######## led_pattern_gen_flat ########
led_pattern_gen_flat, PDN straps and rails:
Bar = 20 um. Pins as bars on the die edge.
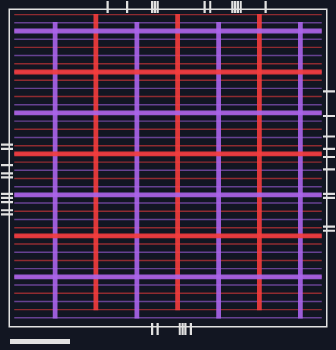

--- config.mk ---
export PLATFORM = sky130hd
export DESIGN_NAME = led_pattern_gen_flat
export DESIGN_NICKNAME = d
export VERILOG_FILES = /design/src/rtl/led_pattern_gen_if.sv /design/src/rtl/led_pattern_gen.sv /design/src/flat_wrapper.sv
export SDC_FILE = /design/constraint.sdc
export NUM_CORES = 1
export LEC_CHECK = 0
export CAP_MARGIN = 20
export CORE_UTILIZATION = 23
export CTS_CLUSTER_DIAMETER = 120
export CTS_CLUSTER_SIZE = 8
export DETAILED_ROUTE_END_ITERATION = 8
export HOLD_SLACK_MARGIN = 0.1
export PLACE_DENSITY_LB_ADDON = 0.25
export SLEW_MARGIN = 5
export SYNTH_ARGS = -nofsm -noshare
export SYNTH_HDL_FRONTEND = slang
export SYNTH_SLANG_ARGS = --single-unit
export TNS_END_PERCENT = 50
--- constraint.sdc ---
create_clock -name clk -period 6.8 [get_ports clk]
set_input_delay 1.36 -clock clk [delete_from_list [all_inputs] [get_ports clk]]
set_output_delay 1.36 -clock clk [all_outputs]
set_load 0.01 [all_outputs]
--- src/rtl/led_pattern_gen_if.sv ---
// Control and LED-drive bundle for led_pattern_gen.
// The master side is the control logic and the slave side is the pattern generator.
interface led_pattern_gen_if #(
  parameter int LED_W   = 4,
  parameter int PRESC_W = 24
);
  logic [1:0]         mode;
  logic [PRESC_W-1:0] period;
  logic [LED_W-1:0]   pattern;
  logic               load;
  logic [LED_W-1:0]   led;
  logic               tick;

  modport master (
    output mode, period, pattern, load,
    input  led, tick
  );

  modport slave (
    input  mode, period, pattern, load,
    output led, tick
  );
endinterface

--- src/rtl/led_pattern_gen.sv ---
// Programmable LED pattern generator: static, blink, rotate and bounce modes paced by a prescaler.
// Define LED_PATTERN_GEN_ACTIVE_LOW_EN to drive the led port inverted for active-low board wiring.
module led_pattern_gen #(
  parameter int LED_W   = 4,
  parameter int PRESC_W = 24
) (
  input  logic         clk,
  input  logic         rst,
  led_pattern_gen_if.slave bus
);

  localparam logic [1:0] MODE_STATIC = 2'd0;
  localparam logic [1:0] MODE_BLINK  = 2'd1;
  localparam logic [1:0] MODE_ROTATE = 2'd2;
  localparam logic [1:0] MODE_BOUNCE = 2'd3;

  localparam logic DIR_UP   = 1'b0;
  localparam logic DIR_DOWN = 1'b1;

  localparam logic [LED_W-1:0] LED_ONE = LED_W'(1);

  function automatic logic [LED_W-1:0] rotl(input logic [LED_W-1:0] v);
    logic [LED_W-1:0] r;
    r = '0;
    for (int i = 0; i < LED_W; i++) begin
      r[(i + 1) % LED_W] = v[i];
    end
    return r;
  endfunction

  logic [PRESC_W-1:0] cnt_q,   cnt_d;
  logic [1:0]         mode_q,  mode_d;
  logic               phase_q, phase_d;
  logic               dir_q,   dir_d;
  logic [LED_W-1:0]   led_q,   led_d;
  // Forces the first edge after reset to behave as a restart even when mode is still 0.
  logic               init_q,  init_d;

  logic restart;
  logic step_due;
  logic step;
  logic led_one_hot;

  assign restart     = bus.load || (bus.mode != mode_q) || init_q;
  assign step_due    = (cnt_q >= bus.period);
  assign step        = step_due && !restart;
  assign led_one_hot = (led_q != '0) && ((led_q & (led_q - LED_ONE)) == '0);

  // Combinational from reset so tick drops the instant rst rises, not at the next edge.
  assign bus.tick = step && !rst;

  // NOTE: every always_comb output gets a default first, so no path can leave a latch behind.
  always_comb begin
    cnt_d   = cnt_q;
    mode_d  = bus.mode;
    phase_d = phase_q;
    dir_d   = dir_q;
    led_d   = led_q;
    init_d  = 1'b0;

    if (restart || step_due) begin
      cnt_d = '0;
    end else begin
      cnt_d = cnt_q + PRESC_W'(1);
    end

    if (restart) begin
      unique case (bus.mode)
        MODE_STATIC: led_d = bus.pattern;
        MODE_BLINK: begin
          phase_d = 1'b1;
          led_d   = bus.pattern;
        end
        MODE_ROTATE: led_d = bus.pattern;
        MODE_BOUNCE: begin
          led_d = LED_ONE;
          dir_d = DIR_UP;
        end
        default: led_d = bus.pattern;
      endcase
    end else begin
      unique case (bus.mode)
        MODE_STATIC: led_d = bus.pattern;

        // Led follows pattern through the whole on-phase and goes dark for the off-phase.
        MODE_BLINK: begin
          if (step) begin
            phase_d = !phase_q;
          end
          led_d = phase_d ? bus.pattern : '0;
        end

        MODE_ROTATE: begin
          if (step) begin
            led_d = rotl(led_q);
          end
        end

        MODE_BOUNCE: begin
          if (step) begin
            if (!led_one_hot) begin
              led_d = LED_ONE;
              dir_d = DIR_UP;
            end else if (LED_W == 1) begin
              led_d = LED_ONE;
            end else if (dir_q == DIR_UP) begin
              // Reverse at the end bit without dwelling there for an extra step.
              if (led_q[LED_W-1]) begin
                led_d = led_q >> 1;
                dir_d = DIR_DOWN;
              end else begin
                led_d = led_q << 1;
              end
            end else begin
              if (led_q[0]) begin
                led_d = led_q << 1;
                dir_d = DIR_UP;
              end else begin
                led_d = led_q >> 1;
              end
            end
          end
        end

        default: led_d = led_q;
      endcase
    end
  end

  // NOTE: sequential state uses non-blocking assignments so every flop samples pre-edge values.
  always_ff @(posedge clk or posedge rst) begin
    if (rst) begin
      cnt_q   <= '0;
      mode_q  <= MODE_STATIC;
      phase_q <= 1'b0;
      dir_q   <= DIR_UP;
      led_q   <= '0;
      init_q  <= 1'b1;
    end else begin
      cnt_q   <= cnt_d;
      mode_q  <= mode_d;
      phase_q <= phase_d;
      dir_q   <= dir_d;
      led_q   <= led_d;
      init_q  <= init_d;
    end
  end

`ifdef LED_PATTERN_GEN_ACTIVE_LOW_EN
  assign bus.led = ~led_q;
`else
  assign bus.led = led_q;
`endif

endmodule
--- src/flat_wrapper.sv ---
// flat-port wrapper written by rule: the top's interface ports become plain ports
module led_pattern_gen_flat 
#(
  parameter int LED_W   = 4,
  parameter int PRESC_W = 24
)
  (clk, rst, bus_mode, bus_period, bus_pattern, bus_load, bus_led, bus_tick);
  led_pattern_gen_if #(.LED_W(LED_W), .PRESC_W(PRESC_W)) bus_i ();
  input  logic clk;
  input  logic rst;
  input wire logic [$bits(bus_i.mode)-1:0] bus_mode;
  input wire logic [$bits(bus_i.period)-1:0] bus_period;
  input wire logic [$bits(bus_i.pattern)-1:0] bus_pattern;
  input wire logic [$bits(bus_i.load)-1:0] bus_load;
  output wire logic [$bits(bus_i.led)-1:0] bus_led;
  output wire logic [$bits(bus_i.tick)-1:0] bus_tick;
  assign bus_i.mode = bus_mode;
  assign bus_i.period = bus_period;
  assign bus_i.pattern = bus_pattern;
  assign bus_i.load = bus_load;
  assign bus_led = bus_i.led;
  assign bus_tick = bus_i.tick;
  led_pattern_gen #(.LED_W(LED_W), .PRESC_W(PRESC_W)) u_core (.clk(clk), .rst(rst), .bus(bus_i));
endmodule
######## fht_frame_loader ########
==> src/rtl/fht_frame_loader.sv <==
// Streaming input stage for fht_top: accepts ADC samples, sign-extends them and
// scatters each frame round-robin over the RAM banks, then hands the frame to the core.
module fht_frame_loader #(
  parameter int D_BIT    = 18,
  parameter int ADC_BIT  = 17,
  parameter int A_BIT    = 8,
  parameter int NUM_BANK = 4
) (
  input  logic                iCLK,
  input  logic                iRESET,
  input  logic                iVALID,
  output logic                oREADY,
  input  logic [ADC_BIT-1:0]  iDATA,
  input  logic                iMODE_BITREV,
  output logic [NUM_BANK-1:0] oWE,
  output logic [A_BIT-1:0]    oADDR_WR,
  output logic [D_BIT-1:0]    oDATA,
  output logic                oSTART,
  input  logic                iRDY,
  output logic                oBUSY,
  output logic                oFRAME_DONE
);

  localparam int BANK_SIZE = 2 ** A_BIT;
  localparam int FRAME_LEN = NUM_BANK * BANK_SIZE;
  localparam int K_BIT     = (FRAME_LEN > 1) ? $clog2(FRAME_LEN) : 1;
  localparam logic [K_BIT-1:0] K_LAST = K_BIT'(FRAME_LEN - 1);

  typedef enum logic [1:0] {LOAD, FIRE, WAIT_ACK, WAIT_DONE} state_t;

  state_t              state;
  logic [K_BIT-1:0]    k;
  logic                mode;
  logic                eff_mode;
  logic                accept;
  logic [A_BIT-1:0]    row;
  logic [A_BIT-1:0]    addr;
  logic [NUM_BANK-1:0] we_next;

  assign oREADY   = (state == LOAD);
  assign accept   = iVALID & oREADY;
  // The first sample of a frame uses the live mode pin; later samples use the latched copy.
  assign eff_mode = (k == '0) ? iMODE_BITREV : mode;
  assign row      = A_BIT'(k / NUM_BANK);
  assign we_next  = NUM_BANK'(1) << (k % NUM_BANK);

  always_comb begin
    addr = row;
    if (eff_mode) begin
      for (int i = 0; i < A_BIT; i++) addr[i] = row[A_BIT-1-i];
    end
  end

  always_ff @(posedge iCLK) begin
    if (iRESET) begin
      state       <= LOAD;
      k           <= '0;
      mode        <= 1'b0;
      oWE         <= '0;
      oADDR_WR    <= '0;
      oDATA       <= '0;
      oSTART      <= 1'b0;
      oBUSY       <= 1'b0;
      oFRAME_DONE <= 1'b0;
    end else begin
      oWE         <= '0;
      oSTART      <= 1'b0;
      oFRAME_DONE <= 1'b0;
      case (state)
        LOAD: begin
          if (accept) begin
            oWE      <= we_next;
            oADDR_WR <= addr;
            oDATA    <= D_BIT'($signed(iDATA));
            oBUSY    <= 1'b1;
            if (k == '0) mode <= iMODE_BITREV;
            // The start pulse lands in the same cycle as the last sample's write.
            if (k == K_LAST) begin
              k      <= '0;
              oSTART <= 1'b1;
              state  <= FIRE;
            end else begin
              k <= k + K_BIT'(1);
            end
          end
        end
        FIRE: state <= WAIT_ACK;
        WAIT_ACK: begin
          if (!iRDY) state <= WAIT_DONE;
        end
        WAIT_DONE: begin
          if (iRDY) begin
            oFRAME_DONE <= 1'b1;
            oBUSY       <= 1'b0;
            state       <= LOAD;
          end
        end
        default: state <= LOAD;
      endcase
    end
  end

endmodule

==> config.mk <==
export PLATFORM = sky130hd
export DESIGN_NAME = fht_frame_loader
export DESIGN_NICKNAME = d
export VERILOG_FILES = /design/src/rtl/fht_frame_loader.sv
export SDC_FILE = /design/constraint.sdc
export NUM_CORES = 1
export LEC_CHECK = 0
export ABC_CLOCK_PERIOD_IN_PS = 2650
export CAP_MARGIN = 20
export CORE_MARGIN = 10
export CORE_UTILIZATION = 45
export DETAILED_ROUTE_END_ITERATION = 10
export HOLD_SLACK_MARGIN = 0.12
export PLACE_DENSITY = 0.76
export SLEW_MARGIN = 40
export SYNTH_ARGS = -nofsm -noshare
export SYNTH_HDL_FRONTEND = slang
export SYNTH_SLANG_ARGS = --single-unit
export TNS_END_PERCENT = 20
==> constraint.sdc <==
create_clock -name iCLK -period 2.65 [get_ports iCLK]
set_clock_uncertainty 0.15 [all_clocks]
set_input_delay 0.53 -clock iCLK [delete_from_list [all_inputs] [get_ports iCLK]]
set_output_delay 0.53 -clock iCLK [all_outputs]
set_load 0.01 [all_outputs]
######## fifo_reader ########
==> config.mk <==
export PLATFORM = sky130hd
export DESIGN_NAME = fifo_reader
export DESIGN_NICKNAME = d
export VERILOG_FILES = /design/src/rtl/fifo_pkg.sv /design/src/rtl/fifo_reader_skid.sv /design/src/rtl/fifo_reader.sv
export SDC_FILE = /design/constraint.sdc
export NUM_CORES = 1
export LEC_CHECK = 0
export CORE_MARGIN = 4
export CORE_UTILIZATION = 45
export DETAILED_ROUTE_END_ITERATION = 6
export DONT_BUFFER_PORTS = 1
export HOLD_SLACK_MARGIN = 0.06
export SETUP_SLACK_MARGIN = 0.02
export SLEW_MARGIN = 20
export SYNTH_ARGS = -nofsm -noshare
export SYNTH_HDL_FRONTEND = slang
export SYNTH_HIERARCHICAL = 1
export SYNTH_SLANG_ARGS = --single-unit
==> constraint.sdc <==
create_clock -name r_clk -period 2.1 [get_ports r_clk]
set_input_delay 0.21 -clock r_clk [delete_from_list [all_inputs] [get_ports r_clk]]
set_output_delay 0.21 -clock r_clk [all_outputs]
set_load 0.02 [all_outputs]
==> src/rtl/fifo_pkg.sv <==
// Shared constants and occupancy encoding for the fifo read-side engine.
package fifo_pkg;

  localparam int FIFO_BRAM_RD_LAT  = 1;
  localparam int FIFO_RD_BUF_DEPTH = 2;

  typedef enum logic [1:0] {
    OCC_EMPTY = 2'd0,
    OCC_ONE   = 2'd1,
    OCC_TWO   = 2'd2
  } occ_e;

endpackage

==> src/rtl/fifo_reader_skid.sv <==
// Two-entry output buffer: entry 0 is always the head, entry 1 only holds a word in OCC_TWO.
module fifo_reader_skid
  import fifo_pkg::*;
#(
  parameter int DATA_WIDTH = 16
) (
  input  logic                  clk,
  input  logic                  rst_n,
  input  logic                  push,
  input  logic [DATA_WIDTH-1:0] push_data,
  input  logic                  pop,
  input  logic                  flush,
  output occ_e                  occ,
  output logic [DATA_WIDTH-1:0] head
);

  occ_e                  state_q, state_d;
  logic [DATA_WIDTH-1:0] ent0_q, ent0_d;
  logic [DATA_WIDTH-1:0] ent1_q, ent1_d;

  always_comb begin
    state_d = state_q;
    ent0_d  = ent0_q;
    ent1_d  = ent1_q;
    if (flush) begin
      state_d = OCC_EMPTY;
    end else begin
      unique case (state_q)
        OCC_EMPTY: begin
          if (push) begin
            ent0_d  = push_data;
            state_d = OCC_ONE;
          end
        end
        OCC_ONE: begin
          // A simultaneous pop and push replaces the head in place.
          if (push && pop) begin
            ent0_d = push_data;
          end else if (push) begin
            ent1_d  = push_data;
            state_d = OCC_TWO;
          end else if (pop) begin
            state_d = OCC_EMPTY;
          end
        end
        OCC_TWO: begin
          if (pop) begin
            ent0_d  = ent1_q;
            state_d = OCC_ONE;
          end
        end
        default: state_d = OCC_EMPTY;
      endcase
    end
  end

  always_ff @(posedge clk or negedge rst_n) begin
    if (!rst_n) begin
      state_q <= OCC_EMPTY;
      ent0_q  <= '0;
      ent1_q  <= '0;
    end else begin
      state_q <= state_d;
      ent0_q  <= ent0_d;
      ent1_q  <= ent1_d;
    end
  end

  assign occ  = state_q;
  assign head = ent0_q;

endmodule

==> src/rtl/fifo_reader.sv <==
// Read-side engine: issues fifo pops, absorbs the BRAM read latency, drives a valid/ready stream.
// Optional frame marking on out_last is enabled by defining FIFO_READER_LAST_EN.
module fifo_reader
  import fifo_pkg::*;
#(
  parameter int DATA_WIDTH = 16,
  parameter int PKT_LEN    = 64
) (
  input  logic                  r_clk,
  input  logic                  rst_n,
  input  logic                  fifo_empty,
  input  logic [DATA_WIDTH-1:0] fifo_q,
  output logic                  fifo_re,
  input  logic                  flush,
  output logic                  out_valid,
  input  logic                  out_ready,
  output logic [DATA_WIDTH-1:0] out_data,
  output logic                  out_last
);

  occ_e       occ;
  logic       pop;
  logic       capture;
  logic       pend_q, pend_d;
  logic [2:0] level;
  logic [2:0] limit;

  assign out_valid = (occ != OCC_EMPTY);
  assign pop       = out_valid & out_ready;
  assign capture   = pend_q & ~flush;

  // Words buffered plus the one in flight must stay within the buffer after this cycle's pop.
  always_comb begin
    level   = {1'b0, occ} + {2'b00, pend_q};
    limit   = 3'(FIFO_RD_BUF_DEPTH) + {2'b00, pop};
    fifo_re = rst_n & ~fifo_empty & ~flush & (level < limit);
    pend_d  = fifo_re;
  end

  always_ff @(posedge r_clk or negedge rst_n) begin
    if (!rst_n) pend_q <= 1'b0;
    else        pend_q <= pend_d;
  end

  fifo_reader_skid #(
    .DATA_WIDTH(DATA_WIDTH)
  ) u_skid (
    .clk      (r_clk),
    .rst_n    (rst_n),
    .push     (capture),
    .push_data(fifo_q),
    .pop      (pop),
    .flush    (flush),
    .occ      (occ),
    .head     (out_data)
  );

`ifdef FIFO_READER_LAST_EN
  localparam int CNT_W = $clog2(PKT_LEN) + 1;
  localparam logic [CNT_W-1:0] LAST_IDX = CNT_W'(PKT_LEN - 1);

  logic [CNT_W-1:0] cnt_q, cnt_d;

  always_comb begin
    cnt_d = cnt_q;
    if (flush)    cnt_d = '0;
    else if (pop) cnt_d = (cnt_q == LAST_IDX) ? '0 : cnt_q + 1'b1;
  end

  always_ff @(posedge r_clk or negedge rst_n) begin
    if (!rst_n) cnt_q <= '0;
    else        cnt_q <= cnt_d;
  end

  assign out_last = out_valid & (cnt_q == LAST_IDX);
`else
  // Always low for any legal PKT_LEN (>= 1).
  assign out_last = out_valid & (PKT_LEN < 1);
`endif

endmodule

led_pattern_gen_flat, clock routing:
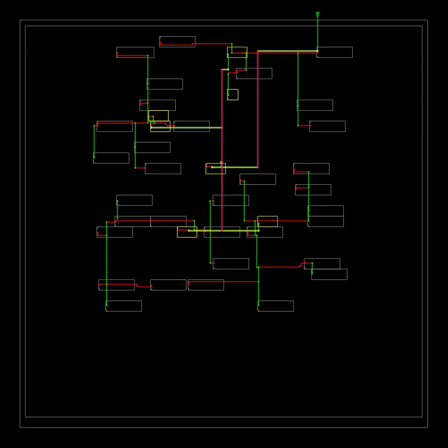
seq_cells: 33
Clock Latency Late Sink: 0.29 ns

led_pattern_gen_flat, clock network drawn from the DEF:
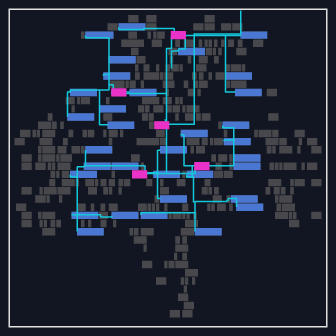
[clock wires] cyan | length: 514 um
[clock drivers] magenta | count: 5
[flip-flops] blue | count: 33
routed clock nets: 6

About 'PDN straps and rails' of led_pattern_gen_flat:
| net | color |
|---|---|
| VSS | purple |
| VDD | red |
met1 rails: 38
met5 straps: 7
signal pins: 38
rows: 37
CORE AREA: 0.0103 mm^2
Die H: 105 um
width of the chip: 105 um
largest vdd supply drop: 0.0000513 V

==> impl_metrics.tcl, led_pattern_gen_flat <==
# place-and-route summary
set metrics [dict create \
    p_switching_mw 0.114 \
    endpoint "bus_tick" \
    p_comb_mw 0.0693 \
    status "completed" \
    placed_area_mm2 0.00293 \
    synth-main-ff-cell "dfrtp_1" \
    ctsHoldBuffers 0 \
    startpoint "bus_period[22]" \
    overflow 0 \
    synth_chip_area_mm2 0.00243 \
    area_leaders "dfrtp_1, ha_1, xor2_1, nor2_1, inv_1" \
    finalCritPeriodShare_pct 79.9 \
    path_class "input pin to primary output" \
    power.density_mw_per_mm2 143 \
    synth_area_leader_cell "dfrtp_1" \
    wl_per_cell_um 11.7 \
    setup-tns-final_ns 0 \
    post-route-min-period_ns 5.43 \
    ctsHtreeMaxLevel 2 \
    cap_violations 0 \
    rr_worst_depth 7 \
    gp_congestion 0.784 \
    netlist_instances 283 \
    cp.arrival_ns 4.07 \
    fillers 1082 \
    relSlewSlack_pct 45.9 \
    met3_usage_pct 2.25 \
    port_buffers 37 \
    grt_pass1_vias 1963 \
    hold_slack_ns 0.493 \
    clkPwrFrac_pct 35.5 \
    powerClk_mw 0.153 \
    route.detailed.drc 0 \
]
-- led_pattern_gen_flat: final cells by class --
class / count / area (um^2) / share of cell area [%]
Inverter: 33 / 124 / 4.11
Tap cell: 136 / 170 / 5.64
Multi-Input combinational cell: 208 / 1430 / 47.3
Timing Repair Buffer: 38 / 378 / 12.5
Sequential cell: 33 / 827 / 27.4
Clock inverter: 1 / 7.51 / 0.249
Clock buffer: 6 / 82.6 / 2.74
-- led_pattern_gen_flat: state kept, by name, summed over array words and instances (netlist names) --
name	cells
u_core.phase_q	1
u_core.dir_q	1
u_core.mode_q	2
u_core.bus.led	4
u_core.cnt_q	24
u_core.init_q	1
-- led_pattern_gen_flat: cell families (layout without fill, tap and decap cells) --
logic type,count (synthesis),count (layout),share of synthesized area [%]
AOI/OAI and AO/OA,41,41,11.5
xor gates and xnor gates,26,26,9.35
adders and majority gates,25,25,12.8
buffers and inverters,42,78,7.45
DFF,33,33,34.0
muxes,5,5,2.31
other,1,1,0.154
and+or+nand+nor,110,110,22.4
-- led_pattern_gen_flat: metrics by stage --
step / cells / power (mW)
floorplan: 283 / 0.250
global placement: 448 / 0.282
detailed placement: 448 / 0.283
CTS: 455 / 0.440
global route: 455 / 0.456
finish: 455 / 0.431
fifo_reader, clock routing:
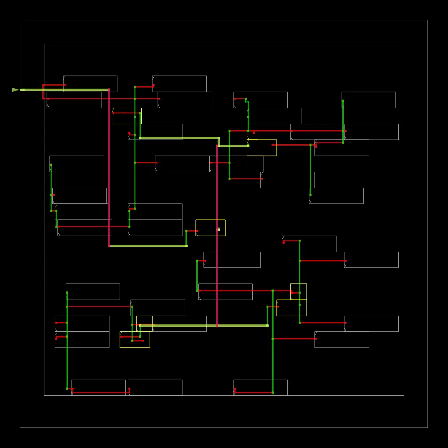
seq_cells: 35
Clock Latency Late Sink: 0.29 ns

==> impl_metrics.tcl, fifo_reader <==
# place-and-route summary
set metrics [dict create \
    core_mm2 0.00366 \
    synthXorXnorAreaFrac_pct 0 \
    cts.reportedPaths.clkPinSlew_ns 0.07 \
    diodes 0 \
    muxShareOfSynthArea_pct 34.7 \
    finalCritPeriodShare_pct 95.8 \
    p_switching_mw 0.481 \
    status "completed" \
    grt_pass1_vias 1018 \
    ys_cells 109 \
    critPathLaunchType "register" \
    signal_buffers 16 \
    clock_tree.root_cell "clkbuf_8" \
    ys_seq_share_pct 51.7 \
    logic_family "multiplexers" \
]
## fifo_reader: layout by cell type, fill, tap and decap left out, types with 2 or more instances in the layout
master         count
clkbuf_8           5
mux2_2            38
dlygate4sd3_1     12
buf_4              2
dfrtp_1           34
mux2_4            10
clkinvlp_4         2
buf_12             2
nand2b_1           2
## fifo_reader: routing by layer
metal  part of all wire [%]  global-route usage (%)  up-vias
met5                      0                       0        -
met4                    1.8                    5.86        0
met3                    8.8                    7.68        5
met2                     48                    21.8       30
met1                     42                    16.2      457
li1                       -                       -      424
## fifo_reader: state kept, by name, indices dropped and copies added, names as in the netlist
name,cells
u_skid/occ,2
pend_q,1
u_skid/head,16
u_skid/ent1_q,16
## fifo_reader: power by group through the flow
stage               Combinational (mW)  Sequential [mW]  Clock [mW]
CTS                              0.191            0.954       0.493
global placement                 0.153            0.960           0
detailed placement               0.160            0.967           0
floorplan                        0.149            0.938           0
global route                     0.217            0.965       0.533
finish                           0.197            0.949       0.477
## fifo_reader: worst register-to-register path, stage by stage (launching register included)
cell	delay, ns
dfrtp_2	0.42
buf_4	0.17
o21a_1	0.27
nor4b_2	0.27
nand2_2	0.32
mux2_2	0.38
fht_frame_loader, clock routing:
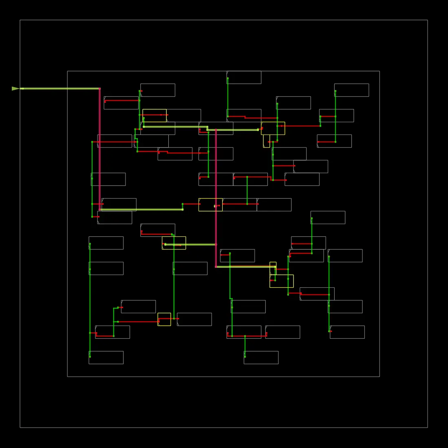
seq_cells: 45
Clock Latency Late Sink: 0.30 ns
clock tree sinks: 45
Num CTS Buffers: 5
# clk buffers: 7

==> impl_metrics.tcl, fht_frame_loader <==
# place-and-route summary
set metrics [dict create \
    status "completed" \
    powerSeq_mw 0.724 \
    synthXorXnorAreaFrac_pct 3.46 \
    cts_tree "done" \
    logic_family "simple AND/OR/NAND/NOR gates" \
    area_leaders "dfxtp_1, nand2_1, a21oi_1, nor2_1, clkbuf_8" \
    nets 308 \
    core_mm2 0.00435 \
    overflow 0 \
    clock_tree.root_cell "clkbuf_8" \
    yosys.area_share.aoi_pct 12.7 \
    synth_chip_area_mm2 0.00202 \
    path_class "register to primary output" \
    io_pins 56 \
    ys_seq_share_pct 44.5 \
    vias 1707 \
    worstPathMaxFanout 8 \
    ctsHoldBuffers 0 \
    slew_viol_final 0 \
    finalWorstSetupSlack_ns 0.380 \
    combinationalPowerShare_pct 15.1 \
    ys_sh_simple_pct 24.7 \
    max_freq_mhz 441 \
    fp-row-count 24 \
    synthesis.area_mm2 0.00202 \
    ys_types 42 \
    routed_wl_mm 4.74 \
    dieArea_mm2 0.00758 \
    intPower_mw 1.00 \
    ctsLongestPathBuffers 2 \
    grtUsageTotal_pct 12.6 \
    diodes 0 \
    post-route-min-period_ns 2.27 \
    critPathLaunchType "register" \
    final-instance-count-excl-fill 334 \
    post_cts_buffers 0 \
    switching_share_pct 24.9 \
    power.total_mw 1.33 \
    required_ns 1.97 \
    setup_viol 0 \
    yosysWarnings 0 \
    dpl_worst_slack_ns 0.518 \
    rsz0062_at_grt "false" \
    power.density_mw_per_mm2 509 \
    port_buffers 55 \
    rr_worst_depth 6 \
    drive_above_1_share_pct 6.74 \
    grt_pass1_wl_mm 7.78 \
    cap_violations 0 \
]
## fht_frame_loader: final cells by class
type	count	area [um^2]
clock buffer	7	76.3
clock inverter	1	7.51
fill	379	1740
inverter	6	22.5
multi-input combinational	162	951
sequential	45	901
tap	52	65.1
timing repair buffer	61	596
## fht_frame_loader: how the worst min path moves through the flow
stage	start	to	slack, ns	cells past startpoint
after global routing	oDATA[4]	oDATA[4]	0.32	2
after global placement	oDATA[8]	oDATA[8]	0.29	2
after floorplan	oDATA[0]	oDATA[0]	0.33	2
after CTS	oDATA[8]	oDATA[8]	0.31	2
final	oDATA[8]	oDATA[8]	0.30	2
after detailed placement	oDATA[8]	oDATA[8]	0.30	2
## fht_frame_loader: critical path: stages, from the launching register on
cell,delay (ns)
dfxtp_1,0.32
inv_1,0.09
ha_1,0.31
clkdlybuf4s50_1,0.59
## fht_frame_loader: metal layers
| layer | GRT usage, % | share of wire, % |
|---|---|---|
| met2 | 20.5 | 49 |
| met5 | 0 | 0 |
| met3 | 4.96 | 7.0 |
| met4 | 4.42 | 1.7 |
| met1 | 14.5 | 43 |

==> layout pictures side by side <==
Placed cells, one color a class.
Fill, decap, tap and diode cells in gray.
shot_01.png
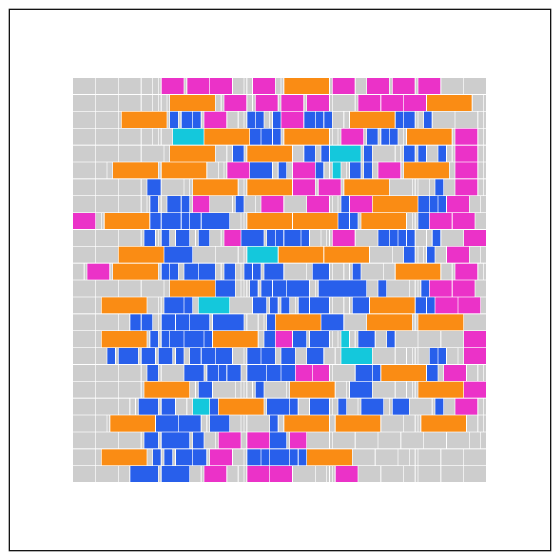
shot_02.png
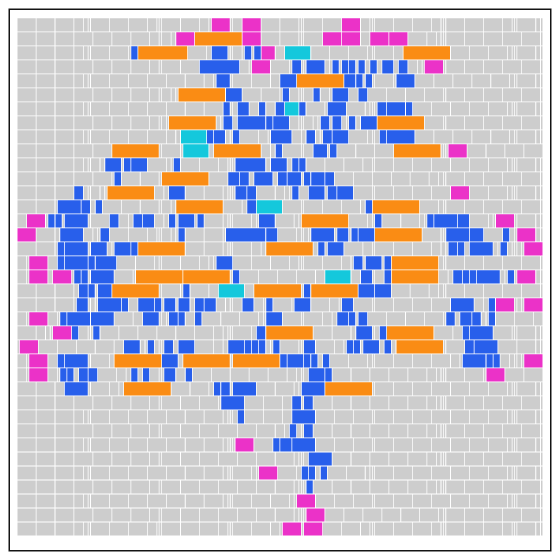
shot_03.png
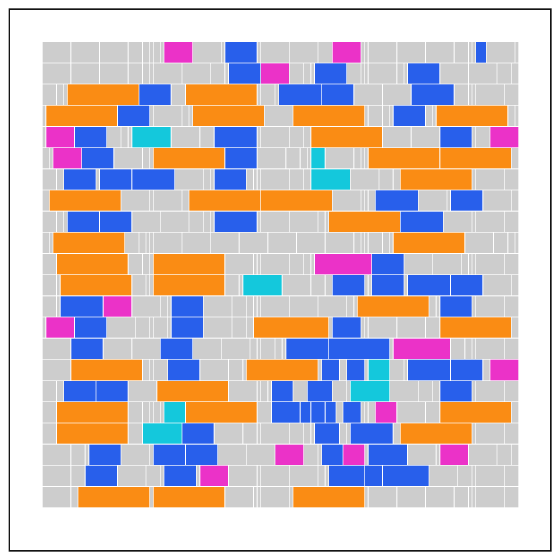
| from | picture |
|---|---|
| fht_frame_loader | shot_01.png |
| fifo_reader | shot_03.png |
| led_pattern_gen_flat | shot_02.png |
Of these, most cells: shot_02.png
Of these, lowest utilization: shot_02.png

Key to shot_02.png:
| class | color | cells | share of their area |
|---|---|---|---|
| other buffers and delay cells | magenta | 38 | 13% |
| flops | orange | 33 | 29% |
| combinational and other logic | blue | 241 | 54% |
| clock drivers and dummy loads | cyan | 7 | 3.2% |


######## btb_nbit_predictor ########
--- src/rtl/btb_nbit_predictor.sv ---
// Fully associative branch target buffer with CTR_W-bit saturating direction counters.
// Latency: lookup is combinational (0 cycles); updates, allocation and flush commit on the next clk edge.
// Backpressure: none; one lookup and one resolved-branch update are accepted every cycle.
// Optional feature macro: BTB_STATS_EN adds saturating branch/mispredict statistics counters.
module btb_nbit_predictor #(
    parameter int ENTRIES = 8,
    parameter int IDX_W   = $clog2(ENTRIES),
    parameter int CTR_W   = 2
) (
    input  logic             clk,
    input  logic             CpuRst_n,
    input  logic [31:0]      lookup_pc,
    output logic             lookup_hit,
    output logic             lookup_taken,
    output logic [31:0]      lookup_target,
    output logic [31:0]      lookup_npc,
    output logic [IDX_W-1:0] lookup_index,
    input  logic             upd_valid,
    input  logic [31:0]      upd_pc,
    input  logic             upd_taken,
    input  logic [31:0]      upd_target,
    input  logic             upd_hit,
    input  logic [IDX_W-1:0] upd_index,
    input  logic             upd_mispred,
`ifdef BTB_STATS_EN
    output logic [31:0]      stat_branches,
    output logic [31:0]      stat_mispreds,
`endif
    input  logic             flush
);

    // Counter constants: saturation limit, unit step and the weakly-taken allocation value.
    localparam logic [CTR_W-1:0] CTR_MAX  = '1;
    localparam logic [CTR_W-1:0] CTR_ZERO = '0;
    localparam logic [CTR_W-1:0] CTR_ONE  = CTR_W'(1);
    localparam logic [CTR_W-1:0] CTR_INIT = CTR_W'(1 << (CTR_W - 1));
    localparam logic [IDX_W-1:0] IDX_ONE  = IDX_W'(1);

    // Table storage; tags hold the full PC so aliasing is impossible.
    logic [ENTRIES-1:0] valid_q;
    logic [31:0]        tag_q    [ENTRIES];
    logic [31:0]        target_q [ENTRIES];
    logic [CTR_W-1:0]   ctr_q    [ENTRIES];
    logic [IDX_W-1:0]   rr_ptr_q;

    // Lookup-side match results.
    logic             hit;
    logic [IDX_W-1:0] hit_idx;

    // Update-side decode.
    logic             upd_confirm;
    logic             upd_alloc;
    logic             any_invalid;
    logic [IDX_W-1:0] first_invalid;
    logic [IDX_W-1:0] victim;
    logic [CTR_W-1:0] ctr_cur;
    logic [CTR_W-1:0] ctr_inc;
    logic [CTR_W-1:0] ctr_dec;

    // Associative match on the IF-stage PC; the lowest matching index wins.
    always_comb begin
        hit     = 1'b0;
        hit_idx = '0;
        for (int i = 0; i < ENTRIES; i++) begin
            if (!hit && valid_q[i] && (tag_q[i] == lookup_pc)) begin
                hit     = 1'b1;
                hit_idx = IDX_W'(i);
            end
        end
    end

    // Fetch-side outputs derived from the matched entry (pre-edge state, no update bypass).
    always_comb begin
        lookup_hit    = hit;
        lookup_index  = hit_idx;
        lookup_target = hit ? target_q[hit_idx] : 32'h0;
        lookup_taken  = hit & ctr_q[hit_idx][CTR_W-1];
        lookup_npc    = lookup_taken ? lookup_target : (lookup_pc + 32'd4);
    end

    // Find the lowest-index invalid entry as the preferred allocation victim.
    always_comb begin
        any_invalid   = 1'b0;
        first_invalid = '0;
        for (int i = 0; i < ENTRIES; i++) begin
            if (!any_invalid && !valid_q[i]) begin
                any_invalid   = 1'b1;
                first_invalid = IDX_W'(i);
            end
        end
    end

    // Classify the resolved branch: confirm a carried hit, or allocate on a taken miss.
    // A carried hit whose entry was since replaced or flushed is treated as a miss.
    always_comb begin
        upd_confirm = upd_valid & upd_hit & valid_q[upd_index]
                      & (tag_q[upd_index] == upd_pc);
        upd_alloc   = upd_valid & ~upd_confirm & upd_taken;
        victim      = any_invalid ? first_invalid : rr_ptr_q;
    end

    // Saturating counter step values for the confirmed entry.
    always_comb begin
        ctr_cur = ctr_q[upd_index];
        ctr_inc = (ctr_cur == CTR_MAX)  ? ctr_cur : (ctr_cur + CTR_ONE);
        ctr_dec = (ctr_cur == CTR_ZERO) ? ctr_cur : (ctr_cur - CTR_ONE);
    end

    // Table state: reset clears everything, flush drops only valid bits, otherwise apply the update.
    always_ff @(posedge clk or negedge CpuRst_n) begin
        if (!CpuRst_n) begin
            valid_q  <= '0;
            rr_ptr_q <= '0;
            for (int i = 0; i < ENTRIES; i++) begin
                tag_q[i]    <= '0;
                target_q[i] <= '0;
                ctr_q[i]    <= '0;
            end
        end else if (flush) begin
            valid_q <= '0;
        end else if (upd_confirm) begin
            if (upd_taken) begin
                ctr_q[upd_index]    <= ctr_inc;
                target_q[upd_index] <= upd_target;
            end else begin
                ctr_q[upd_index]    <= ctr_dec;
            end
        end else if (upd_alloc) begin
            valid_q[victim]  <= 1'b1;
            tag_q[victim]    <= upd_pc;
            target_q[victim] <= upd_target;
            ctr_q[victim]    <= CTR_INIT;
            // Round-robin only moves when a live entry is evicted.
            if (!any_invalid) begin
                rr_ptr_q <= rr_ptr_q + IDX_ONE;
            end
        end
    end

`ifdef BTB_STATS_EN
    // Saturating resolved-branch and mispredict counters; only reset clears them.
    always_ff @(posedge clk or negedge CpuRst_n) begin
        if (!CpuRst_n) begin
            stat_branches <= '0;
            stat_mispreds <= '0;
        end else begin
            if (upd_valid && (stat_branches != 32'hFFFF_FFFF)) begin
                stat_branches <= stat_branches + 32'd1;
            end
            if (upd_valid && upd_mispred && (stat_mispreds != 32'hFFFF_FFFF)) begin
                stat_mispreds <= stat_mispreds + 32'd1;
            end
        end
    end
`else
    // Mispredict flag only feeds the statistics counters.
    logic unused_mispred;
    assign unused_mispred = upd_mispred;
`endif

endmodule

--- config.mk ---
export PLATFORM = sky130hd
export DESIGN_NAME = btb_nbit_predictor
export DESIGN_NICKNAME = d
export VERILOG_FILES = /design/src/rtl/btb_nbit_predictor.sv
export SDC_FILE = /design/constraint.sdc
export NUM_CORES = 1
export LEC_CHECK = 0
export CAP_MARGIN = 25
export CORE_ASPECT_RATIO = 1.25
export CORE_MARGIN = 1
export CORE_UTILIZATION = 40
export DETAILED_ROUTE_END_ITERATION = 12
export GPL_TIMING_DRIVEN = 1
export HOLD_SLACK_MARGIN = 0.15
export PLACE_DENSITY = 0.65
export SLEW_MARGIN = 25
export SYNTH_ARGS = -nofsm -noshare
export SYNTH_HDL_FRONTEND = slang
export SYNTH_SLANG_ARGS = --single-unit
export TNS_END_PERCENT = 10
--- constraint.sdc ---
create_clock -name clk -period 5.1 [get_ports clk]
set_clock_uncertainty 0.05 [all_clocks]
set_input_delay 1.02 -clock clk [delete_from_list [all_inputs] [get_ports clk]]
set_output_delay 1.02 -clock clk [all_outputs]
set_load 0.01 [all_outputs]
######## apb_fifo_slave_p ########
`config.mk`:
```
export PLATFORM = sky130hd
export DESIGN_NAME = apb_fifo_slave_p
export DESIGN_NICKNAME = d
export VERILOG_FILES = /design/src/rtl/apb_fifo_slave_p.sv
export SDC_FILE = /design/constraint.sdc
export NUM_CORES = 1
export LEC_CHECK = 0
export ABC_AREA = 1
export CORE_ASPECT_RATIO = 0.9
export CORE_MARGIN = 4
export CORE_UTILIZATION = 56
export DETAILED_ROUTE_END_ITERATION = 6
export GPL_TIMING_DRIVEN = 0
export PLACE_DENSITY_LB_ADDON = 0.05
export SETUP_SLACK_MARGIN = 0.1
export SYNTH_ARGS = -nofsm -noshare
export SYNTH_HDL_FRONTEND = slang
export SYNTH_SLANG_ARGS = --single-unit
```
`constraint.sdc`:
```
create_clock -name PCLK -period 7.4 [get_ports PCLK]
set_input_delay 1.11 -clock PCLK [delete_from_list [all_inputs] [get_ports PCLK]]
set_output_delay 1.11 -clock PCLK [all_outputs]
set_load 0.1 [all_outputs]
```
`src/rtl/apb_fifo_slave_p.sv`:
```
// rtl/apb_fifo_slave_p.sv - APB slave with a buffered write FIFO and ordered arbiter reads
// Writes are queued as {addr, data} and drained via valid/ack; reads wait for the queue to empty.
module apb_fifo_slave_p #(
   parameter int                DATA_W     = 32,
   parameter int                ADDR_W     = 32,
   parameter int                FIFO_DEPTH = 8,
   parameter logic [ADDR_W-1:0] BASE_ADDR  = '0,
   parameter logic [ADDR_W:0]   ADDR_SPAN  = 'h1000,
   parameter int                TIMEOUT    = 16,
   parameter int                LVL_W      = $clog2(FIFO_DEPTH + 1)
) (
   input  logic              PCLK,
   input  logic              PRESET,
   input  logic              PSEL,
   input  logic              PENABLE,
   input  logic              PWRITE,
   input  logic [ADDR_W-1:0] PADDR,
   input  logic [DATA_W-1:0] PWDATA,
   output logic [DATA_W-1:0] PRDATA,
   output logic              PREADY,
   output logic              PSLVERR,
   output logic              wr_valid_o,
   output logic [ADDR_W-1:0] wr_addr_o,
   output logic [DATA_W-1:0] wr_data_o,
   input  logic              wr_ack_i,
   output logic              rd_req_o,
   output logic [ADDR_W-1:0] rd_addr_o,
   input  logic              arb_rdata_ack,
   input  logic [DATA_W-1:0] arb_rdata,
   output logic              full_o,
   output logic              empty_o,
   output logic [LVL_W-1:0]  fifo_level
);

   localparam int PTR_W = $clog2(FIFO_DEPTH);
   localparam int TMO_W = $clog2(TIMEOUT + 1);

   typedef enum logic [2:0] {IDLE, ACCESS_W, DRAIN_R, WAIT_R, RESP} state_t;

   state_t              state, state_nxt;
   logic [TMO_W-1:0]    tmo_cnt;
   logic                tmo_hit;
   logic [ADDR_W:0]     addr_off;
   logic                addr_err;
   logic                push, pop, capture;
   logic [DATA_W-1:0]   rdata_q;
   logic [PTR_W-1:0]    wr_ptr, rd_ptr;
   logic [LVL_W-1:0]    level_q, level_nxt;
   logic                full_q, empty_q;
   logic [ADDR_W-1:0]   mem_addr [FIFO_DEPTH];
   logic [DATA_W-1:0]   mem_data [FIFO_DEPTH];

   // An address below BASE_ADDR borrows into the top bit, so one compare covers both ends.
   assign addr_off = {1'b0, PADDR} - {1'b0, BASE_ADDR};
   assign addr_err = (addr_off >= ADDR_SPAN);
   assign tmo_hit  = (tmo_cnt == TMO_W'(TIMEOUT));
   assign pop      = ~empty_q & wr_ack_i;

   always_ff @(posedge PCLK or negedge PRESET) begin
      if (!PRESET) state <= IDLE;
      else         state <= state_nxt;
   end

   always_comb begin
      state_nxt = state;
      unique case (state)
         IDLE:     if (PSEL && !PENABLE) state_nxt = PWRITE ? ACCESS_W : DRAIN_R;
         ACCESS_W: if (!PSEL || PREADY) state_nxt = IDLE;
         DRAIN_R: begin
            if (!PSEL || PSLVERR) state_nxt = IDLE;
            else if (capture)     state_nxt = RESP;
            else if (empty_q)     state_nxt = WAIT_R;
         end
         WAIT_R: begin
            if (!PSEL || PSLVERR) state_nxt = IDLE;
            else if (capture)     state_nxt = RESP;
         end
         RESP:     state_nxt = IDLE;
         default:  state_nxt = IDLE;
      endcase
   end

   always_comb begin
      PREADY   = 1'b0;
      PSLVERR  = 1'b0;
      rd_req_o = 1'b0;
      push     = 1'b0;
      capture  = 1'b0;
      unique case (state)
         ACCESS_W: if (PSEL) begin
            if (addr_err || tmo_hit) begin
               PREADY  = 1'b1;
               PSLVERR = 1'b1;
            end else if (!full_q) begin
               PREADY = 1'b1;
               push   = 1'b1;
            end
         end
         DRAIN_R, WAIT_R: if (PSEL) begin
            if (addr_err || tmo_hit) begin
               PREADY  = 1'b1;
               PSLVERR = 1'b1;
            end else if (state == WAIT_R || empty_q) begin
               rd_req_o = 1'b1;
               capture  = arb_rdata_ack;
            end
         end
         RESP:    PREADY = 1'b1;
         default: ;
      endcase
   end

   // Read data is cleared at setup so an error or timeout response returns zero.
   always_ff @(posedge PCLK or negedge PRESET) begin
      if (!PRESET) begin
         tmo_cnt <= '0;
         rdata_q <= '0;
      end else begin
         if (state == IDLE) tmo_cnt <= '0;
         else               tmo_cnt <= tmo_cnt + 1'b1;
         if (state == IDLE && PSEL && !PENABLE) rdata_q <= '0;
         else if (capture)                      rdata_q <= arb_rdata;
      end
   end

   always_comb begin
      level_nxt = level_q;
      if (push && !pop)      level_nxt = level_q + 1'b1;
      else if (!push && pop) level_nxt = level_q - 1'b1;
   end

   always_ff @(posedge PCLK) begin
      if (push) begin
         mem_addr[wr_ptr] <= PADDR;
         mem_data[wr_ptr] <= PWDATA;
      end
   end

   always_ff @(posedge PCLK or negedge PRESET) begin
      if (!PRESET) begin
         wr_ptr  <= '0;
         rd_ptr  <= '0;
         level_q <= '0;
         full_q  <= 1'b0;
         empty_q <= 1'b1;
      end else begin
         if (push) wr_ptr <= wr_ptr + 1'b1;
         if (pop)  rd_ptr <= rd_ptr + 1'b1;
         level_q <= level_nxt;
         full_q  <= (level_nxt == LVL_W'(FIFO_DEPTH));
         empty_q <= (level_nxt == '0);
      end
   end

   assign PRDATA     = rdata_q;
   assign rd_addr_o  = PADDR;
   assign wr_valid_o = ~empty_q;
   assign wr_addr_o  = mem_addr[rd_ptr];
   assign wr_data_o  = mem_data[rd_ptr];
   assign full_o     = full_q;
   assign empty_o    = empty_q;
   assign fifo_level = level_q;

endmodule

```
######## counter_jk ########
**src/rtl/counter_jk.sv**
```systemverilog
// 3-bit up-counter built from three JK flip-flops; counts in plain binary (mode=0)
// or reflected Gray code (mode=1), always continuing from the current value.
module counter_jk (
   input  logic       reset,
   input  logic       clk,
   input  logic       mode,
   output logic [2:0] count
);

   localparam int unsigned W = 3;

   logic [W-1:0] count_q;
   logic [W-1:0] count_d;
   logic [W-1:0] next_val;
   logic [W-1:0] j;
   logic [W-1:0] k;

   // Successor of the current code in the reflected Gray sequence.
   function automatic logic [W-1:0] gray_succ(input logic [W-1:0] q);
      logic [W-1:0] s;
      s = 3'b000;
      unique case (q)
         3'b000: s = 3'b001;
         3'b001: s = 3'b011;
         3'b011: s = 3'b010;
         3'b010: s = 3'b110;
         3'b110: s = 3'b111;
         3'b111: s = 3'b101;
         3'b101: s = 3'b100;
         3'b100: s = 3'b000;
         default: s = 3'b000;
      endcase
      return s;
   endfunction

   // J/K excitation from (count, mode); binary uses the classic toggle form, Gray the J=~Q&N / K=Q&~N form.
   always_comb begin
      next_val = gray_succ(count_q);
      j        = '0;
      k        = '0;
      if (!mode) begin
         j[0] = 1'b1;
         k[0] = 1'b1;
         j[1] = count_q[0];
         k[1] = count_q[0];
         j[2] = count_q[0] & count_q[1];
         k[2] = count_q[0] & count_q[1];
      end else begin
         j = ~count_q & next_val;
         k = count_q & ~next_val;
      end
   end

   // JK flip-flop characteristic per bit, with synchronous reset taking priority.
   always_comb begin
      count_d = count_q;
      for (int i = 0; i < int'(W); i++) begin
         unique case ({j[i], k[i]})
            2'b00: count_d[i] = count_q[i];
            2'b10: count_d[i] = 1'b1;
            2'b01: count_d[i] = 1'b0;
            2'b11: count_d[i] = ~count_q[i];
            default: count_d[i] = count_q[i];
         endcase
      end
      if (reset) begin
         count_d = '0;
      end
   end

   always_ff @(posedge clk) begin
      count_q <= count_d;
   end

   assign count = count_q;

endmodule

```
**config.mk**
```make
export PLATFORM = sky130hd
export DESIGN_NAME = counter_jk
export DESIGN_NICKNAME = d
export VERILOG_FILES = /design/src/rtl/counter_jk.sv
export SDC_FILE = /design/constraint.sdc
export NUM_CORES = 1
export LEC_CHECK = 0
export CORE_AREA = 2 2 39 41
export DETAILED_ROUTE_END_ITERATION = 7
export DIE_AREA = 0 0 41 43
export PLACE_DENSITY = 0.4
export SYNTH_ARGS = -nofsm -noshare
export SYNTH_HDL_FRONTEND = slang
export SYNTH_SLANG_ARGS = --single-unit
export TNS_END_PERCENT = 30
```
**constraint.sdc**
```tcl
create_clock -name clk -period 1.3 [get_ports clk]
set_input_delay 0.26 -clock clk [delete_from_list [all_inputs] [get_ports clk]]
set_output_delay 0.26 -clock clk [all_outputs]
set_load 0.1 [all_outputs]
```
######## spike_rate_encoder ########
`src/rtl/spike_rate_encoder.sv`:
```
// spike_rate_encoder: serially loads a frame of pixel intensities and emits, over a fixed
// 2^INT_W-step window, a spike train per channel whose count equals its intensity.
module spike_rate_encoder #(
    parameter int NUM_CH = 8,
    parameter int INT_W  = 4
) (
    input  logic              clk_i,
    input  logic              rst_ni,
    input  logic              clear_i,
    input  logic              pix_valid_i,
    input  logic [INT_W-1:0]  pix_data_i,
    output logic              pix_ready_o,
    input  logic              start_i,
    output logic              busy_o,
    output logic [NUM_CH-1:0] spike_o,
    output logic              spike_valid_o,
    output logic              done_o
);
    localparam int WINDOW = 1 << INT_W;
    localparam int PTR_W  = NUM_CH > 1 ? $clog2(NUM_CH) : 1;

    typedef enum logic [1:0] {LOAD, ARMED, RUN} state_t;

    state_t                          state, state_nxt;
    logic [PTR_W-1:0]                ptr;
    logic [NUM_CH-1:0][INT_W-1:0]    intensity;
    logic [NUM_CH-1:0][INT_W-1:0]    acc;
    logic [INT_W-1:0]                step;
    logic                            last_pix, last_step;

    assign last_pix    = ptr == PTR_W'(NUM_CH - 1);
    assign last_step   = step == INT_W'(WINDOW - 1);
    assign pix_ready_o = state == LOAD;
    assign busy_o      = state == RUN;

    always_comb begin
        state_nxt = state;
        if (clear_i)
            state_nxt = LOAD;
        else
            case (state)
                LOAD:    state_nxt = pix_valid_i && last_pix ? ARMED : LOAD;
                ARMED:   state_nxt = start_i ? RUN : ARMED;
                RUN:     state_nxt = last_step ? ARMED : RUN;
                default: state_nxt = LOAD;
            endcase
    end

    always_ff @(posedge clk_i or negedge rst_ni)
        if (!rst_ni)
            state <= LOAD;
        else
            state <= state_nxt;

    // The carry out of each phase accumulator is the spike: it fires exactly I times per wrap of 2^INT_W.
    always_ff @(posedge clk_i or negedge rst_ni) begin
        if (!rst_ni) begin
            ptr           <= '0;
            intensity     <= '0;
            acc           <= '0;
            step          <= '0;
            spike_o       <= '0;
            spike_valid_o <= 1'b0;
            done_o        <= 1'b0;
        end else if (clear_i) begin
            ptr           <= '0;
            spike_o       <= '0;
            spike_valid_o <= 1'b0;
            done_o        <= 1'b0;
        end else begin
            spike_o       <= '0;
            spike_valid_o <= 1'b0;
            done_o        <= 1'b0;
            if (state == LOAD && pix_valid_i) begin
                intensity[ptr] <= pix_data_i;
                ptr            <= last_pix ? '0 : ptr + 1'b1;
            end
            if (state == ARMED && start_i) begin
                acc  <= '0;
                step <= '0;
            end
            if (state == RUN) begin
                for (int c = 0; c < NUM_CH; c++)
                    {spike_o[c], acc[c]} <= {1'b0, acc[c]} + {1'b0, intensity[c]};
                spike_valid_o <= 1'b1;
                step          <= step + 1'b1;
                done_o        <= last_step;
            end
        end
    end
endmodule

```
`config.mk`:
```
export PLATFORM = sky130hd
export DESIGN_NAME = spike_rate_encoder
export DESIGN_NICKNAME = d
export VERILOG_FILES = /design/src/rtl/spike_rate_encoder.sv
export SDC_FILE = /design/constraint.sdc
export NUM_CORES = 1
export LEC_CHECK = 0
export CAP_MARGIN = 20
export CORE_MARGIN = 5
export CORE_UTILIZATION = 50
export CTS_BUF_LIST = sky130_fd_sc_hd__clkbuf_8
export CTS_CLUSTER_SIZE = 40
export DETAILED_ROUTE_END_ITERATION = 10
export GPL_ROUTABILITY_DRIVEN = 0
export PLACE_DENSITY = 0.68
export SETUP_SLACK_MARGIN = 0.2
export SYNTH_ARGS = -nofsm -noshare
export SYNTH_HDL_FRONTEND = slang
export SYNTH_SLANG_ARGS = --single-unit
```
`constraint.sdc`:
```
create_clock -name clk_i -period 1.9 [get_ports clk_i]
set_input_delay 0.38 -clock clk_i [delete_from_list [all_inputs] [get_ports clk_i]]
set_output_delay 0.38 -clock clk_i [all_outputs]
set_load 0.01 [all_outputs]
```
######## mux_4_arbiter_flat ########
## config.mk

```make
export PLATFORM = sky130hd
export DESIGN_NAME = mux_4_arbiter_flat
export DESIGN_NICKNAME = d
export VERILOG_FILES = /design/src/rtl/mux_4_arbiter_pkg.sv /design/src/rtl/mux_4_arbiter_if.sv /design/src/rtl/mux_4_arbiter_mux.sv /design/src/rtl/mux_4_arbiter.sv /design/src/flat_wrapper.sv
export SDC_FILE = /design/constraint.sdc
export NUM_CORES = 1
export LEC_CHECK = 0
export CORE_MARGIN = 1.5
export CORE_UTILIZATION = 31
export CTS_CLUSTER_DIAMETER = 50
export CTS_CLUSTER_SIZE = 20
export DETAILED_ROUTE_END_ITERATION = 10
export GPL_TIMING_DRIVEN = 0
export PLACE_DENSITY = 0.77
export SLEW_MARGIN = 0
export SYNTH_ARGS = -nofsm -noshare
export SYNTH_HDL_FRONTEND = slang
export SYNTH_SLANG_ARGS = --single-unit
```

## constraint.sdc

```tcl
create_clock -name clk -period 2.35 [get_ports clk]
set_clock_uncertainty 0.1 [all_clocks]
set_input_delay 0.3525 -clock clk [delete_from_list [all_inputs] [get_ports clk]]
set_output_delay 0.3525 -clock clk [all_outputs]
set_load 0.05 [all_outputs]
```

## src/rtl/mux_4_arbiter_pkg.sv

```systemverilog
// Shared types, sizes and the round-robin pick helper for the 4:1 mux arbiter.
package arb_pkg;

  typedef enum logic {ARB_IDLE, ARB_GRANT} arb_state_t;

  localparam int NUM_REQ  = 4;
  localparam int REQ_ID_W = 2;

  // Returns {found, idx}. The scan runs from lowest to highest priority so the
  // last hit (offset ptr+1) wins; offset 4 wraps to ptr itself.
  function automatic logic [REQ_ID_W:0] rr_pick(input logic [NUM_REQ-1:0]  req,
                                                input logic [REQ_ID_W-1:0] ptr);
    logic [REQ_ID_W:0]   res;
    logic [REQ_ID_W-1:0] idx;
    res = '0;
    for (int k = NUM_REQ; k >= 1; k--) begin
      idx = ptr + REQ_ID_W'(k);
      if (req[idx]) res = {1'b1, idx};
    end
    return res;
  endfunction

endpackage

```

## src/rtl/mux_4_arbiter_if.sv

```systemverilog
// Requester/consumer bundle for the arbiter; master is the environment side.
interface mux_4_arbiter_if #(parameter int DATA_WIDTH = 16);
  import arb_pkg::*;

  logic [NUM_REQ-1:0]    req;
  logic [NUM_REQ-1:0]    lock;
  logic [DATA_WIDTH-1:0] din_0;
  logic [DATA_WIDTH-1:0] din_1;
  logic [DATA_WIDTH-1:0] din_2;
  logic [DATA_WIDTH-1:0] din_3;
  logic                  out_ready;
  logic [NUM_REQ-1:0]    gnt;
  logic [REQ_ID_W-1:0]   sel;
  logic                  out_valid;
  logic [DATA_WIDTH-1:0] dout;
  logic                  busy;

  modport master (
    output req, lock, din_0, din_1, din_2, din_3, out_ready,
    input  gnt, sel, out_valid, dout, busy
  );

  modport slave (
    input  req, lock, din_0, din_1, din_2, din_3, out_ready,
    output gnt, sel, out_valid, dout, busy
  );

endinterface

```

## src/rtl/mux_4_arbiter_mux.sv

```systemverilog
// Plain combinational 4:1 data mux used on the shared output channel.
module mux_4 #(
  parameter int data_width = 16
) (
  input  logic [data_width-1:0] din_0,
  input  logic [data_width-1:0] din_1,
  input  logic [data_width-1:0] din_2,
  input  logic [data_width-1:0] din_3,
  input  logic [1:0]            sel,
  output logic [data_width-1:0] mux_out
);

  always_comb begin
    unique case (sel)
      2'd0: mux_out = din_0;
      2'd1: mux_out = din_1;
      2'd2: mux_out = din_2;
      2'd3: mux_out = din_3;
    endcase
  end

endmodule

```

## src/rtl/mux_4_arbiter.sv

```systemverilog
// Round-robin arbiter with capped locked bursts driving a shared 4:1 data mux.
module mux_4_arbiter
  import arb_pkg::*;
#(
  parameter int DATA_WIDTH = 16,
  parameter int MAX_BURST  = 4
) (
  input logic             clk,
  input logic             reset,
  mux_4_arbiter_if.slave  bus
);

  localparam int              CNT_W    = (MAX_BURST > 1) ? $clog2(MAX_BURST) : 1;
  localparam logic [CNT_W-1:0] CNT_LAST = CNT_W'(MAX_BURST - 1);

  arb_state_t          state, state_nxt;
  logic [NUM_REQ-1:0]  gnt, gnt_nxt;
  logic [REQ_ID_W-1:0] sel, sel_nxt;
  logic [REQ_ID_W-1:0] ptr, ptr_nxt;
  logic [CNT_W-1:0]    beat_cnt, beat_cnt_nxt;

  logic                beat;
  logic                release_now;
  logic [REQ_ID_W:0]   pick_idle;
  logic [REQ_ID_W:0]   pick_rel;

  // After a release the old holder (sel) becomes the new ptr, so the
  // same-cycle re-arbitration scans from sel rather than the stale ptr.
  assign pick_idle = rr_pick(bus.req, ptr);
  assign pick_rel  = rr_pick(bus.req, sel);

  always_comb begin
    state_nxt    = state;
    gnt_nxt      = gnt;
    sel_nxt      = sel;
    ptr_nxt      = ptr;
    beat_cnt_nxt = beat_cnt;
    beat         = 1'b0;
    release_now  = 1'b0;
    unique case (state)
      ARB_IDLE: begin
        if (pick_idle[REQ_ID_W]) begin
          state_nxt    = ARB_GRANT;
          sel_nxt      = pick_idle[REQ_ID_W-1:0];
          gnt_nxt      = NUM_REQ'(1) << pick_idle[REQ_ID_W-1:0];
          beat_cnt_nxt = '0;
        end
      end
      ARB_GRANT: begin
        beat        = bus.req[sel] && bus.out_ready;
        release_now = !bus.req[sel] ||
                      (beat && (!bus.lock[sel] || beat_cnt == CNT_LAST));
        if (release_now) begin
          ptr_nxt      = sel;
          beat_cnt_nxt = '0;
          if (pick_rel[REQ_ID_W]) begin
            sel_nxt = pick_rel[REQ_ID_W-1:0];
            gnt_nxt = NUM_REQ'(1) << pick_rel[REQ_ID_W-1:0];
          end else begin
            state_nxt = ARB_IDLE;
            gnt_nxt   = '0;
          end
        end else if (beat) begin
          beat_cnt_nxt = beat_cnt + CNT_W'(1);
        end
      end
      default: begin
        state_nxt = ARB_IDLE;
        gnt_nxt   = '0;
      end
    endcase
  end

  always_ff @(posedge clk) begin
    if (reset) begin
      state    <= ARB_IDLE;
      gnt      <= '0;
      sel      <= '0;
      ptr      <= REQ_ID_W'(NUM_REQ - 1);
      beat_cnt <= '0;
    end else begin
      state    <= state_nxt;
      gnt      <= gnt_nxt;
      sel      <= sel_nxt;
      ptr      <= ptr_nxt;
      beat_cnt <= beat_cnt_nxt;
    end
  end

  assign bus.gnt       = gnt;
  assign bus.sel       = sel;
  assign bus.busy      = (state == ARB_GRANT);
  assign bus.out_valid = (state == ARB_GRANT) && bus.req[sel];

  mux_4 #(.data_width(DATA_WIDTH)) u_mux (
    .din_0   (bus.din_0),
    .din_1   (bus.din_1),
    .din_2   (bus.din_2),
    .din_3   (bus.din_3),
    .sel     (sel),
    .mux_out (bus.dout)
  );

endmodule
```

## src/flat_wrapper.sv

```systemverilog
// flat-port wrapper written by rule: the top's interface ports become plain ports
module mux_4_arbiter_flat import arb_pkg::*;
#(
  parameter int DATA_WIDTH = 16,
  parameter int MAX_BURST  = 4
)
  (clk, reset, bus_req, bus_lock, bus_din_0, bus_din_1, bus_din_2, bus_din_3, bus_out_ready, bus_gnt, bus_sel, bus_out_valid, bus_dout, bus_busy);
  mux_4_arbiter_if #(.DATA_WIDTH(DATA_WIDTH)) bus_i ();
  input logic clk;
  input logic reset;
  input wire logic [$bits(bus_i.req)-1:0] bus_req;
  input wire logic [$bits(bus_i.lock)-1:0] bus_lock;
  input wire logic [$bits(bus_i.din_0)-1:0] bus_din_0;
  input wire logic [$bits(bus_i.din_1)-1:0] bus_din_1;
  input wire logic [$bits(bus_i.din_2)-1:0] bus_din_2;
  input wire logic [$bits(bus_i.din_3)-1:0] bus_din_3;
  input wire logic [$bits(bus_i.out_ready)-1:0] bus_out_ready;
  output wire logic [$bits(bus_i.gnt)-1:0] bus_gnt;
  output wire logic [$bits(bus_i.sel)-1:0] bus_sel;
  output wire logic [$bits(bus_i.out_valid)-1:0] bus_out_valid;
  output wire logic [$bits(bus_i.dout)-1:0] bus_dout;
  output wire logic [$bits(bus_i.busy)-1:0] bus_busy;
  assign bus_i.req = bus_req;
  assign bus_i.lock = bus_lock;
  assign bus_i.din_0 = bus_din_0;
  assign bus_i.din_1 = bus_din_1;
  assign bus_i.din_2 = bus_din_2;
  assign bus_i.din_3 = bus_din_3;
  assign bus_i.out_ready = bus_out_ready;
  assign bus_gnt = bus_i.gnt;
  assign bus_sel = bus_i.sel;
  assign bus_out_valid = bus_i.out_valid;
  assign bus_dout = bus_i.dout;
  assign bus_busy = bus_i.busy;
  mux_4_arbiter #(.DATA_WIDTH(DATA_WIDTH), .MAX_BURST(MAX_BURST)) u_core (.clk(clk), .reset(reset), .bus(bus_i));
endmodule
```

counter_jk, PDN straps and rails:
Bar = 10 um. Pins as bars on the die edge.
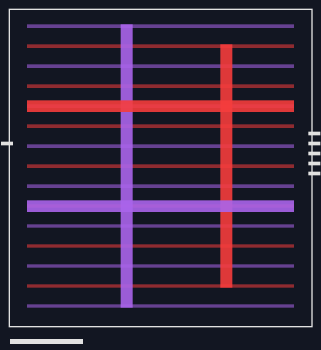
| net | color |
|---|---|
| VDD | red |
| VSS | purple |
met1 rails: 15
met4 straps: 2
rows: 14

counter_jk, clock network drawn from the DEF:
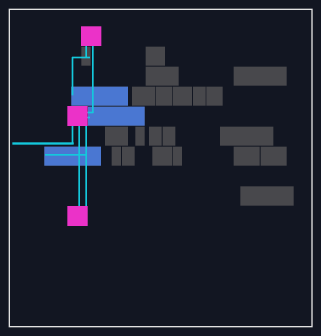
[clock wires] cyan | length: 67.4 um
[clock drivers] magenta | count: 3
[flip-flops] blue | count: 3
routed clock nets: 4

==> impl_metrics.tcl, counter_jk <==
# place-and-route summary
set metrics [dict create \
    status "completed" \
    ctsHtreeMaxLevel 1 \
    grt_use_met1_pct 8.33 \
    placed_area_um2 260 \
    busiest_layer "met1" \
    dr_wl_met3_um 37 \
    fp_nets 20 \
    hold_path.class "register to register" \
    overflow 0 \
    ys_cells 17 \
    fp_util_pct 10.8 \
    yosys.area_share.aoi_pct 21.0 \
    cp.arrival_ns 1.25 \
    clkPwrFrac_pct 38.8 \
    top_layer "met3" \
    power.total_mw 0.418 \
    p_seq_share_pct 29.1 \
    p_comb_mw 0.134 \
    path_class "input pin to register" \
    antenna_left 0 \
    crit_family "buffers and inverters" \
    worstPathCellList "clkdlybuf4s50_1 -> nand3b_1 -> a21boi_1 -> nor4_2" \
    area_delta_synth_final_pct 92.4 \
    intPower_mw 0.272 \
    drtIter0Drc 1 \
    clock_latency_ns 0.23 \
    power.density_mw_per_mm2 1460 \
    p_leak_nw 0.102 \
    final_cell_area_um2 287 \
    routed_wl_um 396 \
    io_pins 6 \
    drive_above_1_share_pct 40.7 \
    fp-row-count 14 \
    cap_violations 0 \
    switching_share_pct 35.0 \
    worst_pin_slew_ns 0.269 \
    ys_sh_simple_pct 32.8 \
    grt_max_degree 8 \
]
-- counter_jk: final timing paths --
path | cells after the start | from | endpoint
setup / recovery | 4 | mode | count[2]
hold / removal | 1 | count[0] | count[1]
setup reg to reg | 3 | count[2] | count[2]
hold reg to reg | 1 | count[0] | count[1]
-- counter_jk: layout make-up --
class	instances	area, um^2
clock buffer	4	26.3
sequential	3	63.8
tap	16	20.0
multi-input combinational	14	88.8
fill	148	1100
timing repair buffer	6	87.6
-- counter_jk: Yosys cell counts, drive strengths merged --
master	instances	area, um^2
a21boi	1	7.51
xnor2	1	8.76
a21oi	3	15.0
dfxtp	3	60.1
nor3	1	5.00
nor2	2	7.51
nand3b	1	7.51
nand2	1	3.75
nor4	1	12.5
nand2b	2	12.5
a311oi	1	8.76
-- counter_jk: metrics by stage --
| step | cells | setup WS [ns] | utilization (%) |
|---|---|---|---|
| floorplan | 17 | 0.0458 | - |
| global placement | 39 | -0.0118 | 18.8 |
| detailed placement | 39 | -0.0716 | 18.8 |
| CTS | 43 | 0.163 | 20.7 |
| global route | 43 | 0.0863 | 20.7 |
| finish | 43 | 0.178 | 20.7 |
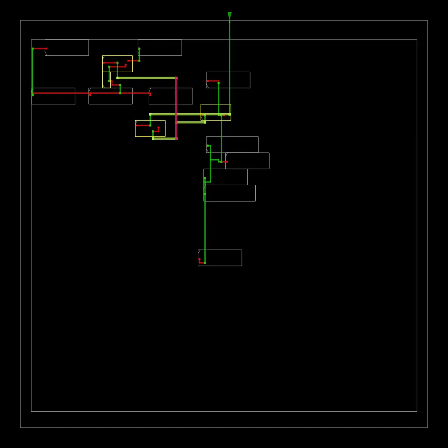
mux_4_arbiter_flat: clock routing
Num CTS Buffers: 3
seq_cells: 11
# clk buffers: 4
Clock Latency Late Sink: 0.24 ns
clock tree sinks: 11

==> impl_metrics.tcl, mux_4_arbiter_flat <==
# place-and-route summary
set metrics [dict create \
    met3_usage_pct 6.49 \
    status "completed" \
    relSlewSlack_pct 66.9 \
    antenna_left 0 \
    yosys.area_share.aoi_pct 29.7 \
    logic_family "AND-OR/OR-AND gates" \
    p_seq_share_pct 13.8 \
    max_freq_mhz 434 \
    busiest_layer "met2" \
    register_area_um2 228 \
    nets 354 \
    finalWorstSetupSlack_ns 0.0456 \
    ctsLongestPathBuffers 2 \
    powerClk_mw 0.188 \
    min_from "bus_req[2]" \
    well_tap_count 50 \
    top_cell_area_share_pct 16.6 \
    r2r_slack_ns 0.05 \
    warnings 32 \
    rr_startpoint "u_core.bus.sel[0]" \
    ys_seq_share_pct 16.6 \
    rsz0062_at_grt "true" \
    drt_first_pass_iters 5 \
    worst_pin_slew_ns 0.495 \
    critPathLaunchType "register" \
    setup_viol 0 \
    die_h_um 68.5 \
    grtUsageTotal_pct 22.2 \
    crit_path_end_kind "register" \
    cp.arrival_ns 2.32 \
    grt_pass1_vias 1735 \
    bufAreaShareNonClock_pct 41.3 \
    synth-main-ff-cell "dfxtp_1" \
    edf_count 0 \
    sh_comb_area_pct 42.9 \
    ctsHoldBuffers 0 \
    worstHoldPathCells 3 \
    cap_violations 0 \
    cts_tree "done" \
    cp_slowest_cell "o41ai_1" \
    post_cts_buffers 10 \
    core_mm2 0.00406 \
    clkPwrFrac_pct 10.9 \
    switching_share_pct 46.2 \
]
[mux_4_arbiter_flat: worst max path at each step]
stage	from	end	slack [ns]	depth (start not counted)
global placement	u_core.bus.sel[0]	bus_dout[15]	-0.68	8
finish	u_core.bus.sel[0]	u_core.bus.sel[0]	0.05	9
floorplan	u_core.bus.sel[0]	u_core.bus.gnt[1]	-0.06	8
detailed placement	u_core.bus.sel[0]	bus_dout[7]	-0.69	8
CTS	u_core.bus.sel[0]	u_core.bus.gnt[1]	-0.008	8
global route	u_core.bus.sel[0]	u_core.bus.gnt[3]	-0.05	8
[mux_4_arbiter_flat: metrics by stage]
step	area (um^2)	setup TNS (ns)	hold slack, ns	instances
floorplan	1500	-0.118	0.336	165
global placement	2520	-9.17	0.344	311
detailed placement	2520	-9.32	0.359	311
CTS	2700	-0.00758	0.311	323
global route	2730	-0.122	0.361	323
finish	2730	0	0.315	323
[mux_4_arbiter_flat: flip-flops by register name (all words and copies together) (netlist names)]
name,flops
u_core.ptr,2
u_core.bus.busy,1
u_core.bus.gnt,4
u_core.beat_cnt,2
u_core.bus.sel,2
btb_nbit_predictor, clock network drawn from the DEF:
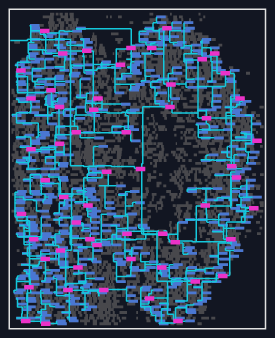
[clock wires] cyan | length: 7,260 um
[flip-flops] blue | count: 539
[clock drivers] magenta | count: 57
routed clock nets: 58
flops lie: widely spread

==> impl_metrics.tcl, btb_nbit_predictor <==
# place-and-route summary
set metrics [dict create \
    status "complete, but fails checks" \
    route.detailed.drc 0 \
    nNonClkInverters 25 \
    routed_wl_mm 125 \
    die_w_um 246 \
    synth_area_leader_cell "dfrtp_1" \
    core_mm2 0.0736 \
    setup_viol 62 \
    die_h_um 307 \
    ys_cells 2463 \
    violations "negative setup slack" \
    combinationalPowerShare_pct 20.7 \
    vias_per_cell 5.89 \
    critPathMaxStageDelay_ns 0.54 \
    startpoint "lookup_pc[11]" \
    met1_length_mm 47.1 \
    signal_buffers 688 \
    wl_met2_mm 60.3 \
    well_tap_count 960 \
    top_cell_area_share_pct 45.2 \
    fp_util_pct 40.5 \
    rr_startpoint "tag_q[12]" \
    finalWorstSetupSlack_ns -0.389 \
]
-- btb_nbit_predictor: how the worst min path moves through the flow --
stage | to | start | slack (ns)
floorplan | rr_ptr_q[2] | rr_ptr_q[2] | 0.39
global placement | target_q[85] | target_q[85] | 0.42
detailed placement | target_q[66] | target_q[66] | 0.42
CTS | target_q[65] | target_q[65] | 0.44
global route | target_q[71] | target_q[71] | 0.44
finish | target_q[250] | CpuRst_n | 0.39
-- btb_nbit_predictor: through the flow --
| stage | instances | hold slack, ns | instance area [um^2] | setup TNS [ns] | power (mW) |
|---|---|---|---|---|---|
| 2_1_floorplan | 2463 | 0.390 | 29800 | 0 | 5.82 |
| 3_3_place_gp | 3865 | 0.417 | 36200 | -94.05 | 6.99 |
| 3_5_place_dp | 3865 | 0.424 | 36200 | -97.86 | 7.04 |
| 4_1_cts | 4027 | 0.438 | 40500 | -15.16 | 11.5 |
| 5_1_grt | 4030 | 0.443 | 41000 | -20.92 | 11.9 |
| 6_report | 4030 | 0.389 | 41000 | -14.97 | 11.6 |
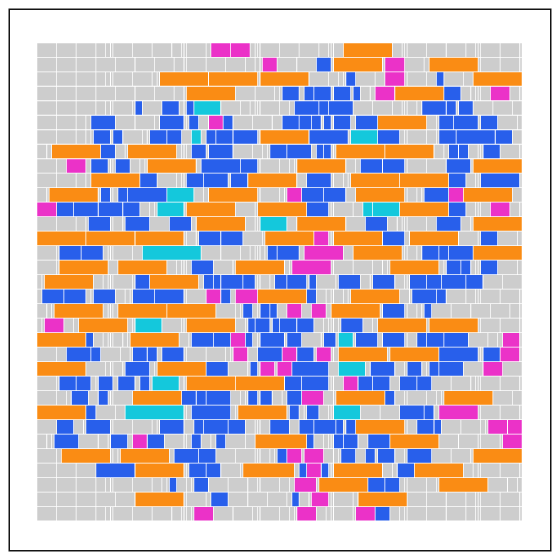
spike_rate_encoder: placed cells, one color a class
Fill, decap, tap and diode cells in gray.
| class | color | cells | share of their area |
|---|---|---|---|
| combinational and other logic | blue | 230 | 43% |
| flops | orange | 83 | 44% |
| other buffers and delay cells | magenta | 45 | 9.1% |
| clock drivers and dummy loads | cyan | 15 | 4.5% |

==> impl_metrics.tcl, spike_rate_encoder <==
# place-and-route summary
set metrics [dict create \
    setup_viol 0 \
    io_pins 21 \
    top_layer "met4" \
    core_mm2 0.00818 \
    top_cell "dfrtp_1" \
    clock_buffers 10 \
    fp_nets 378 \
    p_switching_mw 0.917 \
    intPower_mw 2.87 \
    r2r_slack_ns 0.17 \
    signal_buffers 45 \
    vias_per_cell 5.84 \
    die_h_um 101 \
    grtUsageMet2_pct 28.1 \
    crit_path_end_kind "register" \
    rsz0062_at_grt "true" \
    power.density_mw_per_mm2 775 \
    synthesis.area_mm2 0.00417 \
    rr_worst_depth 5 \
    crit_family "buffers and inverters" \
    r2r-end "intensity[8]" \
    finClkSkew_ns 0.0137 \
    top_cells_by_count "dfrtp_1, ha_1, mux2_2" \
    rr_startpoint "state[0]" \
    nets 421 \
    top_area_cell_class "flip-flops and latches" \
    relSlewSlack_pct 72.0 \
    ys_cells 326 \
    worstPathMaxFanout 5 \
    area_leaders "dfrtp_1, ha_1, mux2_2, a22o_1, fa_1" \
    synth-main-ff-cell "dfrtp_1" \
    ys_seq_share_pct 49.8 \
    synth_chip_area_mm2 0.00417 \
    switching_share_pct 24.2 \
    status "completed" \
    antenna_left 0 \
    powerSeq_mw 1.97 \
    endpoint "intensity[8]" \
    final-instance-count-excl-fill 478 \
]
==> spike_rate_encoder: stage by stage <==
stage               setup slack (ns)  hold slack [ns]  utilization, %
floorplan                      0.318           0.0844               -
global placement             -0.0944            0.339            56.2
detailed placement            -0.141            0.353            56.2
CTS                            0.133            0.492            59.2
global route                  0.0914            0.509            59.7
finish                         0.158            0.489            59.7
==> spike_rate_encoder: cell families (layout without fill, tap and decap cells) <==
family / after synthesis / count (layout) / synth area share, %
AND-OR/OR-AND: 75 / 75 / 13.1
XOR/XNOR: 8 / 8 / 1.68
flip-flops: 83 / 83 / 49.8
multiplexers: 33 / 33 / 8.91
AND/OR/NAND/NOR: 65 / 65 / 9.57
buffers and inverters: 19 / 66 / 2.67
adder cells (fa/ha/maj): 43 / 43 / 14.3
==> spike_rate_encoder: registers in the layout, indices dropped and copies added, names as in the netlist <==
signal,flops
done_o,1
state,2
intensity,32
step,4
ptr,3
spike_valid_o,1
spike_o,8
acc,32
==> spike_rate_encoder: what timing repair did <==
item                                    4_1_cts  5_1_grt
endpoints found under the hold margin        29        0
gates resized                                 5        7
endpoints found under the setup margin        2       30
setup buffers                                 2        3
pin swaps                                     0        1
hold buffers                                  1        0
apb_fifo_slave_p, clock network drawn from the DEF:
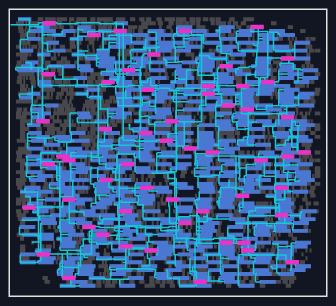
[clock drivers] magenta | count: 55
[flip-flops] blue | count: 564
[clock wires] cyan | length: 6,220 um
flops lie: widely spread
routed clock nets: 56
Clock Power Share: 21.3%
Clock Latency Late Sink: 0.60 ns

==> impl_metrics.tcl, apb_fifo_slave_p <==
# place-and-route summary
set metrics [dict create \
    placed_area_mm2 0.0263 \
    final-instance-count-excl-fill 2739 \
    dp_cells 2637 \
    warnings 28 \
    gp_congestion 0.793 \
    busiest_layer "met2" \
    worstPathCellList "inv_2 -> buf_4 -> buf_4 -> clkbuf_1 -> o21ai_0 -> o22ai_1 -> nor2_1 -> a31oi_1 -> clkdlybuf4s50_1" \
    peakVddDrop_v 0.000497 \
    rr_worst_depth 14 \
    setup_viol 0 \
    netlist_instances 1808 \
    wl_met2_mm 26.6 \
    critPathMaxStageDelay_ns 1.24 \
    worst_pin_slew_ns 1.11 \
    finalWorstSetupSlack_ns 2.07 \
    status "completed" \
    crit_path_end_kind "primary output" \
    die_h_um 198 \
    cts.reportedPaths.clkPinSlew_ns 0.06 \
    grt_pass1_vias 15208 \
    hpwl_mm 39.3 \
    p_leak_nw 9.88 \
    dpl_worst_slack_ns 2.48 \
    drtIter0Drc 1542 \
    core_mm2 0.0396 \
    fillers 2773 \
    ys_types 37 \
    finalHoldViolations 0 \
    yosysWarnings 0 \
]
[apb_fifo_slave_p: final cells by class]
class                           instances  area [um^2]  area share (%)
Buffer                                136          709            2.54
Clock buffer                           78         1510            5.42
Tap cell                              532          666            2.38
Inverter                               39          149           0.533
Timing Repair Buffer                  297         3070            11.0
Clock inverter                         24          135           0.484
Multi-Input combinational cell       1069         5010            18.0
Sequential cell                       564        16700            59.7
[apb_fifo_slave_p: cells in the final DEF (no fill, tap or decap), types with 8 or more instances in the layout]
master,n
a31oi_1,64
buf_2,34
buf_4,35
buf_6,52
clkbuf_1,76
clkbuf_16,55
clkdlybuf4s50_1,239
clkinv_1,14
dfrtp_1,51
edfxtp_1,512
inv_1,31
nand2_1,141
nand3_1,12
nor2_1,469
nor3_2,8
o21ai_0,259
o22ai_1,64
[apb_fifo_slave_p: logic make-up (layout without fill, tap and decap cells)]
kind of cell             count (synthesis)  after routing  synth area share, %
AND-OR/OR-AND                          392            392                 9.52
XOR/XNOR                                 6              6                0.233
adder cells (fa/ha/maj)                  6              6                0.333
buffers and inverters                  175            574                 3.81
flip-flops                             564            564                 74.1
AND/OR/NAND/NOR                        665            665                 12.0

==> notes/layouts.md <==
Pictures saved along the way, in no particular order.

Wiring by layer.
panel A
Bar = 20 um. Only two layers are drawn.
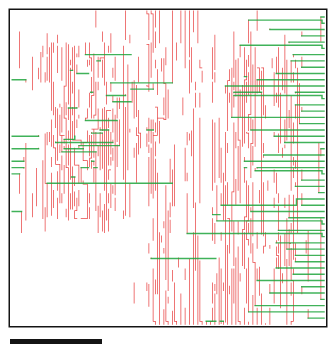
panel B
Bar = 50 um. Only two layers are drawn.
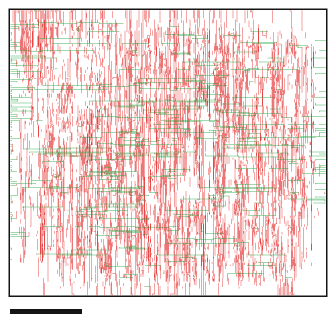
panel C
Bar = 20 um. Only two layers are drawn.
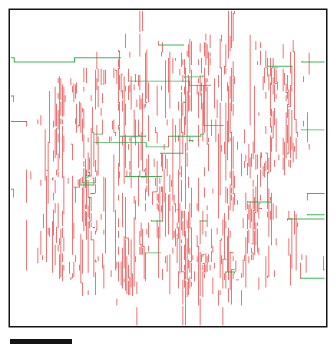
panel D
Bar = 50 um. Only two layers are drawn.
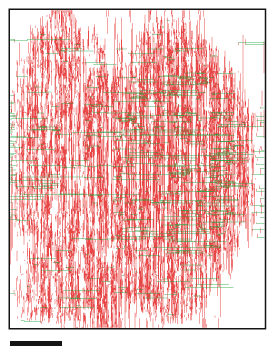
panel E
Bar = 10 um. Only two layers are drawn.
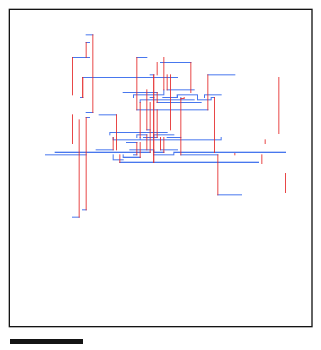
Panel A is mux_4_arbiter_flat.
Panel D is btb_nbit_predictor.
Panel E is counter_jk.
Panel C is spike_rate_encoder.
Panel B is apb_fifo_slave_p.
The one with the most wire is panel D.
The one with the smallest die is panel E.


######## alu_issue_seq ########
alu_issue_seq, PDN straps and rails:
Bar = 20 um. Pins as bars on the die edge.
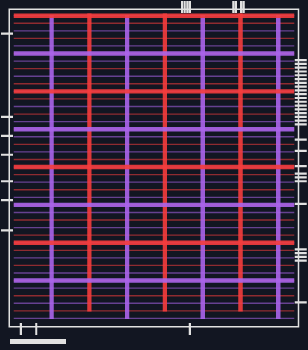

File: src/rtl/alu_issue_seq.sv
// Buffers host-loaded ALU instructions and issues them one at a time on go; results stream out in load order.
// Latency: start 1 cycle after go, res_valid 1 cycle after rvalid; load_ready drops when full or not IDLE.
module alu_issue_seq #(
   parameter int INSTR_LENGTH = 12,
   parameter int DEPTH        = 8,
   parameter int TIMEOUT      = 15
) (
   input  logic                     clk,
   input  logic                     reset_n,
   input  logic                     load_valid,
   input  logic [INSTR_LENGTH-1:0]  load_instr,
   output logic                     load_ready,
   input  logic                     go,
   output logic                     start,
   output logic [INSTR_LENGTH-1:0]  instruction,
   input  logic [3:0]               result,
   input  logic                     cb,
   input  logic                     rvalid,
   output logic                     res_valid,
   output logic [4:0]               res_data,
   output logic [$clog2(DEPTH)-1:0] res_index,
   output logic                     busy,
   output logic                     done,
   output logic                     timeout_err
);

   localparam int PW = $clog2(DEPTH);
   localparam int CW = PW + 1;
   localparam int TW = $clog2(TIMEOUT + 1);

   typedef enum logic [2:0] {IDLE, ISSUE, WAIT, NEXT, FINISH} state_t;

   state_t                  state;
   logic [INSTR_LENGTH-1:0] instr_mem [DEPTH];
   logic [PW-1:0]           wr_ptr;
   logic [PW-1:0]           rd_ptr;
   logic [CW-1:0]           count;
   logic [CW-1:0]           count_nxt;
   logic [TW-1:0]           tmo_cnt;
   logic                    load_fire;

   assign load_ready = (state == IDLE) && (count != CW'(DEPTH));
   assign load_fire  = load_valid && load_ready;
   assign count_nxt  = count + CW'(load_fire);
   assign busy       = (state != IDLE);

   always_ff @(posedge clk) begin
      if (load_fire) instr_mem[wr_ptr] <= load_instr;
   end

   always_ff @(posedge clk or negedge reset_n) begin
      if (!reset_n) begin
         state       <= IDLE;
         wr_ptr      <= '0;
         rd_ptr      <= '0;
         count       <= '0;
         tmo_cnt     <= '0;
         start       <= 1'b0;
         instruction <= '0;
         res_valid   <= 1'b0;
         res_data    <= '0;
         res_index   <= '0;
         done        <= 1'b0;
         timeout_err <= 1'b0;
      end else begin
         start     <= 1'b0;
         res_valid <= 1'b0;
         done      <= 1'b0;
         case (state)
            IDLE: begin
               if (load_fire) begin
                  wr_ptr <= wr_ptr + PW'(1);
                  count  <= count_nxt;
               end
               if (go) begin
                  if (count_nxt == '0) begin
                     done <= 1'b1;
                  end else begin
                     // A load in the go cycle into an empty buffer bypasses the memory write.
                     rd_ptr      <= '0;
                     timeout_err <= 1'b0;
                     start       <= 1'b1;
                     instruction <= (load_fire && count == '0) ? load_instr : instr_mem[PW'(0)];
                     state       <= ISSUE;
                  end
               end
            end
            ISSUE: begin
               tmo_cnt <= '0;
               state   <= WAIT;
            end
            WAIT: begin
               if (rvalid) begin
                  res_data  <= {cb, result};
                  res_index <= rd_ptr;
                  res_valid <= 1'b1;
                  state     <= NEXT;
               end else if (tmo_cnt == TW'(TIMEOUT - 1)) begin
                  timeout_err <= 1'b1;
                  done        <= 1'b1;
                  state       <= FINISH;
               end else begin
                  tmo_cnt <= tmo_cnt + TW'(1);
               end
            end
            NEXT: begin
               if ({1'b0, rd_ptr} == count - CW'(1)) begin
                  done  <= 1'b1;
                  state <= FINISH;
               end else begin
                  rd_ptr      <= rd_ptr + PW'(1);
                  instruction <= instr_mem[rd_ptr + PW'(1)];
                  start       <= 1'b1;
                  state       <= ISSUE;
               end
            end
            FINISH: begin
               count  <= '0;
               rd_ptr <= '0;
               wr_ptr <= '0;
               state  <= IDLE;
            end
            default: state <= IDLE;
         endcase
      end
   end

endmodule

File: config.mk
export PLATFORM = sky130hd
export DESIGN_NAME = alu_issue_seq
export DESIGN_NICKNAME = d
export VERILOG_FILES = /design/src/rtl/alu_issue_seq.sv
export SDC_FILE = /design/constraint.sdc
export NUM_CORES = 1
export LEC_CHECK = 0
export ABC_AREA = 1
export CORE_ASPECT_RATIO = 1.1
export CORE_MARGIN = 1
export CORE_UTILIZATION = 55
export CTS_BUF_LIST = sky130_fd_sc_hd__clkbuf_8
export CTS_CLUSTER_DIAMETER = 200
export DETAILED_ROUTE_END_ITERATION = 16
export GPL_ROUTABILITY_DRIVEN = 0
export GPL_TIMING_DRIVEN = 0
export PLACE_DENSITY_LB_ADDON = 0.08
export SYNTH_ARGS = -nofsm -noshare
export SYNTH_HDL_FRONTEND = slang
export SYNTH_SLANG_ARGS = --single-unit
File: constraint.sdc
create_clock -name clk -period 3 [get_ports clk]
set_input_delay 0.45 -clock clk [delete_from_list [all_inputs] [get_ports clk]]
set_output_delay 0.45 -clock clk [all_outputs]
set_load 0.01 [all_outputs]
######## fgp_color_writer ########
===== config.mk =====
export PLATFORM = sky130hd
export DESIGN_NAME = fgp_color_writer
export DESIGN_NICKNAME = d
export VERILOG_FILES = /design/src/rtl/fgp_color_writer.sv
export SDC_FILE = /design/constraint.sdc
export NUM_CORES = 1
export LEC_CHECK = 0
export ABC_AREA = 1
export CAP_MARGIN = 10
export CORE_MARGIN = 1.5
export CORE_UTILIZATION = 35
export DETAILED_ROUTE_END_ITERATION = 6
export DONT_BUFFER_PORTS = 1
export SLEW_MARGIN = 0
export SYNTH_ARGS = -nofsm -noshare
export SYNTH_HDL_FRONTEND = slang
export SYNTH_SLANG_ARGS = --single-unit
export TNS_END_PERCENT = 100

===== constraint.sdc =====
create_clock -name clk -period 2.1 [get_ports clk]
set_input_delay 0.42 -clock clk [delete_from_list [all_inputs] [get_ports clk]]
set_output_delay 0.42 -clock clk [all_outputs]
set_load 0.005 [all_outputs]

===== src/rtl/fgp_color_writer.sv =====
`default_nettype none
// ============================================================================
// Module   : fgp_color_writer
// Function : Packs the FGP payload byte stream (3 bytes -> 2 x 12-bit colors)
//            into framebuffer writes at base offset + color index.
// Revision : 1.0 - initial release
// ============================================================================
module fgp_color_writer #(
  parameter int ADDR_W    = 17,
  parameter int COLOR_W   = 12,
  parameter int RAM_DEPTH = 76800,
  parameter int CNT_W     = 16
) (
  input  logic               clk,
  input  logic               rstn,
  input  logic               inclk,
  input  logic [7:0]         in,
  input  logic               setoff_req,
  input  logic [ADDR_W-1:0]  setoff_val,
  input  logic               done,
  output logic               ram_we,
  output logic [ADDR_W-1:0]  ram_addr,
  output logic [COLOR_W-1:0] ram_din,
  output logic               pkt_done,
  output logic               err_align,
  output logic               err_range,
  output logic [CNT_W-1:0]   pkt_cnt
);

  typedef enum logic [1:0] {
    P0 = 2'd0,
    P1 = 2'd1,
    P2 = 2'd2
  } phase_t;

  // One extra bit so a depth equal to 2^ADDR_W still compares correctly.
  localparam logic [ADDR_W:0] DEPTH_LIMIT = (ADDR_W+1)'(RAM_DEPTH);

  phase_t             phase;
  logic [7:0]         hold;
  logic [3:0]         nibble;
  logic [ADDR_W-1:0]  wr_addr;
  logic               emit;
  logic [COLOR_W-1:0] color;
  logic               in_range;

  always_comb begin
    emit  = 1'b0;
    color = '0;
    if (inclk && !setoff_req) begin
      case (phase)
        P1: begin
          emit  = 1'b1;
          color = COLOR_W'({hold, in[7:4]});
        end
        P2: begin
          emit  = 1'b1;
          color = COLOR_W'({nibble, in});
        end
        default: begin
          emit  = 1'b0;
          color = '0;
        end
      endcase
    end
  end

  assign in_range = ({1'b0, wr_addr} < DEPTH_LIMIT);

  always_ff @(posedge clk or negedge rstn) begin
    if (!rstn) begin
      phase     <= P0;
      hold      <= '0;
      nibble    <= '0;
      wr_addr   <= '0;
      ram_we    <= 1'b0;
      ram_addr  <= '0;
      ram_din   <= '0;
      pkt_done  <= 1'b0;
      err_align <= 1'b0;
      err_range <= 1'b0;
      pkt_cnt   <= '0;
    end else begin
      ram_we    <= 1'b0;
      pkt_done  <= 1'b0;
      err_align <= 1'b0;
      if (setoff_req) begin
        // A byte arriving with the base load is dropped along with any partial color.
        wr_addr <= setoff_val;
        phase   <= P0;
      end else if (inclk) begin
        case (phase)
          P0: begin
            hold  <= in;
            phase <= P1;
          end
          P1: begin
            nibble <= in[3:0];
            phase  <= P2;
          end
          default: phase <= P0;
        endcase
        if (emit) begin
          ram_addr <= wr_addr;
          ram_din  <= color;
          ram_we   <= in_range;
          wr_addr  <= wr_addr + ADDR_W'(1);
          if (!in_range) begin
            err_range <= 1'b1;
          end
        end
        if (done) begin
          phase     <= P0;
          pkt_cnt   <= pkt_cnt + CNT_W'(1);
          pkt_done  <= 1'b1;
          err_align <= (phase != P2);
        end
      end
    end
  end

endmodule
`default_nettype wire


fgp_color_writer, wiring by layer:
Bar = 20 um. Only two layers are drawn.
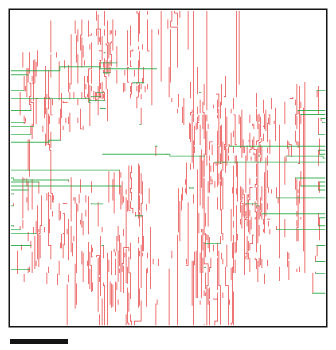
| layer | color | wire length |
|---|---|---|
| metal 3 | green | 554 um |
| metal 2 | red | 4,120 um |
GRT Total Usage: 16.4%
Routed WL: 8.99 mm
Routed WL per cell: 15.0 um
vias: 2,963

==> impl_metrics.tcl, fgp_color_writer <==
# place-and-route summary
set metrics [dict create \
    p_switching_mw 1.10 \
    violations "negative hold slack" \
    cts.reportedPaths.clkPinSlew_ns 0.09 \
    slew_viol_final 0 \
    gp_congestion 0.858 \
    clk_share_pct 4.64 \
    clock_tree.root_cell "clkbuf_8" \
    hold_slack_ns -0.253 \
    finalHoldViolations 80 \
    io_pins 79 \
    top_area_cell_class "flip-flops and latches" \
    fp_util_pct 35.9 \
    signal_buffers 4 \
    cts_buffers 9 \
    switching_share_pct 29.9 \
    power.group.top "registers" \
    syn_avg_cell_area_um2 8.59 \
    setup-tns-final_ns 0 \
    fp_nets 486 \
    seq_cells 80 \
    ys_cells 451 \
    rr_worst_depth 7 \
    seq_area_share_pct 47.6 \
    peakVddDrop_v 0.000326 \
    nNonClkInverters 51 \
    synth_chip_area_mm2 0.00387 \
    post-route-min-period_ns 1.79 \
    status "complete, but fails checks" \
    cp.arrival_ns 2.03 \
    post_cts_buffers 0 \
    logic_area_mm2 0.00161 \
    warnings 30 \
    vias_per_cell 4.95 \
    rsz0062_at_grt "false" \
    sh_comb_area_pct 38.3 \
    endpoint "wr_addr[6]" \
    drt_first_pass_iters 4 \
    logic_family "simple AND/OR/NAND/NOR gates" \
    synthXorXnorAreaFrac_pct 1.81 \
    cp.buffers_inverters 2 \
    fa_ha_area_share_pct 1.62 \
    comb_cells 308 \
    final-instance-count-excl-fill 598 \
    clock_buffers 10 \
    hold_path.class "input pin to async pin" \
    die_h_um 108 \
    cp_num_cells 7 \
    worst_pin_slew_ns 0.461 \
]
[fgp_color_writer: synth_stat cells]
cell type | number | share of area [%]
a21oi_1 | 3 | 0.39
a22o_1 | 4 | 0.90
a22oi_1 | 9 | 1.7
buf_4 | 3 | 0.58
buf_6 | 2 | 0.58
clkbuf_1 | 7 | 0.68
dfrtp_1 | 80 | 52
ha_1 | 5 | 1.6
inv_1 | 50 | 4.8
inv_2 | 1 | 0.097
mux2_2 | 4 | 1.2
mux2_4 | 8 | 3.1
nand2_1 | 133 | 13
nand3_1 | 22 | 2.8
nand3_4 | 1 | 0.45
nand4_1 | 9 | 1.5
nor2_1 | 31 | 3.0
nor2_2 | 2 | 0.32
nor2_4 | 1 | 0.29
nor3_1 | 3 | 0.39
o211ai_1 | 5 | 0.97
o21a_1 | 1 | 0.19
o21ai_0 | 50 | 6.5
o21bai_1 | 2 | 0.39
o22ai_1 | 6 | 0.97
or2_2 | 1 | 0.16
xnor2_1 | 4 | 0.90
xor2_1 | 4 | 0.90
alu_issue_seq, wiring by layer:
Bar = 20 um. Only two layers are drawn.
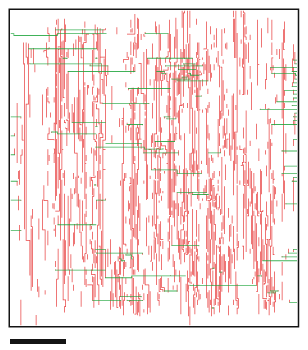
| layer | color | wire length |
|---|---|---|
| metal 2 | red | 6,450 um |
| metal 3 | green | 668 um |

alu_issue_seq, clock routing:
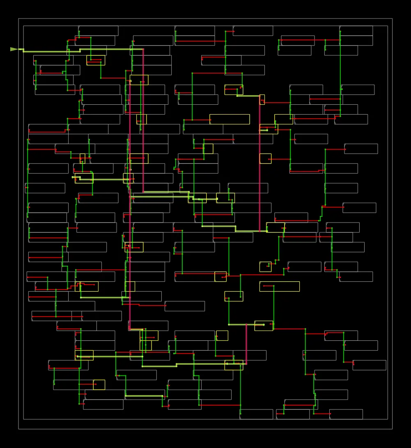
Clk. pwr: 1.46 mW
seq_cells: 137
Clock Latency Late Sink: 0.45 ns

## Picture notes: 'PDN straps and rails' of alu_issue_seq
| net | color |
|---|---|
| VSS | purple |
| VDD | red |
met4 straps: 7
signal pins: 48
Die H: 114 um
width of the chip: 103 um

==> impl_metrics.tcl, alu_issue_seq <==
# place-and-route summary
set metrics [dict create \
    status "completed" \
    layout.cells.most_common "nand2_1" \
    ys_types 31 \
    overflow 0 \
    crit_path_end_kind "primary output" \
    p_leak_nw 3.14 \
    cp_slowest_cell "clkdlybuf4s50_1" \
    endpoint "load_ready" \
    finalWorstSetupSlack_ns 0.244 \
    vias_per_cell 5.19 \
    well_tap_count 147 \
    worstPathMaxFanout 10 \
    cp_num_cells 7 \
    logic_area_mm2 0.00194 \
    power.group.top "registers" \
    setup_viol 0 \
    met3_usage_pct 5.09 \
]
-- alu_issue_seq: cells in the mapped netlist --
cell	count	area (um^2)
nor3_2	1	10.0
xor2_1	2	17.5
dfrtp_1	41	1030
buf_1	1	3.75
nor2_2	1	6.26
o22ai_1	3	18.8
ha_1	8	100
buf_6	2	22.5
clkinv_1	1	3.75
clkbuf_1	10	37.5
edfxtp_1	96	2880
o21ai_1	3	15.0
and3_1	1	6.26
inv_2	5	18.8
a21oi_4	1	16.3
nand2_4	2	22.5
nor2_4	1	11.3
nand2_1	165	619
xnor2_1	2	17.5
and2_1	1	6.26
buf_2	10	50.1
buf_4	5	37.5
nand2_2	3	18.8
nor3_1	7	35.0
nand4_1	15	93.8
o21ai_0	55	275
nand3_1	41	205
nand3_2	3	30.0
a21oi_1	14	70.1
nor2_1	86	323
inv_1	59	221
-- alu_issue_seq: state kept, by name, summed over array words and instances, names as in the netlist --
register / flops
count: 4
done: 1
instr_mem: 96
instruction: 12
rd_ptr: 3
res_data: 5
res_index: 3
res_valid: 1
start: 1
state: 3
timeout_err: 1
tmo_cnt: 4
wr_ptr: 3
-- alu_issue_seq: timing repair --
item,CTS,global route
hold buffers,0,0
resized,0,1
endpoints found under the setup margin,0,5

==> layout pictures side by side <==
Clock network drawn from the DEF.
image #1
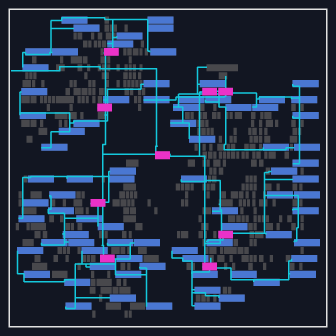
image #2
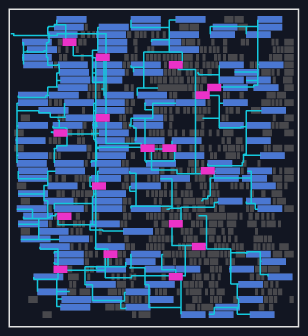
For alu_issue_seq, see image #2.
For fgp_color_writer, see image #1.
The one with the most sequential cells is image #2.


######## alu_arbiter ########
alu_arbiter, wiring by layer:
Bar = 50 um. Only two layers are drawn.
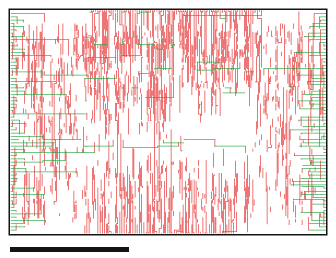

**config.mk**
```make
export PLATFORM = sky130hd
export DESIGN_NAME = alu_arbiter
export DESIGN_NICKNAME = d
export VERILOG_FILES = /design/src/rtl/alu_arbiter.sv
export SDC_FILE = /design/constraint.sdc
export NUM_CORES = 1
export LEC_CHECK = 0
export CORE_ASPECT_RATIO = 0.7
export CORE_MARGIN = 2
export CORE_UTILIZATION = 41
export CTS_CLUSTER_DIAMETER = 120
export CTS_CLUSTER_SIZE = 20
export DETAILED_ROUTE_END_ITERATION = 6
export HOLD_SLACK_MARGIN = 0.03
export PLACE_DENSITY = 0.86
export SYNTH_ARGS = -nofsm -noshare
export SYNTH_HDL_FRONTEND = slang
export SYNTH_SLANG_ARGS = --single-unit
export TNS_END_PERCENT = 30
```
**constraint.sdc**
```tcl
create_clock -name clk -period 2.7 [get_ports clk]
set_clock_uncertainty 0.15 [all_clocks]
set_input_delay 0.405 -clock clk [delete_from_list [all_inputs] [get_ports clk]]
set_output_delay 0.405 -clock clk [all_outputs]
set_load 0.01 [all_outputs]
```
**src/rtl/alu_arbiter.sv**
```systemverilog
// Two-requester front end for a shared combinational ALU: one grant per cycle,
// an issue register feeding the ALU and a response register with a ready/valid handshake.
module alu_arbiter #(
   parameter bit RR_EN = 1'b1
) (
   input  logic        clk,
   input  logic        rst_n,
   input  logic        r0_valid,
   input  logic        r1_valid,
   output logic        r0_ready,
   output logic        r1_ready,
   input  logic [31:0] r0_a,
   input  logic [31:0] r0_b,
   input  logic [31:0] r1_a,
   input  logic [31:0] r1_b,
   input  logic [3:0]  r0_ctrl,
   input  logic [3:0]  r1_ctrl,
   output logic [31:0] alu_a,
   output logic [31:0] alu_b,
   output logic [3:0]  alu_ctrl,
   input  logic [31:0] alu_result,
   input  logic        alu_carry,
   input  logic        alu_zero,
   output logic        rsp_valid,
   input  logic        rsp_ready,
   output logic        rsp_id,
   output logic [31:0] rsp_result,
   output logic        rsp_carry,
   output logic        rsp_zero
);

   logic        s1_valid_r;
   logic [31:0] s1_a_r;
   logic [31:0] s1_b_r;
   logic [3:0]  s1_ctrl_r;
   logic        s1_id_r;
   logic        last_r;
   logic        rsp_valid_r;
   logic        rsp_id_r;
   logic [31:0] rsp_result_r;
   logic        rsp_carry_r;
   logic        rsp_zero_r;

   logic        grant_any_s;
   logic        grant_id_s;
   logic        s2_load_s;
   logic        s1_free_s;
   logic        accept_s;

   // Winner selection from current valids and the last-grant pointer only.
   function automatic logic pick_id(input logic v0, input logic v1, input logic last);
      logic id;
      if (v0 && v1) begin
         if (RR_EN) begin
            id = ~last;
         end else begin
            id = 1'b0;
         end
      end else if (v1) begin
         id = 1'b1;
      end else begin
         id = 1'b0;
      end
      return id;
   endfunction

   // Grant, pipeline-advance and handshake decode.
   always_comb begin
      grant_any_s = 1'b0;
      grant_id_s  = 1'b0;
      s2_load_s   = 1'b0;
      s1_free_s   = 1'b0;
      accept_s    = 1'b0;
      grant_any_s = r0_valid || r1_valid;
      grant_id_s  = pick_id(r0_valid, r1_valid, last_r);
      s2_load_s   = s1_valid_r && (!rsp_valid_r || rsp_ready);
      s1_free_s   = !s1_valid_r || s2_load_s;
      accept_s    = grant_any_s && s1_free_s && rst_n;
   end

   assign r0_ready   = accept_s && !grant_id_s;
   assign r1_ready   = accept_s && grant_id_s;
   assign alu_a      = s1_valid_r ? s1_a_r : 32'd0;
   assign alu_b      = s1_valid_r ? s1_b_r : 32'd0;
   assign alu_ctrl   = s1_valid_r ? s1_ctrl_r : 4'd0;
   assign rsp_valid  = rsp_valid_r;
   assign rsp_id     = rsp_id_r;
   assign rsp_result = rsp_result_r;
   assign rsp_carry  = rsp_carry_r;
   assign rsp_zero   = rsp_zero_r;

   // Issue stage: captures the granted operation, empties when it moves on.
   always_ff @(posedge clk) begin
      if (!rst_n) begin
         s1_valid_r <= 1'b0;
         s1_a_r     <= 32'd0;
         s1_b_r     <= 32'd0;
         s1_ctrl_r  <= 4'd0;
         s1_id_r    <= 1'b0;
      end else if (accept_s) begin
         s1_valid_r <= 1'b1;
         s1_a_r     <= grant_id_s ? r1_a : r0_a;
         s1_b_r     <= grant_id_s ? r1_b : r0_b;
         s1_ctrl_r  <= grant_id_s ? r1_ctrl : r0_ctrl;
         s1_id_r    <= grant_id_s;
      end else if (s2_load_s) begin
         s1_valid_r <= 1'b0;
      end else begin
         s1_valid_r <= s1_valid_r;
      end
   end

   // Last-grant pointer; starts at 1 so requester 0 wins the first tie.
   always_ff @(posedge clk) begin
      if (!rst_n) begin
         last_r <= 1'b1;
      end else if (accept_s) begin
         last_r <= grant_id_s;
      end else begin
         last_r <= last_r;
      end
   end

   // Response stage: payload holds while the consumer stalls.
   always_ff @(posedge clk) begin
      if (!rst_n) begin
         rsp_valid_r  <= 1'b0;
         rsp_id_r     <= 1'b0;
         rsp_result_r <= 32'd0;
         rsp_carry_r  <= 1'b0;
         rsp_zero_r   <= 1'b0;
      end else if (s2_load_s) begin
         rsp_valid_r  <= 1'b1;
         rsp_id_r     <= s1_id_r;
         rsp_result_r <= alu_result;
         rsp_carry_r  <= alu_carry;
         rsp_zero_r   <= alu_zero;
      end else if (rsp_ready) begin
         rsp_valid_r  <= 1'b0;
      end else begin
         rsp_valid_r  <= rsp_valid_r;
      end
   end

endmodule

```
######## pipe_cla_addsub ########
--- config.mk ---
export PLATFORM = sky130hd
export DESIGN_NAME = pipe_cla_addsub
export DESIGN_NICKNAME = d
export VERILOG_FILES = /design/src/rtl/cla_pkg.sv /design/src/rtl/cla_slice.sv /design/src/rtl/pipe_cla_addsub.sv
export SDC_FILE = /design/constraint.sdc
export NUM_CORES = 1
export LEC_CHECK = 0
export CAP_MARGIN = 15
export CORE_ASPECT_RATIO = 0.9
export CORE_MARGIN = 3
export CORE_UTILIZATION = 54
export DETAILED_ROUTE_END_ITERATION = 6
export PLACE_DENSITY = 0.8
export SYNTH_ARGS = -nofsm -noshare
export SYNTH_HDL_FRONTEND = slang
export SYNTH_SLANG_ARGS = --single-unit
--- constraint.sdc ---
create_clock -name i_clk -period 8.5 [get_ports i_clk]
set_input_delay 1.7 -clock i_clk [delete_from_list [all_inputs] [get_ports i_clk]]
set_output_delay 1.7 -clock i_clk [all_outputs]
set_load 0.01 [all_outputs]
--- src/rtl/cla_pkg.sv ---
// Shared definitions for the pipelined carry-lookahead add/subtract unit:
// operation encoding, flag bit positions and lookahead group width.
package cla_pkg;

  typedef enum logic [1:0] {
    OP_ADD = 2'b00,
    OP_SUB = 2'b01,
    OP_ADC = 2'b10,
    OP_SBC = 2'b11
  } op_e;

  // Positions inside the {N, Z, C, V} flag vector.
  localparam int FLAG_N = 3;
  localparam int FLAG_Z = 2;
  localparam int FLAG_C = 1;
  localparam int FLAG_V = 0;

  localparam int GROUP_W = 4;

endpackage

--- src/rtl/cla_slice.sv ---
// Combinational N-bit adder built from 4-bit carry-lookahead groups;
// group carries ripple from one group to the next.
module cla_slice
  import cla_pkg::*;
#(
  parameter int N = 8
) (
  input  logic [N-1:0] a,
  input  logic [N-1:0] b,
  input  logic         cin,
  output logic [N-1:0] sum,
  output logic         cout
);

  logic [N-1:0] g;
  logic [N-1:0] p;
  logic [N:0]   c;

  assign g = a & b;
  assign p = a ^ b;

  // Every carry inside a group is expanded from that group's carry-in,
  // so the group's internal carries do not ripple.
  always_comb begin
    // NOTE: assign the whole vector first so no bit is left holding its old value (latch).
    c    = '0;
    c[0] = cin;
    for (int k = 0; k < N / GROUP_W; k++) begin
      c[4*k+1] = g[4*k] | (p[4*k] & c[4*k]);
      c[4*k+2] = g[4*k+1] | (p[4*k+1] & g[4*k])
               | (p[4*k+1] & p[4*k] & c[4*k]);
      c[4*k+3] = g[4*k+2] | (p[4*k+2] & g[4*k+1])
               | (p[4*k+2] & p[4*k+1] & g[4*k])
               | (p[4*k+2] & p[4*k+1] & p[4*k] & c[4*k]);
      c[4*k+4] = g[4*k+3] | (p[4*k+3] & g[4*k+2])
               | (p[4*k+3] & p[4*k+2] & g[4*k+1])
               | (p[4*k+3] & p[4*k+2] & p[4*k+1] & g[4*k])
               | (p[4*k+3] & p[4*k+2] & p[4*k+1] & p[4*k] & c[4*k]);
    end
  end

  assign sum  = p ^ c[N-1:0];
  assign cout = c[N];

endmodule

--- src/rtl/pipe_cla_addsub.sv ---
// Pipelined add/subtract: each stage adds one WIDTH/STAGES slice, LSB first,
// carrying the unprocessed operand bits and the finished sum bits alongside.
module pipe_cla_addsub
  import cla_pkg::*;
#(
  parameter int WIDTH  = 32,
  parameter int STAGES = 4
) (
  input  logic             i_clk,
  input  logic             i_rst,
  input  logic             i_valid,
  output logic             o_ready,
  input  logic [WIDTH-1:0] i_a,
  input  logic [WIDTH-1:0] i_b,
  input  logic [1:0]       i_op,
  input  logic             i_cin,
  output logic             o_valid,
  input  logic             i_ready,
  output logic [WIDTH-1:0] o_sum,
  output logic [3:0]       o_flags
);

  localparam int SW   = WIDTH / STAGES;
  localparam int LAST = STAGES - 1;

  if ((WIDTH % 4 != 0) || (WIDTH < 8) || (STAGES < 1) || (STAGES > 8) ||
      ((WIDTH / 4) % STAGES != 0)) begin : g_bad_param
    $error("pipe_cla_addsub: unsupported WIDTH/STAGES combination");
  end

  // The whole pipeline moves as one: any stall at the output freezes every stage.
  logic adv;
  assign adv     = !o_valid || i_ready;
  assign o_ready = adv;

  logic [WIDTH-1:0] b_eff;
  logic             cin_eff;

  always_comb begin
    b_eff   = i_b;
    cin_eff = 1'b0;
    unique case (op_e'(i_op))
      OP_ADD: ;
      OP_SUB: begin
        b_eff   = ~i_b;
        cin_eff = 1'b1;
      end
      OP_ADC: cin_eff = i_cin;
      OP_SBC: begin
        b_eff   = ~i_b;
        cin_eff = i_cin;
      end
    endcase
  end

  for (genvar s = 0; s < STAGES; s++) begin : g_stage
    localparam int LO = s * SW;
    localparam int HI = LO + SW;

    logic [WIDTH-1:LO] a_in;
    logic [WIDTH-1:LO] b_in;
    logic              c_in;
    logic              v_in;
    logic [SW-1:0]     sl_sum;
    logic              sl_c;
    logic [HI-1:0]     s_nxt;

    if (s == 0) begin : g_head
      assign a_in  = i_a;
      assign b_in  = b_eff;
      assign c_in  = cin_eff;
      assign v_in  = i_valid;
      assign s_nxt = sl_sum;
    end else begin : g_body
      assign a_in  = g_stage[s-1].g_reg.a_q;
      assign b_in  = g_stage[s-1].g_reg.b_q;
      assign c_in  = g_stage[s-1].g_reg.c_q;
      assign v_in  = g_stage[s-1].g_reg.v_q;
      assign s_nxt = {sl_sum, g_stage[s-1].g_reg.s_q};
    end

    cla_slice #(.N(SW)) u_slice (
      .a    (a_in[HI-1:LO]),
      .b    (b_in[HI-1:LO]),
      .cin  (c_in),
      .sum  (sl_sum),
      .cout (sl_c)
    );

    if (s == LAST) begin : g_out
      logic [3:0] flags_nxt;

      // The MSB slice is processed here, so its operand bits are still at hand for V.
      always_comb begin
        flags_nxt         = '0;
        flags_nxt[FLAG_N] = s_nxt[WIDTH-1];
        flags_nxt[FLAG_Z] = (s_nxt == '0);
        flags_nxt[FLAG_C] = sl_c;
        flags_nxt[FLAG_V] = (a_in[WIDTH-1] == b_in[WIDTH-1]) &&
                            (s_nxt[WIDTH-1] != a_in[WIDTH-1]);
      end

      always_ff @(posedge i_clk) begin
        // NOTE: sequential state uses <= so every register samples pre-edge values.
        if (i_rst) begin
          o_valid <= 1'b0;
          o_sum   <= '0;
          o_flags <= '0;
        end else if (adv) begin
          o_valid <= v_in;
          o_sum   <= s_nxt;
          o_flags <= flags_nxt;
        end
      end
    end else begin : g_reg
      logic [WIDTH-1:HI] a_q;
      logic [WIDTH-1:HI] b_q;
      logic [HI-1:0]     s_q;
      logic              c_q;
      logic              v_q;

      always_ff @(posedge i_clk) begin
        if (i_rst) v_q <= 1'b0;
        else if (adv) v_q <= v_in;
      end

      // NOTE: payload registers are left unreset; the stage valid bit qualifies them.
      always_ff @(posedge i_clk) begin
        if (adv) begin
          a_q <= a_in[WIDTH-1:HI];
          b_q <= b_in[WIDTH-1:HI];
          s_q <= s_nxt;
          c_q <= sl_c;
        end
      end
    end
  end

endmodule

######## bcd_counter_n ########
### config.mk
export PLATFORM = sky130hd
export DESIGN_NAME = bcd_counter_n
export DESIGN_NICKNAME = d
export VERILOG_FILES = /design/src/rtl/bcd_counter_n_pkg.sv /design/src/rtl/bcd_counter_n_digit.sv /design/src/rtl/bcd_counter_n.sv
export SDC_FILE = /design/constraint.sdc
export NUM_CORES = 1
export LEC_CHECK = 0
export ABC_AREA = 1
export ABC_CLOCK_PERIOD_IN_PS = 1300
export CORE_MARGIN = 2
export CORE_UTILIZATION = 45
export DETAILED_ROUTE_END_ITERATION = 8
export MAX_ROUTING_LAYER = met4
export PLACE_DENSITY = 0.79
export SYNTH_ARGS = -nofsm -noshare
export SYNTH_HDL_FRONTEND = slang
export SYNTH_SLANG_ARGS = --single-unit
export TNS_END_PERCENT = 100
### constraint.sdc
create_clock -name clk -period 1.3 [get_ports clk]
set_input_delay 0.195 -clock clk [delete_from_list [all_inputs] [get_ports clk]]
set_output_delay 0.195 -clock clk [all_outputs]
set_load 0.03 [all_outputs]
### src/rtl/bcd_counter_n_pkg.sv
// Shared constants and helpers for the multi-digit BCD counter.
// Holds the digit width, the digit limits and the load-value clamp.
package bcd_counter_n_pkg;

  localparam int BCD_W = 4;
  localparam logic [BCD_W-1:0] BCD_MAX  = 4'd9;
  localparam logic [BCD_W-1:0] BCD_ZERO = 4'd0;

  // Non-decimal nibbles (10..15) collapse to 9 so no illegal digit is ever stored.
  function automatic logic [BCD_W-1:0] bcd_clamp(input logic [BCD_W-1:0] d);
    return (d > BCD_MAX) ? BCD_MAX : d;
  endfunction

endpackage

### src/rtl/bcd_counter_n_digit.sv
// One decimal digit: a 4-bit register with reset, clamped load and up/down step.
// The digit wraps 9->0 going up and 0->9 going down.
module bcd_digit
  import bcd_counter_n_pkg::*;
(
  input  logic             clk,
  input  logic             reset,
  input  logic             step,
  input  logic             up,
  input  logic             load,
  input  logic [BCD_W-1:0] load_d,
  output logic [BCD_W-1:0] q,
  output logic             is9,
  output logic             is0
);

  function automatic logic [BCD_W-1:0] bcd_next(input logic [BCD_W-1:0] d,
                                                input logic             dir);
    if (dir) return (d == BCD_MAX)  ? BCD_ZERO : d + 4'd1;
    else     return (d == BCD_ZERO) ? BCD_MAX  : d - 4'd1;
  endfunction

  always_ff @(posedge clk) begin
    if (reset)     q <= BCD_ZERO;
    else if (load) q <= bcd_clamp(load_d);
    else if (step) q <= bcd_next(q, up);
  end

  assign is9 = (q == BCD_MAX);
  assign is0 = (q == BCD_ZERO);

endmodule

### src/rtl/bcd_counter_n.sv
// Multi-digit BCD up/down counter with load, wrap or saturate mode and a
// registered wrap pulse. All digits step on the same edge; no ripple latency.
module bcd_counter_n
  import bcd_counter_n_pkg::*;
#(
  parameter int DIGITS   = 2,
  parameter bit SATURATE = 1'b0
) (
  input  logic                  clk,
  input  logic                  reset,
  input  logic                  x,
  input  logic                  up,
  input  logic                  load,
  input  logic [4*DIGITS-1:0]   load_val,
  output logic [4*DIGITS-1:0]   bcd_out,
  output logic                  carry,
  output logic                  at_max,
  output logic                  at_zero
);

  logic [DIGITS-1:0] is9;
  logic [DIGITS-1:0] is0;
  logic [DIGITS-1:0] sel;
  logic [DIGITS-1:0] step;
  logic              terminal;
  logic              count_en;
  logic              carry_p1;

  assign at_max   = &is9;
  assign at_zero  = &is0;
  assign terminal = up ? at_max : at_zero;
  // In saturate mode a step that would wrap is suppressed entirely.
  assign count_en = x & ~load & ~(SATURATE & terminal);
  assign sel      = up ? is9 : is0;

  genvar k;
  generate
    for (k = 0; k < DIGITS; k++) begin : g_digit
      // Digit k steps when every lower digit sits at its terminal value.
      localparam logic [DIGITS-1:0] LOWER = DIGITS'((64'd1 << k) - 64'd1);
      assign step[k] = count_en & ((sel & LOWER) == LOWER);

      bcd_digit u_digit (
        .clk    (clk),
        .reset  (reset),
        .step   (step[k]),
        .up     (up),
        .load   (load),
        .load_d (load_val[4*k +: 4]),
        .q      (bcd_out[4*k +: 4]),
        .is9    (is9[k]),
        .is0    (is0[k])
      );
    end
  endgenerate

  // Stage p1: wrap pulse registered alongside the digit update.
  always_ff @(posedge clk) begin
    if (reset) carry_p1 <= 1'b0;
    else       carry_p1 <= x & ~load & terminal & ~SATURATE;
  end

  assign carry = carry_p1;

endmodule

alu_arbiter, clock routing:
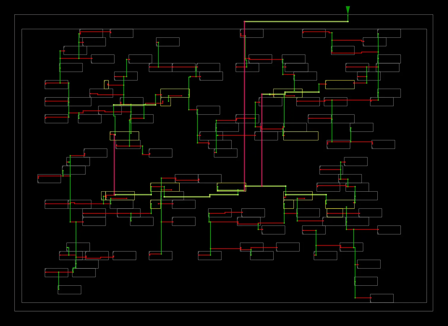
# clk buffers: 12
Num CTS Buffers: 9
Clock Latency Late Sink: 0.34 ns
Clk. pwr: 1.33 mW
seq_cells: 107

alu_arbiter, PDN straps and rails:
Bar = 50 um. Pins as bars on the die edge.
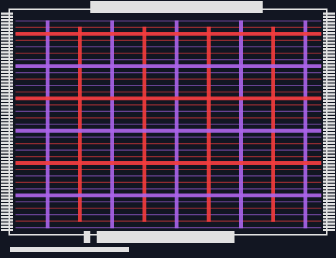
| net | color |
|---|---|
| VDD | red |
| VSS | purple |
met5 straps: 6
rows: 32
largest vdd supply drop: 0.000381 V
width of the chip: 133 um

About 'wiring by layer' of alu_arbiter:
| layer | color | wire length |
|---|---|---|
| metal 3 | green | 1,240 um |
| metal 2 | red | 7,350 um |
GRT Total Usage: 23.4%
Routed WL per cell: 16.7 um
Routed WL: 15.2 mm
vias: 4,685

==> impl_metrics.tcl, alu_arbiter <==
# place-and-route summary
set metrics [dict create \
    power.density_mw_per_mm2 498 \
    worst_pin_slew_ns 0.512 \
    rr_startpoint "s1_valid_r" \
    overflow 0 \
    top_cell "dfxtp_1" \
    diodes 0 \
    final_util_pct 71.3 \
    r2r-end "s1_id_r" \
    ctsLongestPathBuffers 2 \
    dp_cells 893 \
    status "completed" \
    startpoint "r1_valid" \
    antenna_found_initial 0 \
    core_mm2 0.0112 \
    power.group.top "registers" \
    synth_area_leader_cell "dfxtp_1" \
    ys_seq_share_pct 44.8 \
]
==> alu_arbiter: cell type report <==
type	instances	area, um^2	share of cell area, %
Clock buffer	12	246	3.08
Clock inverter	4	56.3	0.704
Inverter	4	15.0	0.188
Multi-Input combinational cell	335	2410	30.2
Sequential cell	107	2140	26.8
Tap cell	153	191	2.39
Timing Repair Buffer	294	2930	36.7
==> alu_arbiter: cell families after synthesis <==
group | after synthesis | share of synthesized area [%]
AOI/OAI and AO/OA | 143 | 20.9
buffers and inverters | 53 | 5.21
DFF | 107 | 44.8
muxes | 71 | 14.9
and+or+nand+nor | 121 | 14.3
==> alu_arbiter: worst max-delay path, cell delays in order <==
cell and delay, ns:
clkdlybuf4s50_1 0.55, or2_1 0.21, nand3_2 0.13, nor2_1 0.15
clkdlybuf4s50_1 0.57
==> alu_arbiter: per-layer routing <==
layer | up-vias | wire (um) | track usage [%]
li1 | 2297 | - | -
met1 | 2153 | 6130 | 26.3
met2 | 203 | 7350 | 41.3
met3 | 32 | 1240 | 8.05
met4 | 0 | 465 | 9.22
met5 | - | 0 | 0
bcd_counter_n, clock network drawn from the DEF:
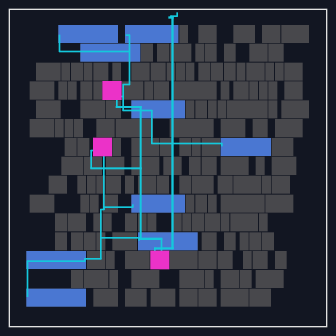
[clock wires] cyan | length: 170 um
[clock drivers] magenta | count: 3
[flip-flops] blue | count: 9
routed clock nets: 4
clock skew: 0.000411 ns
Clk. pwr: 0.229 mW

==> impl_metrics.tcl, bcd_counter_n <==
# place-and-route summary
set metrics [dict create \
    p_switching_mw 0.416 \
    ys_seq_share_pct 23.1 \
    clkSinkCount 9 \
    grt_max_degree 8 \
    busiest_layer "met2" \
    vias_per_cell 5.30 \
    cts_resized 26 \
    netlist_instances 128 \
    clock_tree.root_cell "clkbuf_4" \
    syn_avg_cell_area_um2 6.09 \
    drt_first_pass_iters 4 \
    synthesis.area_um2 779 \
    cp_slowest_cell "dfxtp_4" \
    fillers 118 \
    setup_viol 5 \
    ctsLongestPathBuffers 2 \
    seq_area_share_pct 15.8 \
    clock_latency_ns 0.27 \
    violations "negative setup slack" \
    critPathLaunchType "register" \
    ys.flops 9 \
    worstHoldPathCells 3 \
    post-route-min-period_ns 1.37 \
    crit_path_end_kind "primary output" \
    status "complete, but fails checks" \
    final_cell_area_mm2 0.00128 \
    slew_viol_final 0 \
    synth_chip_area_um2 779 \
    seq_cells 9 \
    gp_congestion 0.813 \
    fp-row-count 15 \
    setup-tns-final_ns -0.218 \
    worstPathCellList "inv_4 -> nor2_4 -> nand2_4 -> nor3_4 -> buf_6" \
    cp.buffers_inverters 2 \
    yosysWarnings 0 \
    die_h_um 45.6 \
    grtUsageTotal_pct 24.8 \
    ys_cells 128 \
    cts_buffers 3 \
    port_buffers 23 \
    die_w_um 45.6 \
    area_leaders "dfxtp_1, nand2_1, a21oi_1, inv_1, nor2_1" \
    startpoint "g_digit[0].u_digit.q[3]" \
    antenna_found_initial 0 \
    vias 997 \
    finalWorstSetupSlack_ns -0.0738 \
]
-- bcd_counter_n: tightest hold or removal path: stages --
cell and delay (ns):
clkdlybuf4s50_1 0.40, a21oi_1 0.13, a21oi_1 0.07
-- bcd_counter_n: cells in the final DEF (no fill, tap or decap), types with 4 or more instances in the layout --
cell | netlist | routed
nand2_1 | 21 | 19
buf_4 | 0 | 19
inv_1 | 17 | 15
nor2_1 | 17 | 14
clkdlybuf4s50_1 | 0 | 12
a21oi_1 | 13 | 11
o21ai_1 | 6 | 7
nand3_1 | 7 | 7
nor2_4 | 1 | 5
o21ai_0 | 7 | 5
dfxtp_4 | 0 | 5
nand2_2 | 3 | 4
nor2_2 | 5 | 4
dlygate4sd2_1 | 0 | 4
buf_6 | 0 | 4
-- bcd_counter_n: registers in the layout, indices dropped and copies added (netlist names) --
signal	flops
carry	1
g_digit.u_digit.q	8
-- bcd_counter_n: per-stage QoR --
step	instances	total power, mW
floorplan	128	0.590
global placement	175	0.731
detailed placement	175	0.741
CTS	187	1.01
global route	188	1.12
finish	188	1.05
pipe_cla_addsub, PDN straps and rails:
Bar = 50 um. Pins as bars on the die edge.
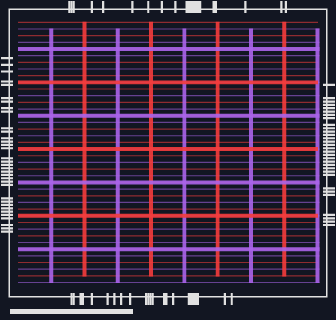
| net | color |
|---|---|
| VSS | purple |
| VDD | red |
met5 straps: 7
met4 straps: 9
met1 rails: 40
rows: 39
signal pins: 109

==> impl_metrics.tcl, pipe_cla_addsub <==
# place-and-route summary
set metrics [dict create \
    min_from "g_stage[0].g_reg.b_q[31]" \
    routed_wl_mm 11.9 \
    cp.buffers_inverters 4 \
    grt_max_degree 116 \
    grtUsageMet2_pct 27.7 \
    area_delta_synth_final_pct 24.9 \
    dpl_worst_slack_ns 2.90 \
    route.detailed.drc 0 \
    power.group.top "registers" \
    rr_worst_depth 12 \
    hpwl_mm 8.23 \
    worstPathMaxFanout 115 \
    power.total_mw 2.34 \
    overflow 0 \
    status "completed" \
    die_w_um 129 \
    seq_area_share_pct 56.8 \
    cp_num_cells 5 \
    endpoint "o_ready" \
    met3_usage_pct 6.08 \
    powerSeq_mw 1.24 \
    synth_area_leader_cell "edfxtp_1" \
    seq_cells 186 \
    worstHoldPathCells 0 \
    synth-main-ff-cell "edfxtp_1" \
    dieArea_mm2 0.0150 \
    critPathLaunchType "input pin" \
    signal_buffers 111 \
    ys_seq_share_pct 70.9 \
    slew_viol_final 0 \
    peakVddDrop_v 0.000154 \
    power.density_mw_per_mm2 256 \
    required_ns 6.80 \
    syn_avg_cell_area_um2 14.5 \
    netlist_instances 504 \
]
pipe_cla_addsub: cell families (layout without fill, tap and decap cells):
| group | count (synthesis) | count (layout) | synth area share, % |
|---|---|---|---|
| and+or+nand+nor | 114 | 114 | 6.61 |
| muxes | 1 | 1 | 0.205 |
| adders and majority gates | 40 | 40 | 7.65 |
| AOI/OAI and AO/OA | 73 | 73 | 6.23 |
| xor gates and xnor gates | 54 | 54 | 6.45 |
| DFF | 186 | 186 | 70.9 |
| buffers and inverters | 36 | 162 | 2.00 |
pipe_cla_addsub: cells in the final DEF (no fill, tap or decap), types with 2 or more instances in the layout:
master	count
edfxtp_1	147
clkdlybuf4s50_1	107
nand2_1	71
xor2_1	40
a21oi_1	40
dfxtp_1	39
ha_1	32
inv_1	18
clkbuf_16	17
nor2_1	16
xnor2_1	14
fa_1	8
nor3_1	7
o21ai_0	6
o21bai_1	6
a21o_1	6
nor4_1	6
a211oi_1	4
bufinv_16	3
clkinv_1	3
clkinv_4	3
buf_4	3
nand2b_1	2
and3_1	2
a31oi_1	2
o211ai_1	2
nand3_1	2
nand4_1	2
or3_1	2
clkinvlp_4	2
clkinv_2	2
clkbuf_1	2


==> layout pictures side by side <==
Placed cells, one color a class.
Fill, decap, tap and diode cells in gray.
picture 1
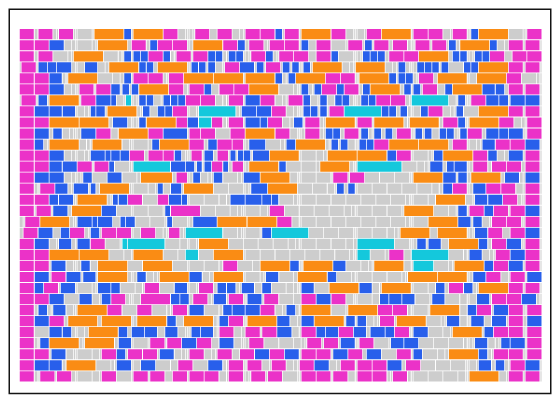
picture 2
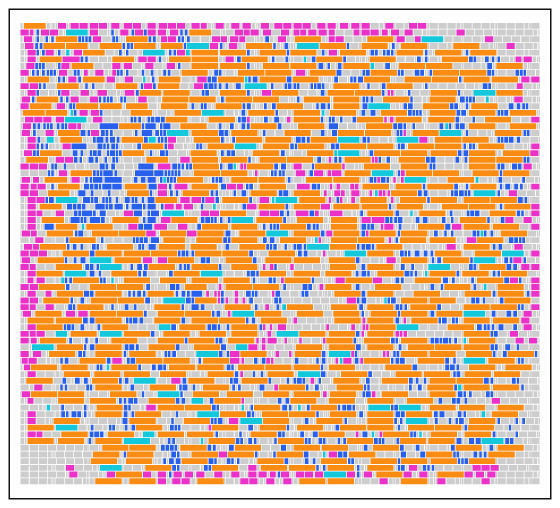
picture 3
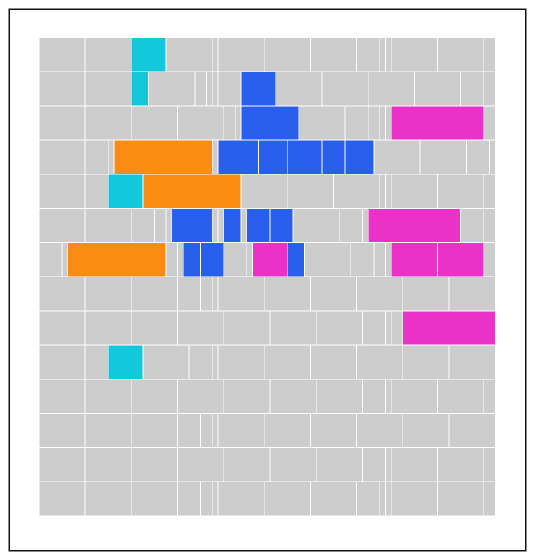
picture 4
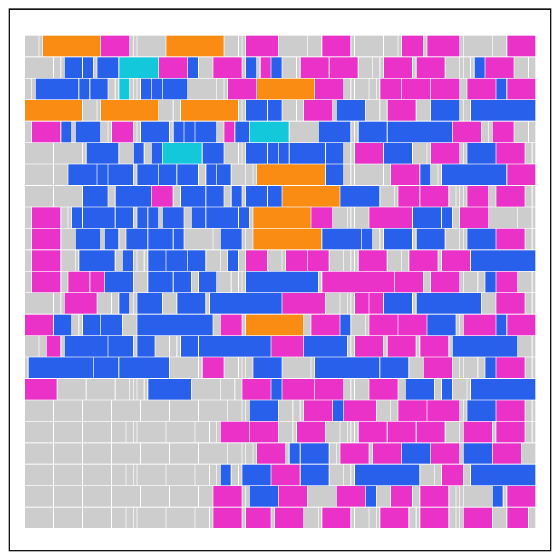
picture 5
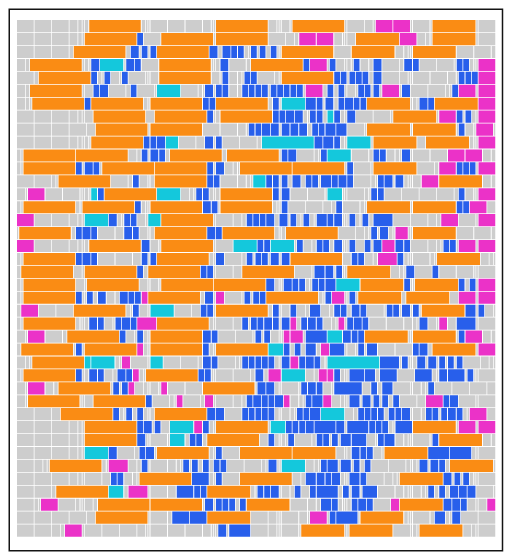
picture 6
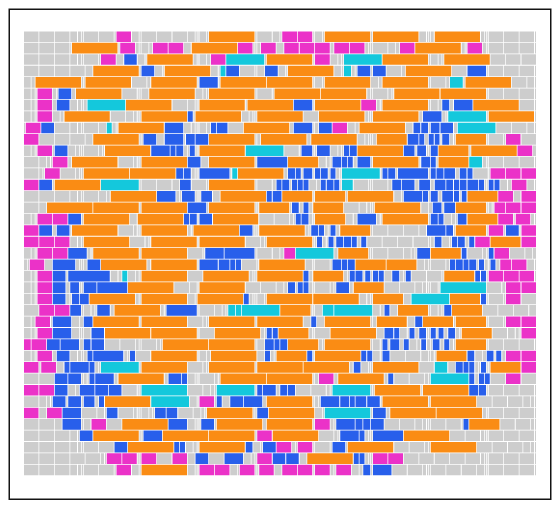
alu_arbiter: picture 1
mux_4_arbiter_flat: picture 4
counter_jk: picture 3
pipe_cla_addsub: picture 6
apb_fifo_slave_p: picture 2
alu_issue_seq: picture 5

Key to picture 2:
| class | color | cells | share of their area |
|---|---|---|---|
| clock drivers and dummy loads | cyan | 102 | 6.0% |
| flops | orange | 564 | 61% |
| combinational and other logic | blue | 1,108 | 19% |
| other buffers and delay cells | magenta | 433 | 14% |


==> layout pictures side by side <==
PDN straps and rails.
(a)
Bar = 20 um. Pins as bars on the die edge.
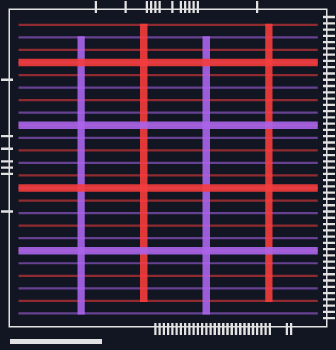
(b)
Bar = 20 um. Pins as bars on the die edge.
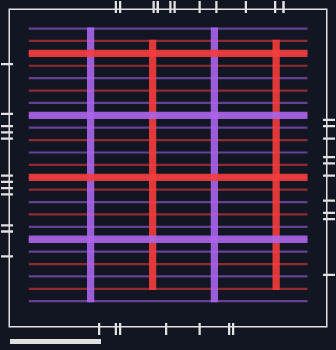
(c)
Bar = 50 um. Pins as bars on the die edge.
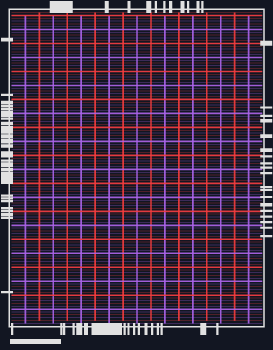
(d)
Bar = 50 um. Pins as bars on the die edge.
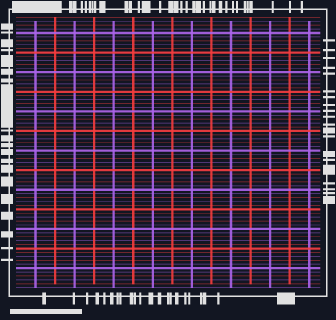
(e)
Bar = 20 um. Pins as bars on the die edge.
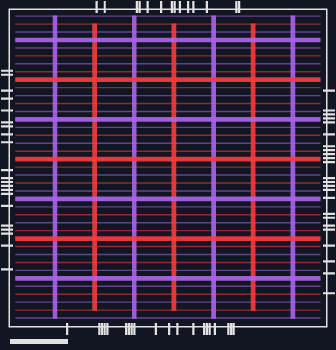
(f)
Bar = 20 um. Pins as bars on the die edge.
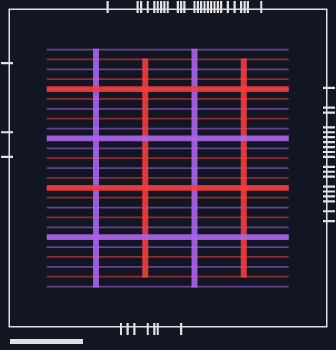
- btb_nbit_predictor = (c)
- fht_frame_loader = (f)
- fifo_reader = (b)
- mux_4_arbiter_flat = (a)
- apb_fifo_slave_p = (d)
- fgp_color_writer = (e)
The one with the most pins is (d).

Key to (e):
| net | color |
|---|---|
| VSS | purple |
| VDD | red |
signal pins: 79
met5 straps: 7

Power figures rest on the tool's default switching activity, not on a simulated workload.
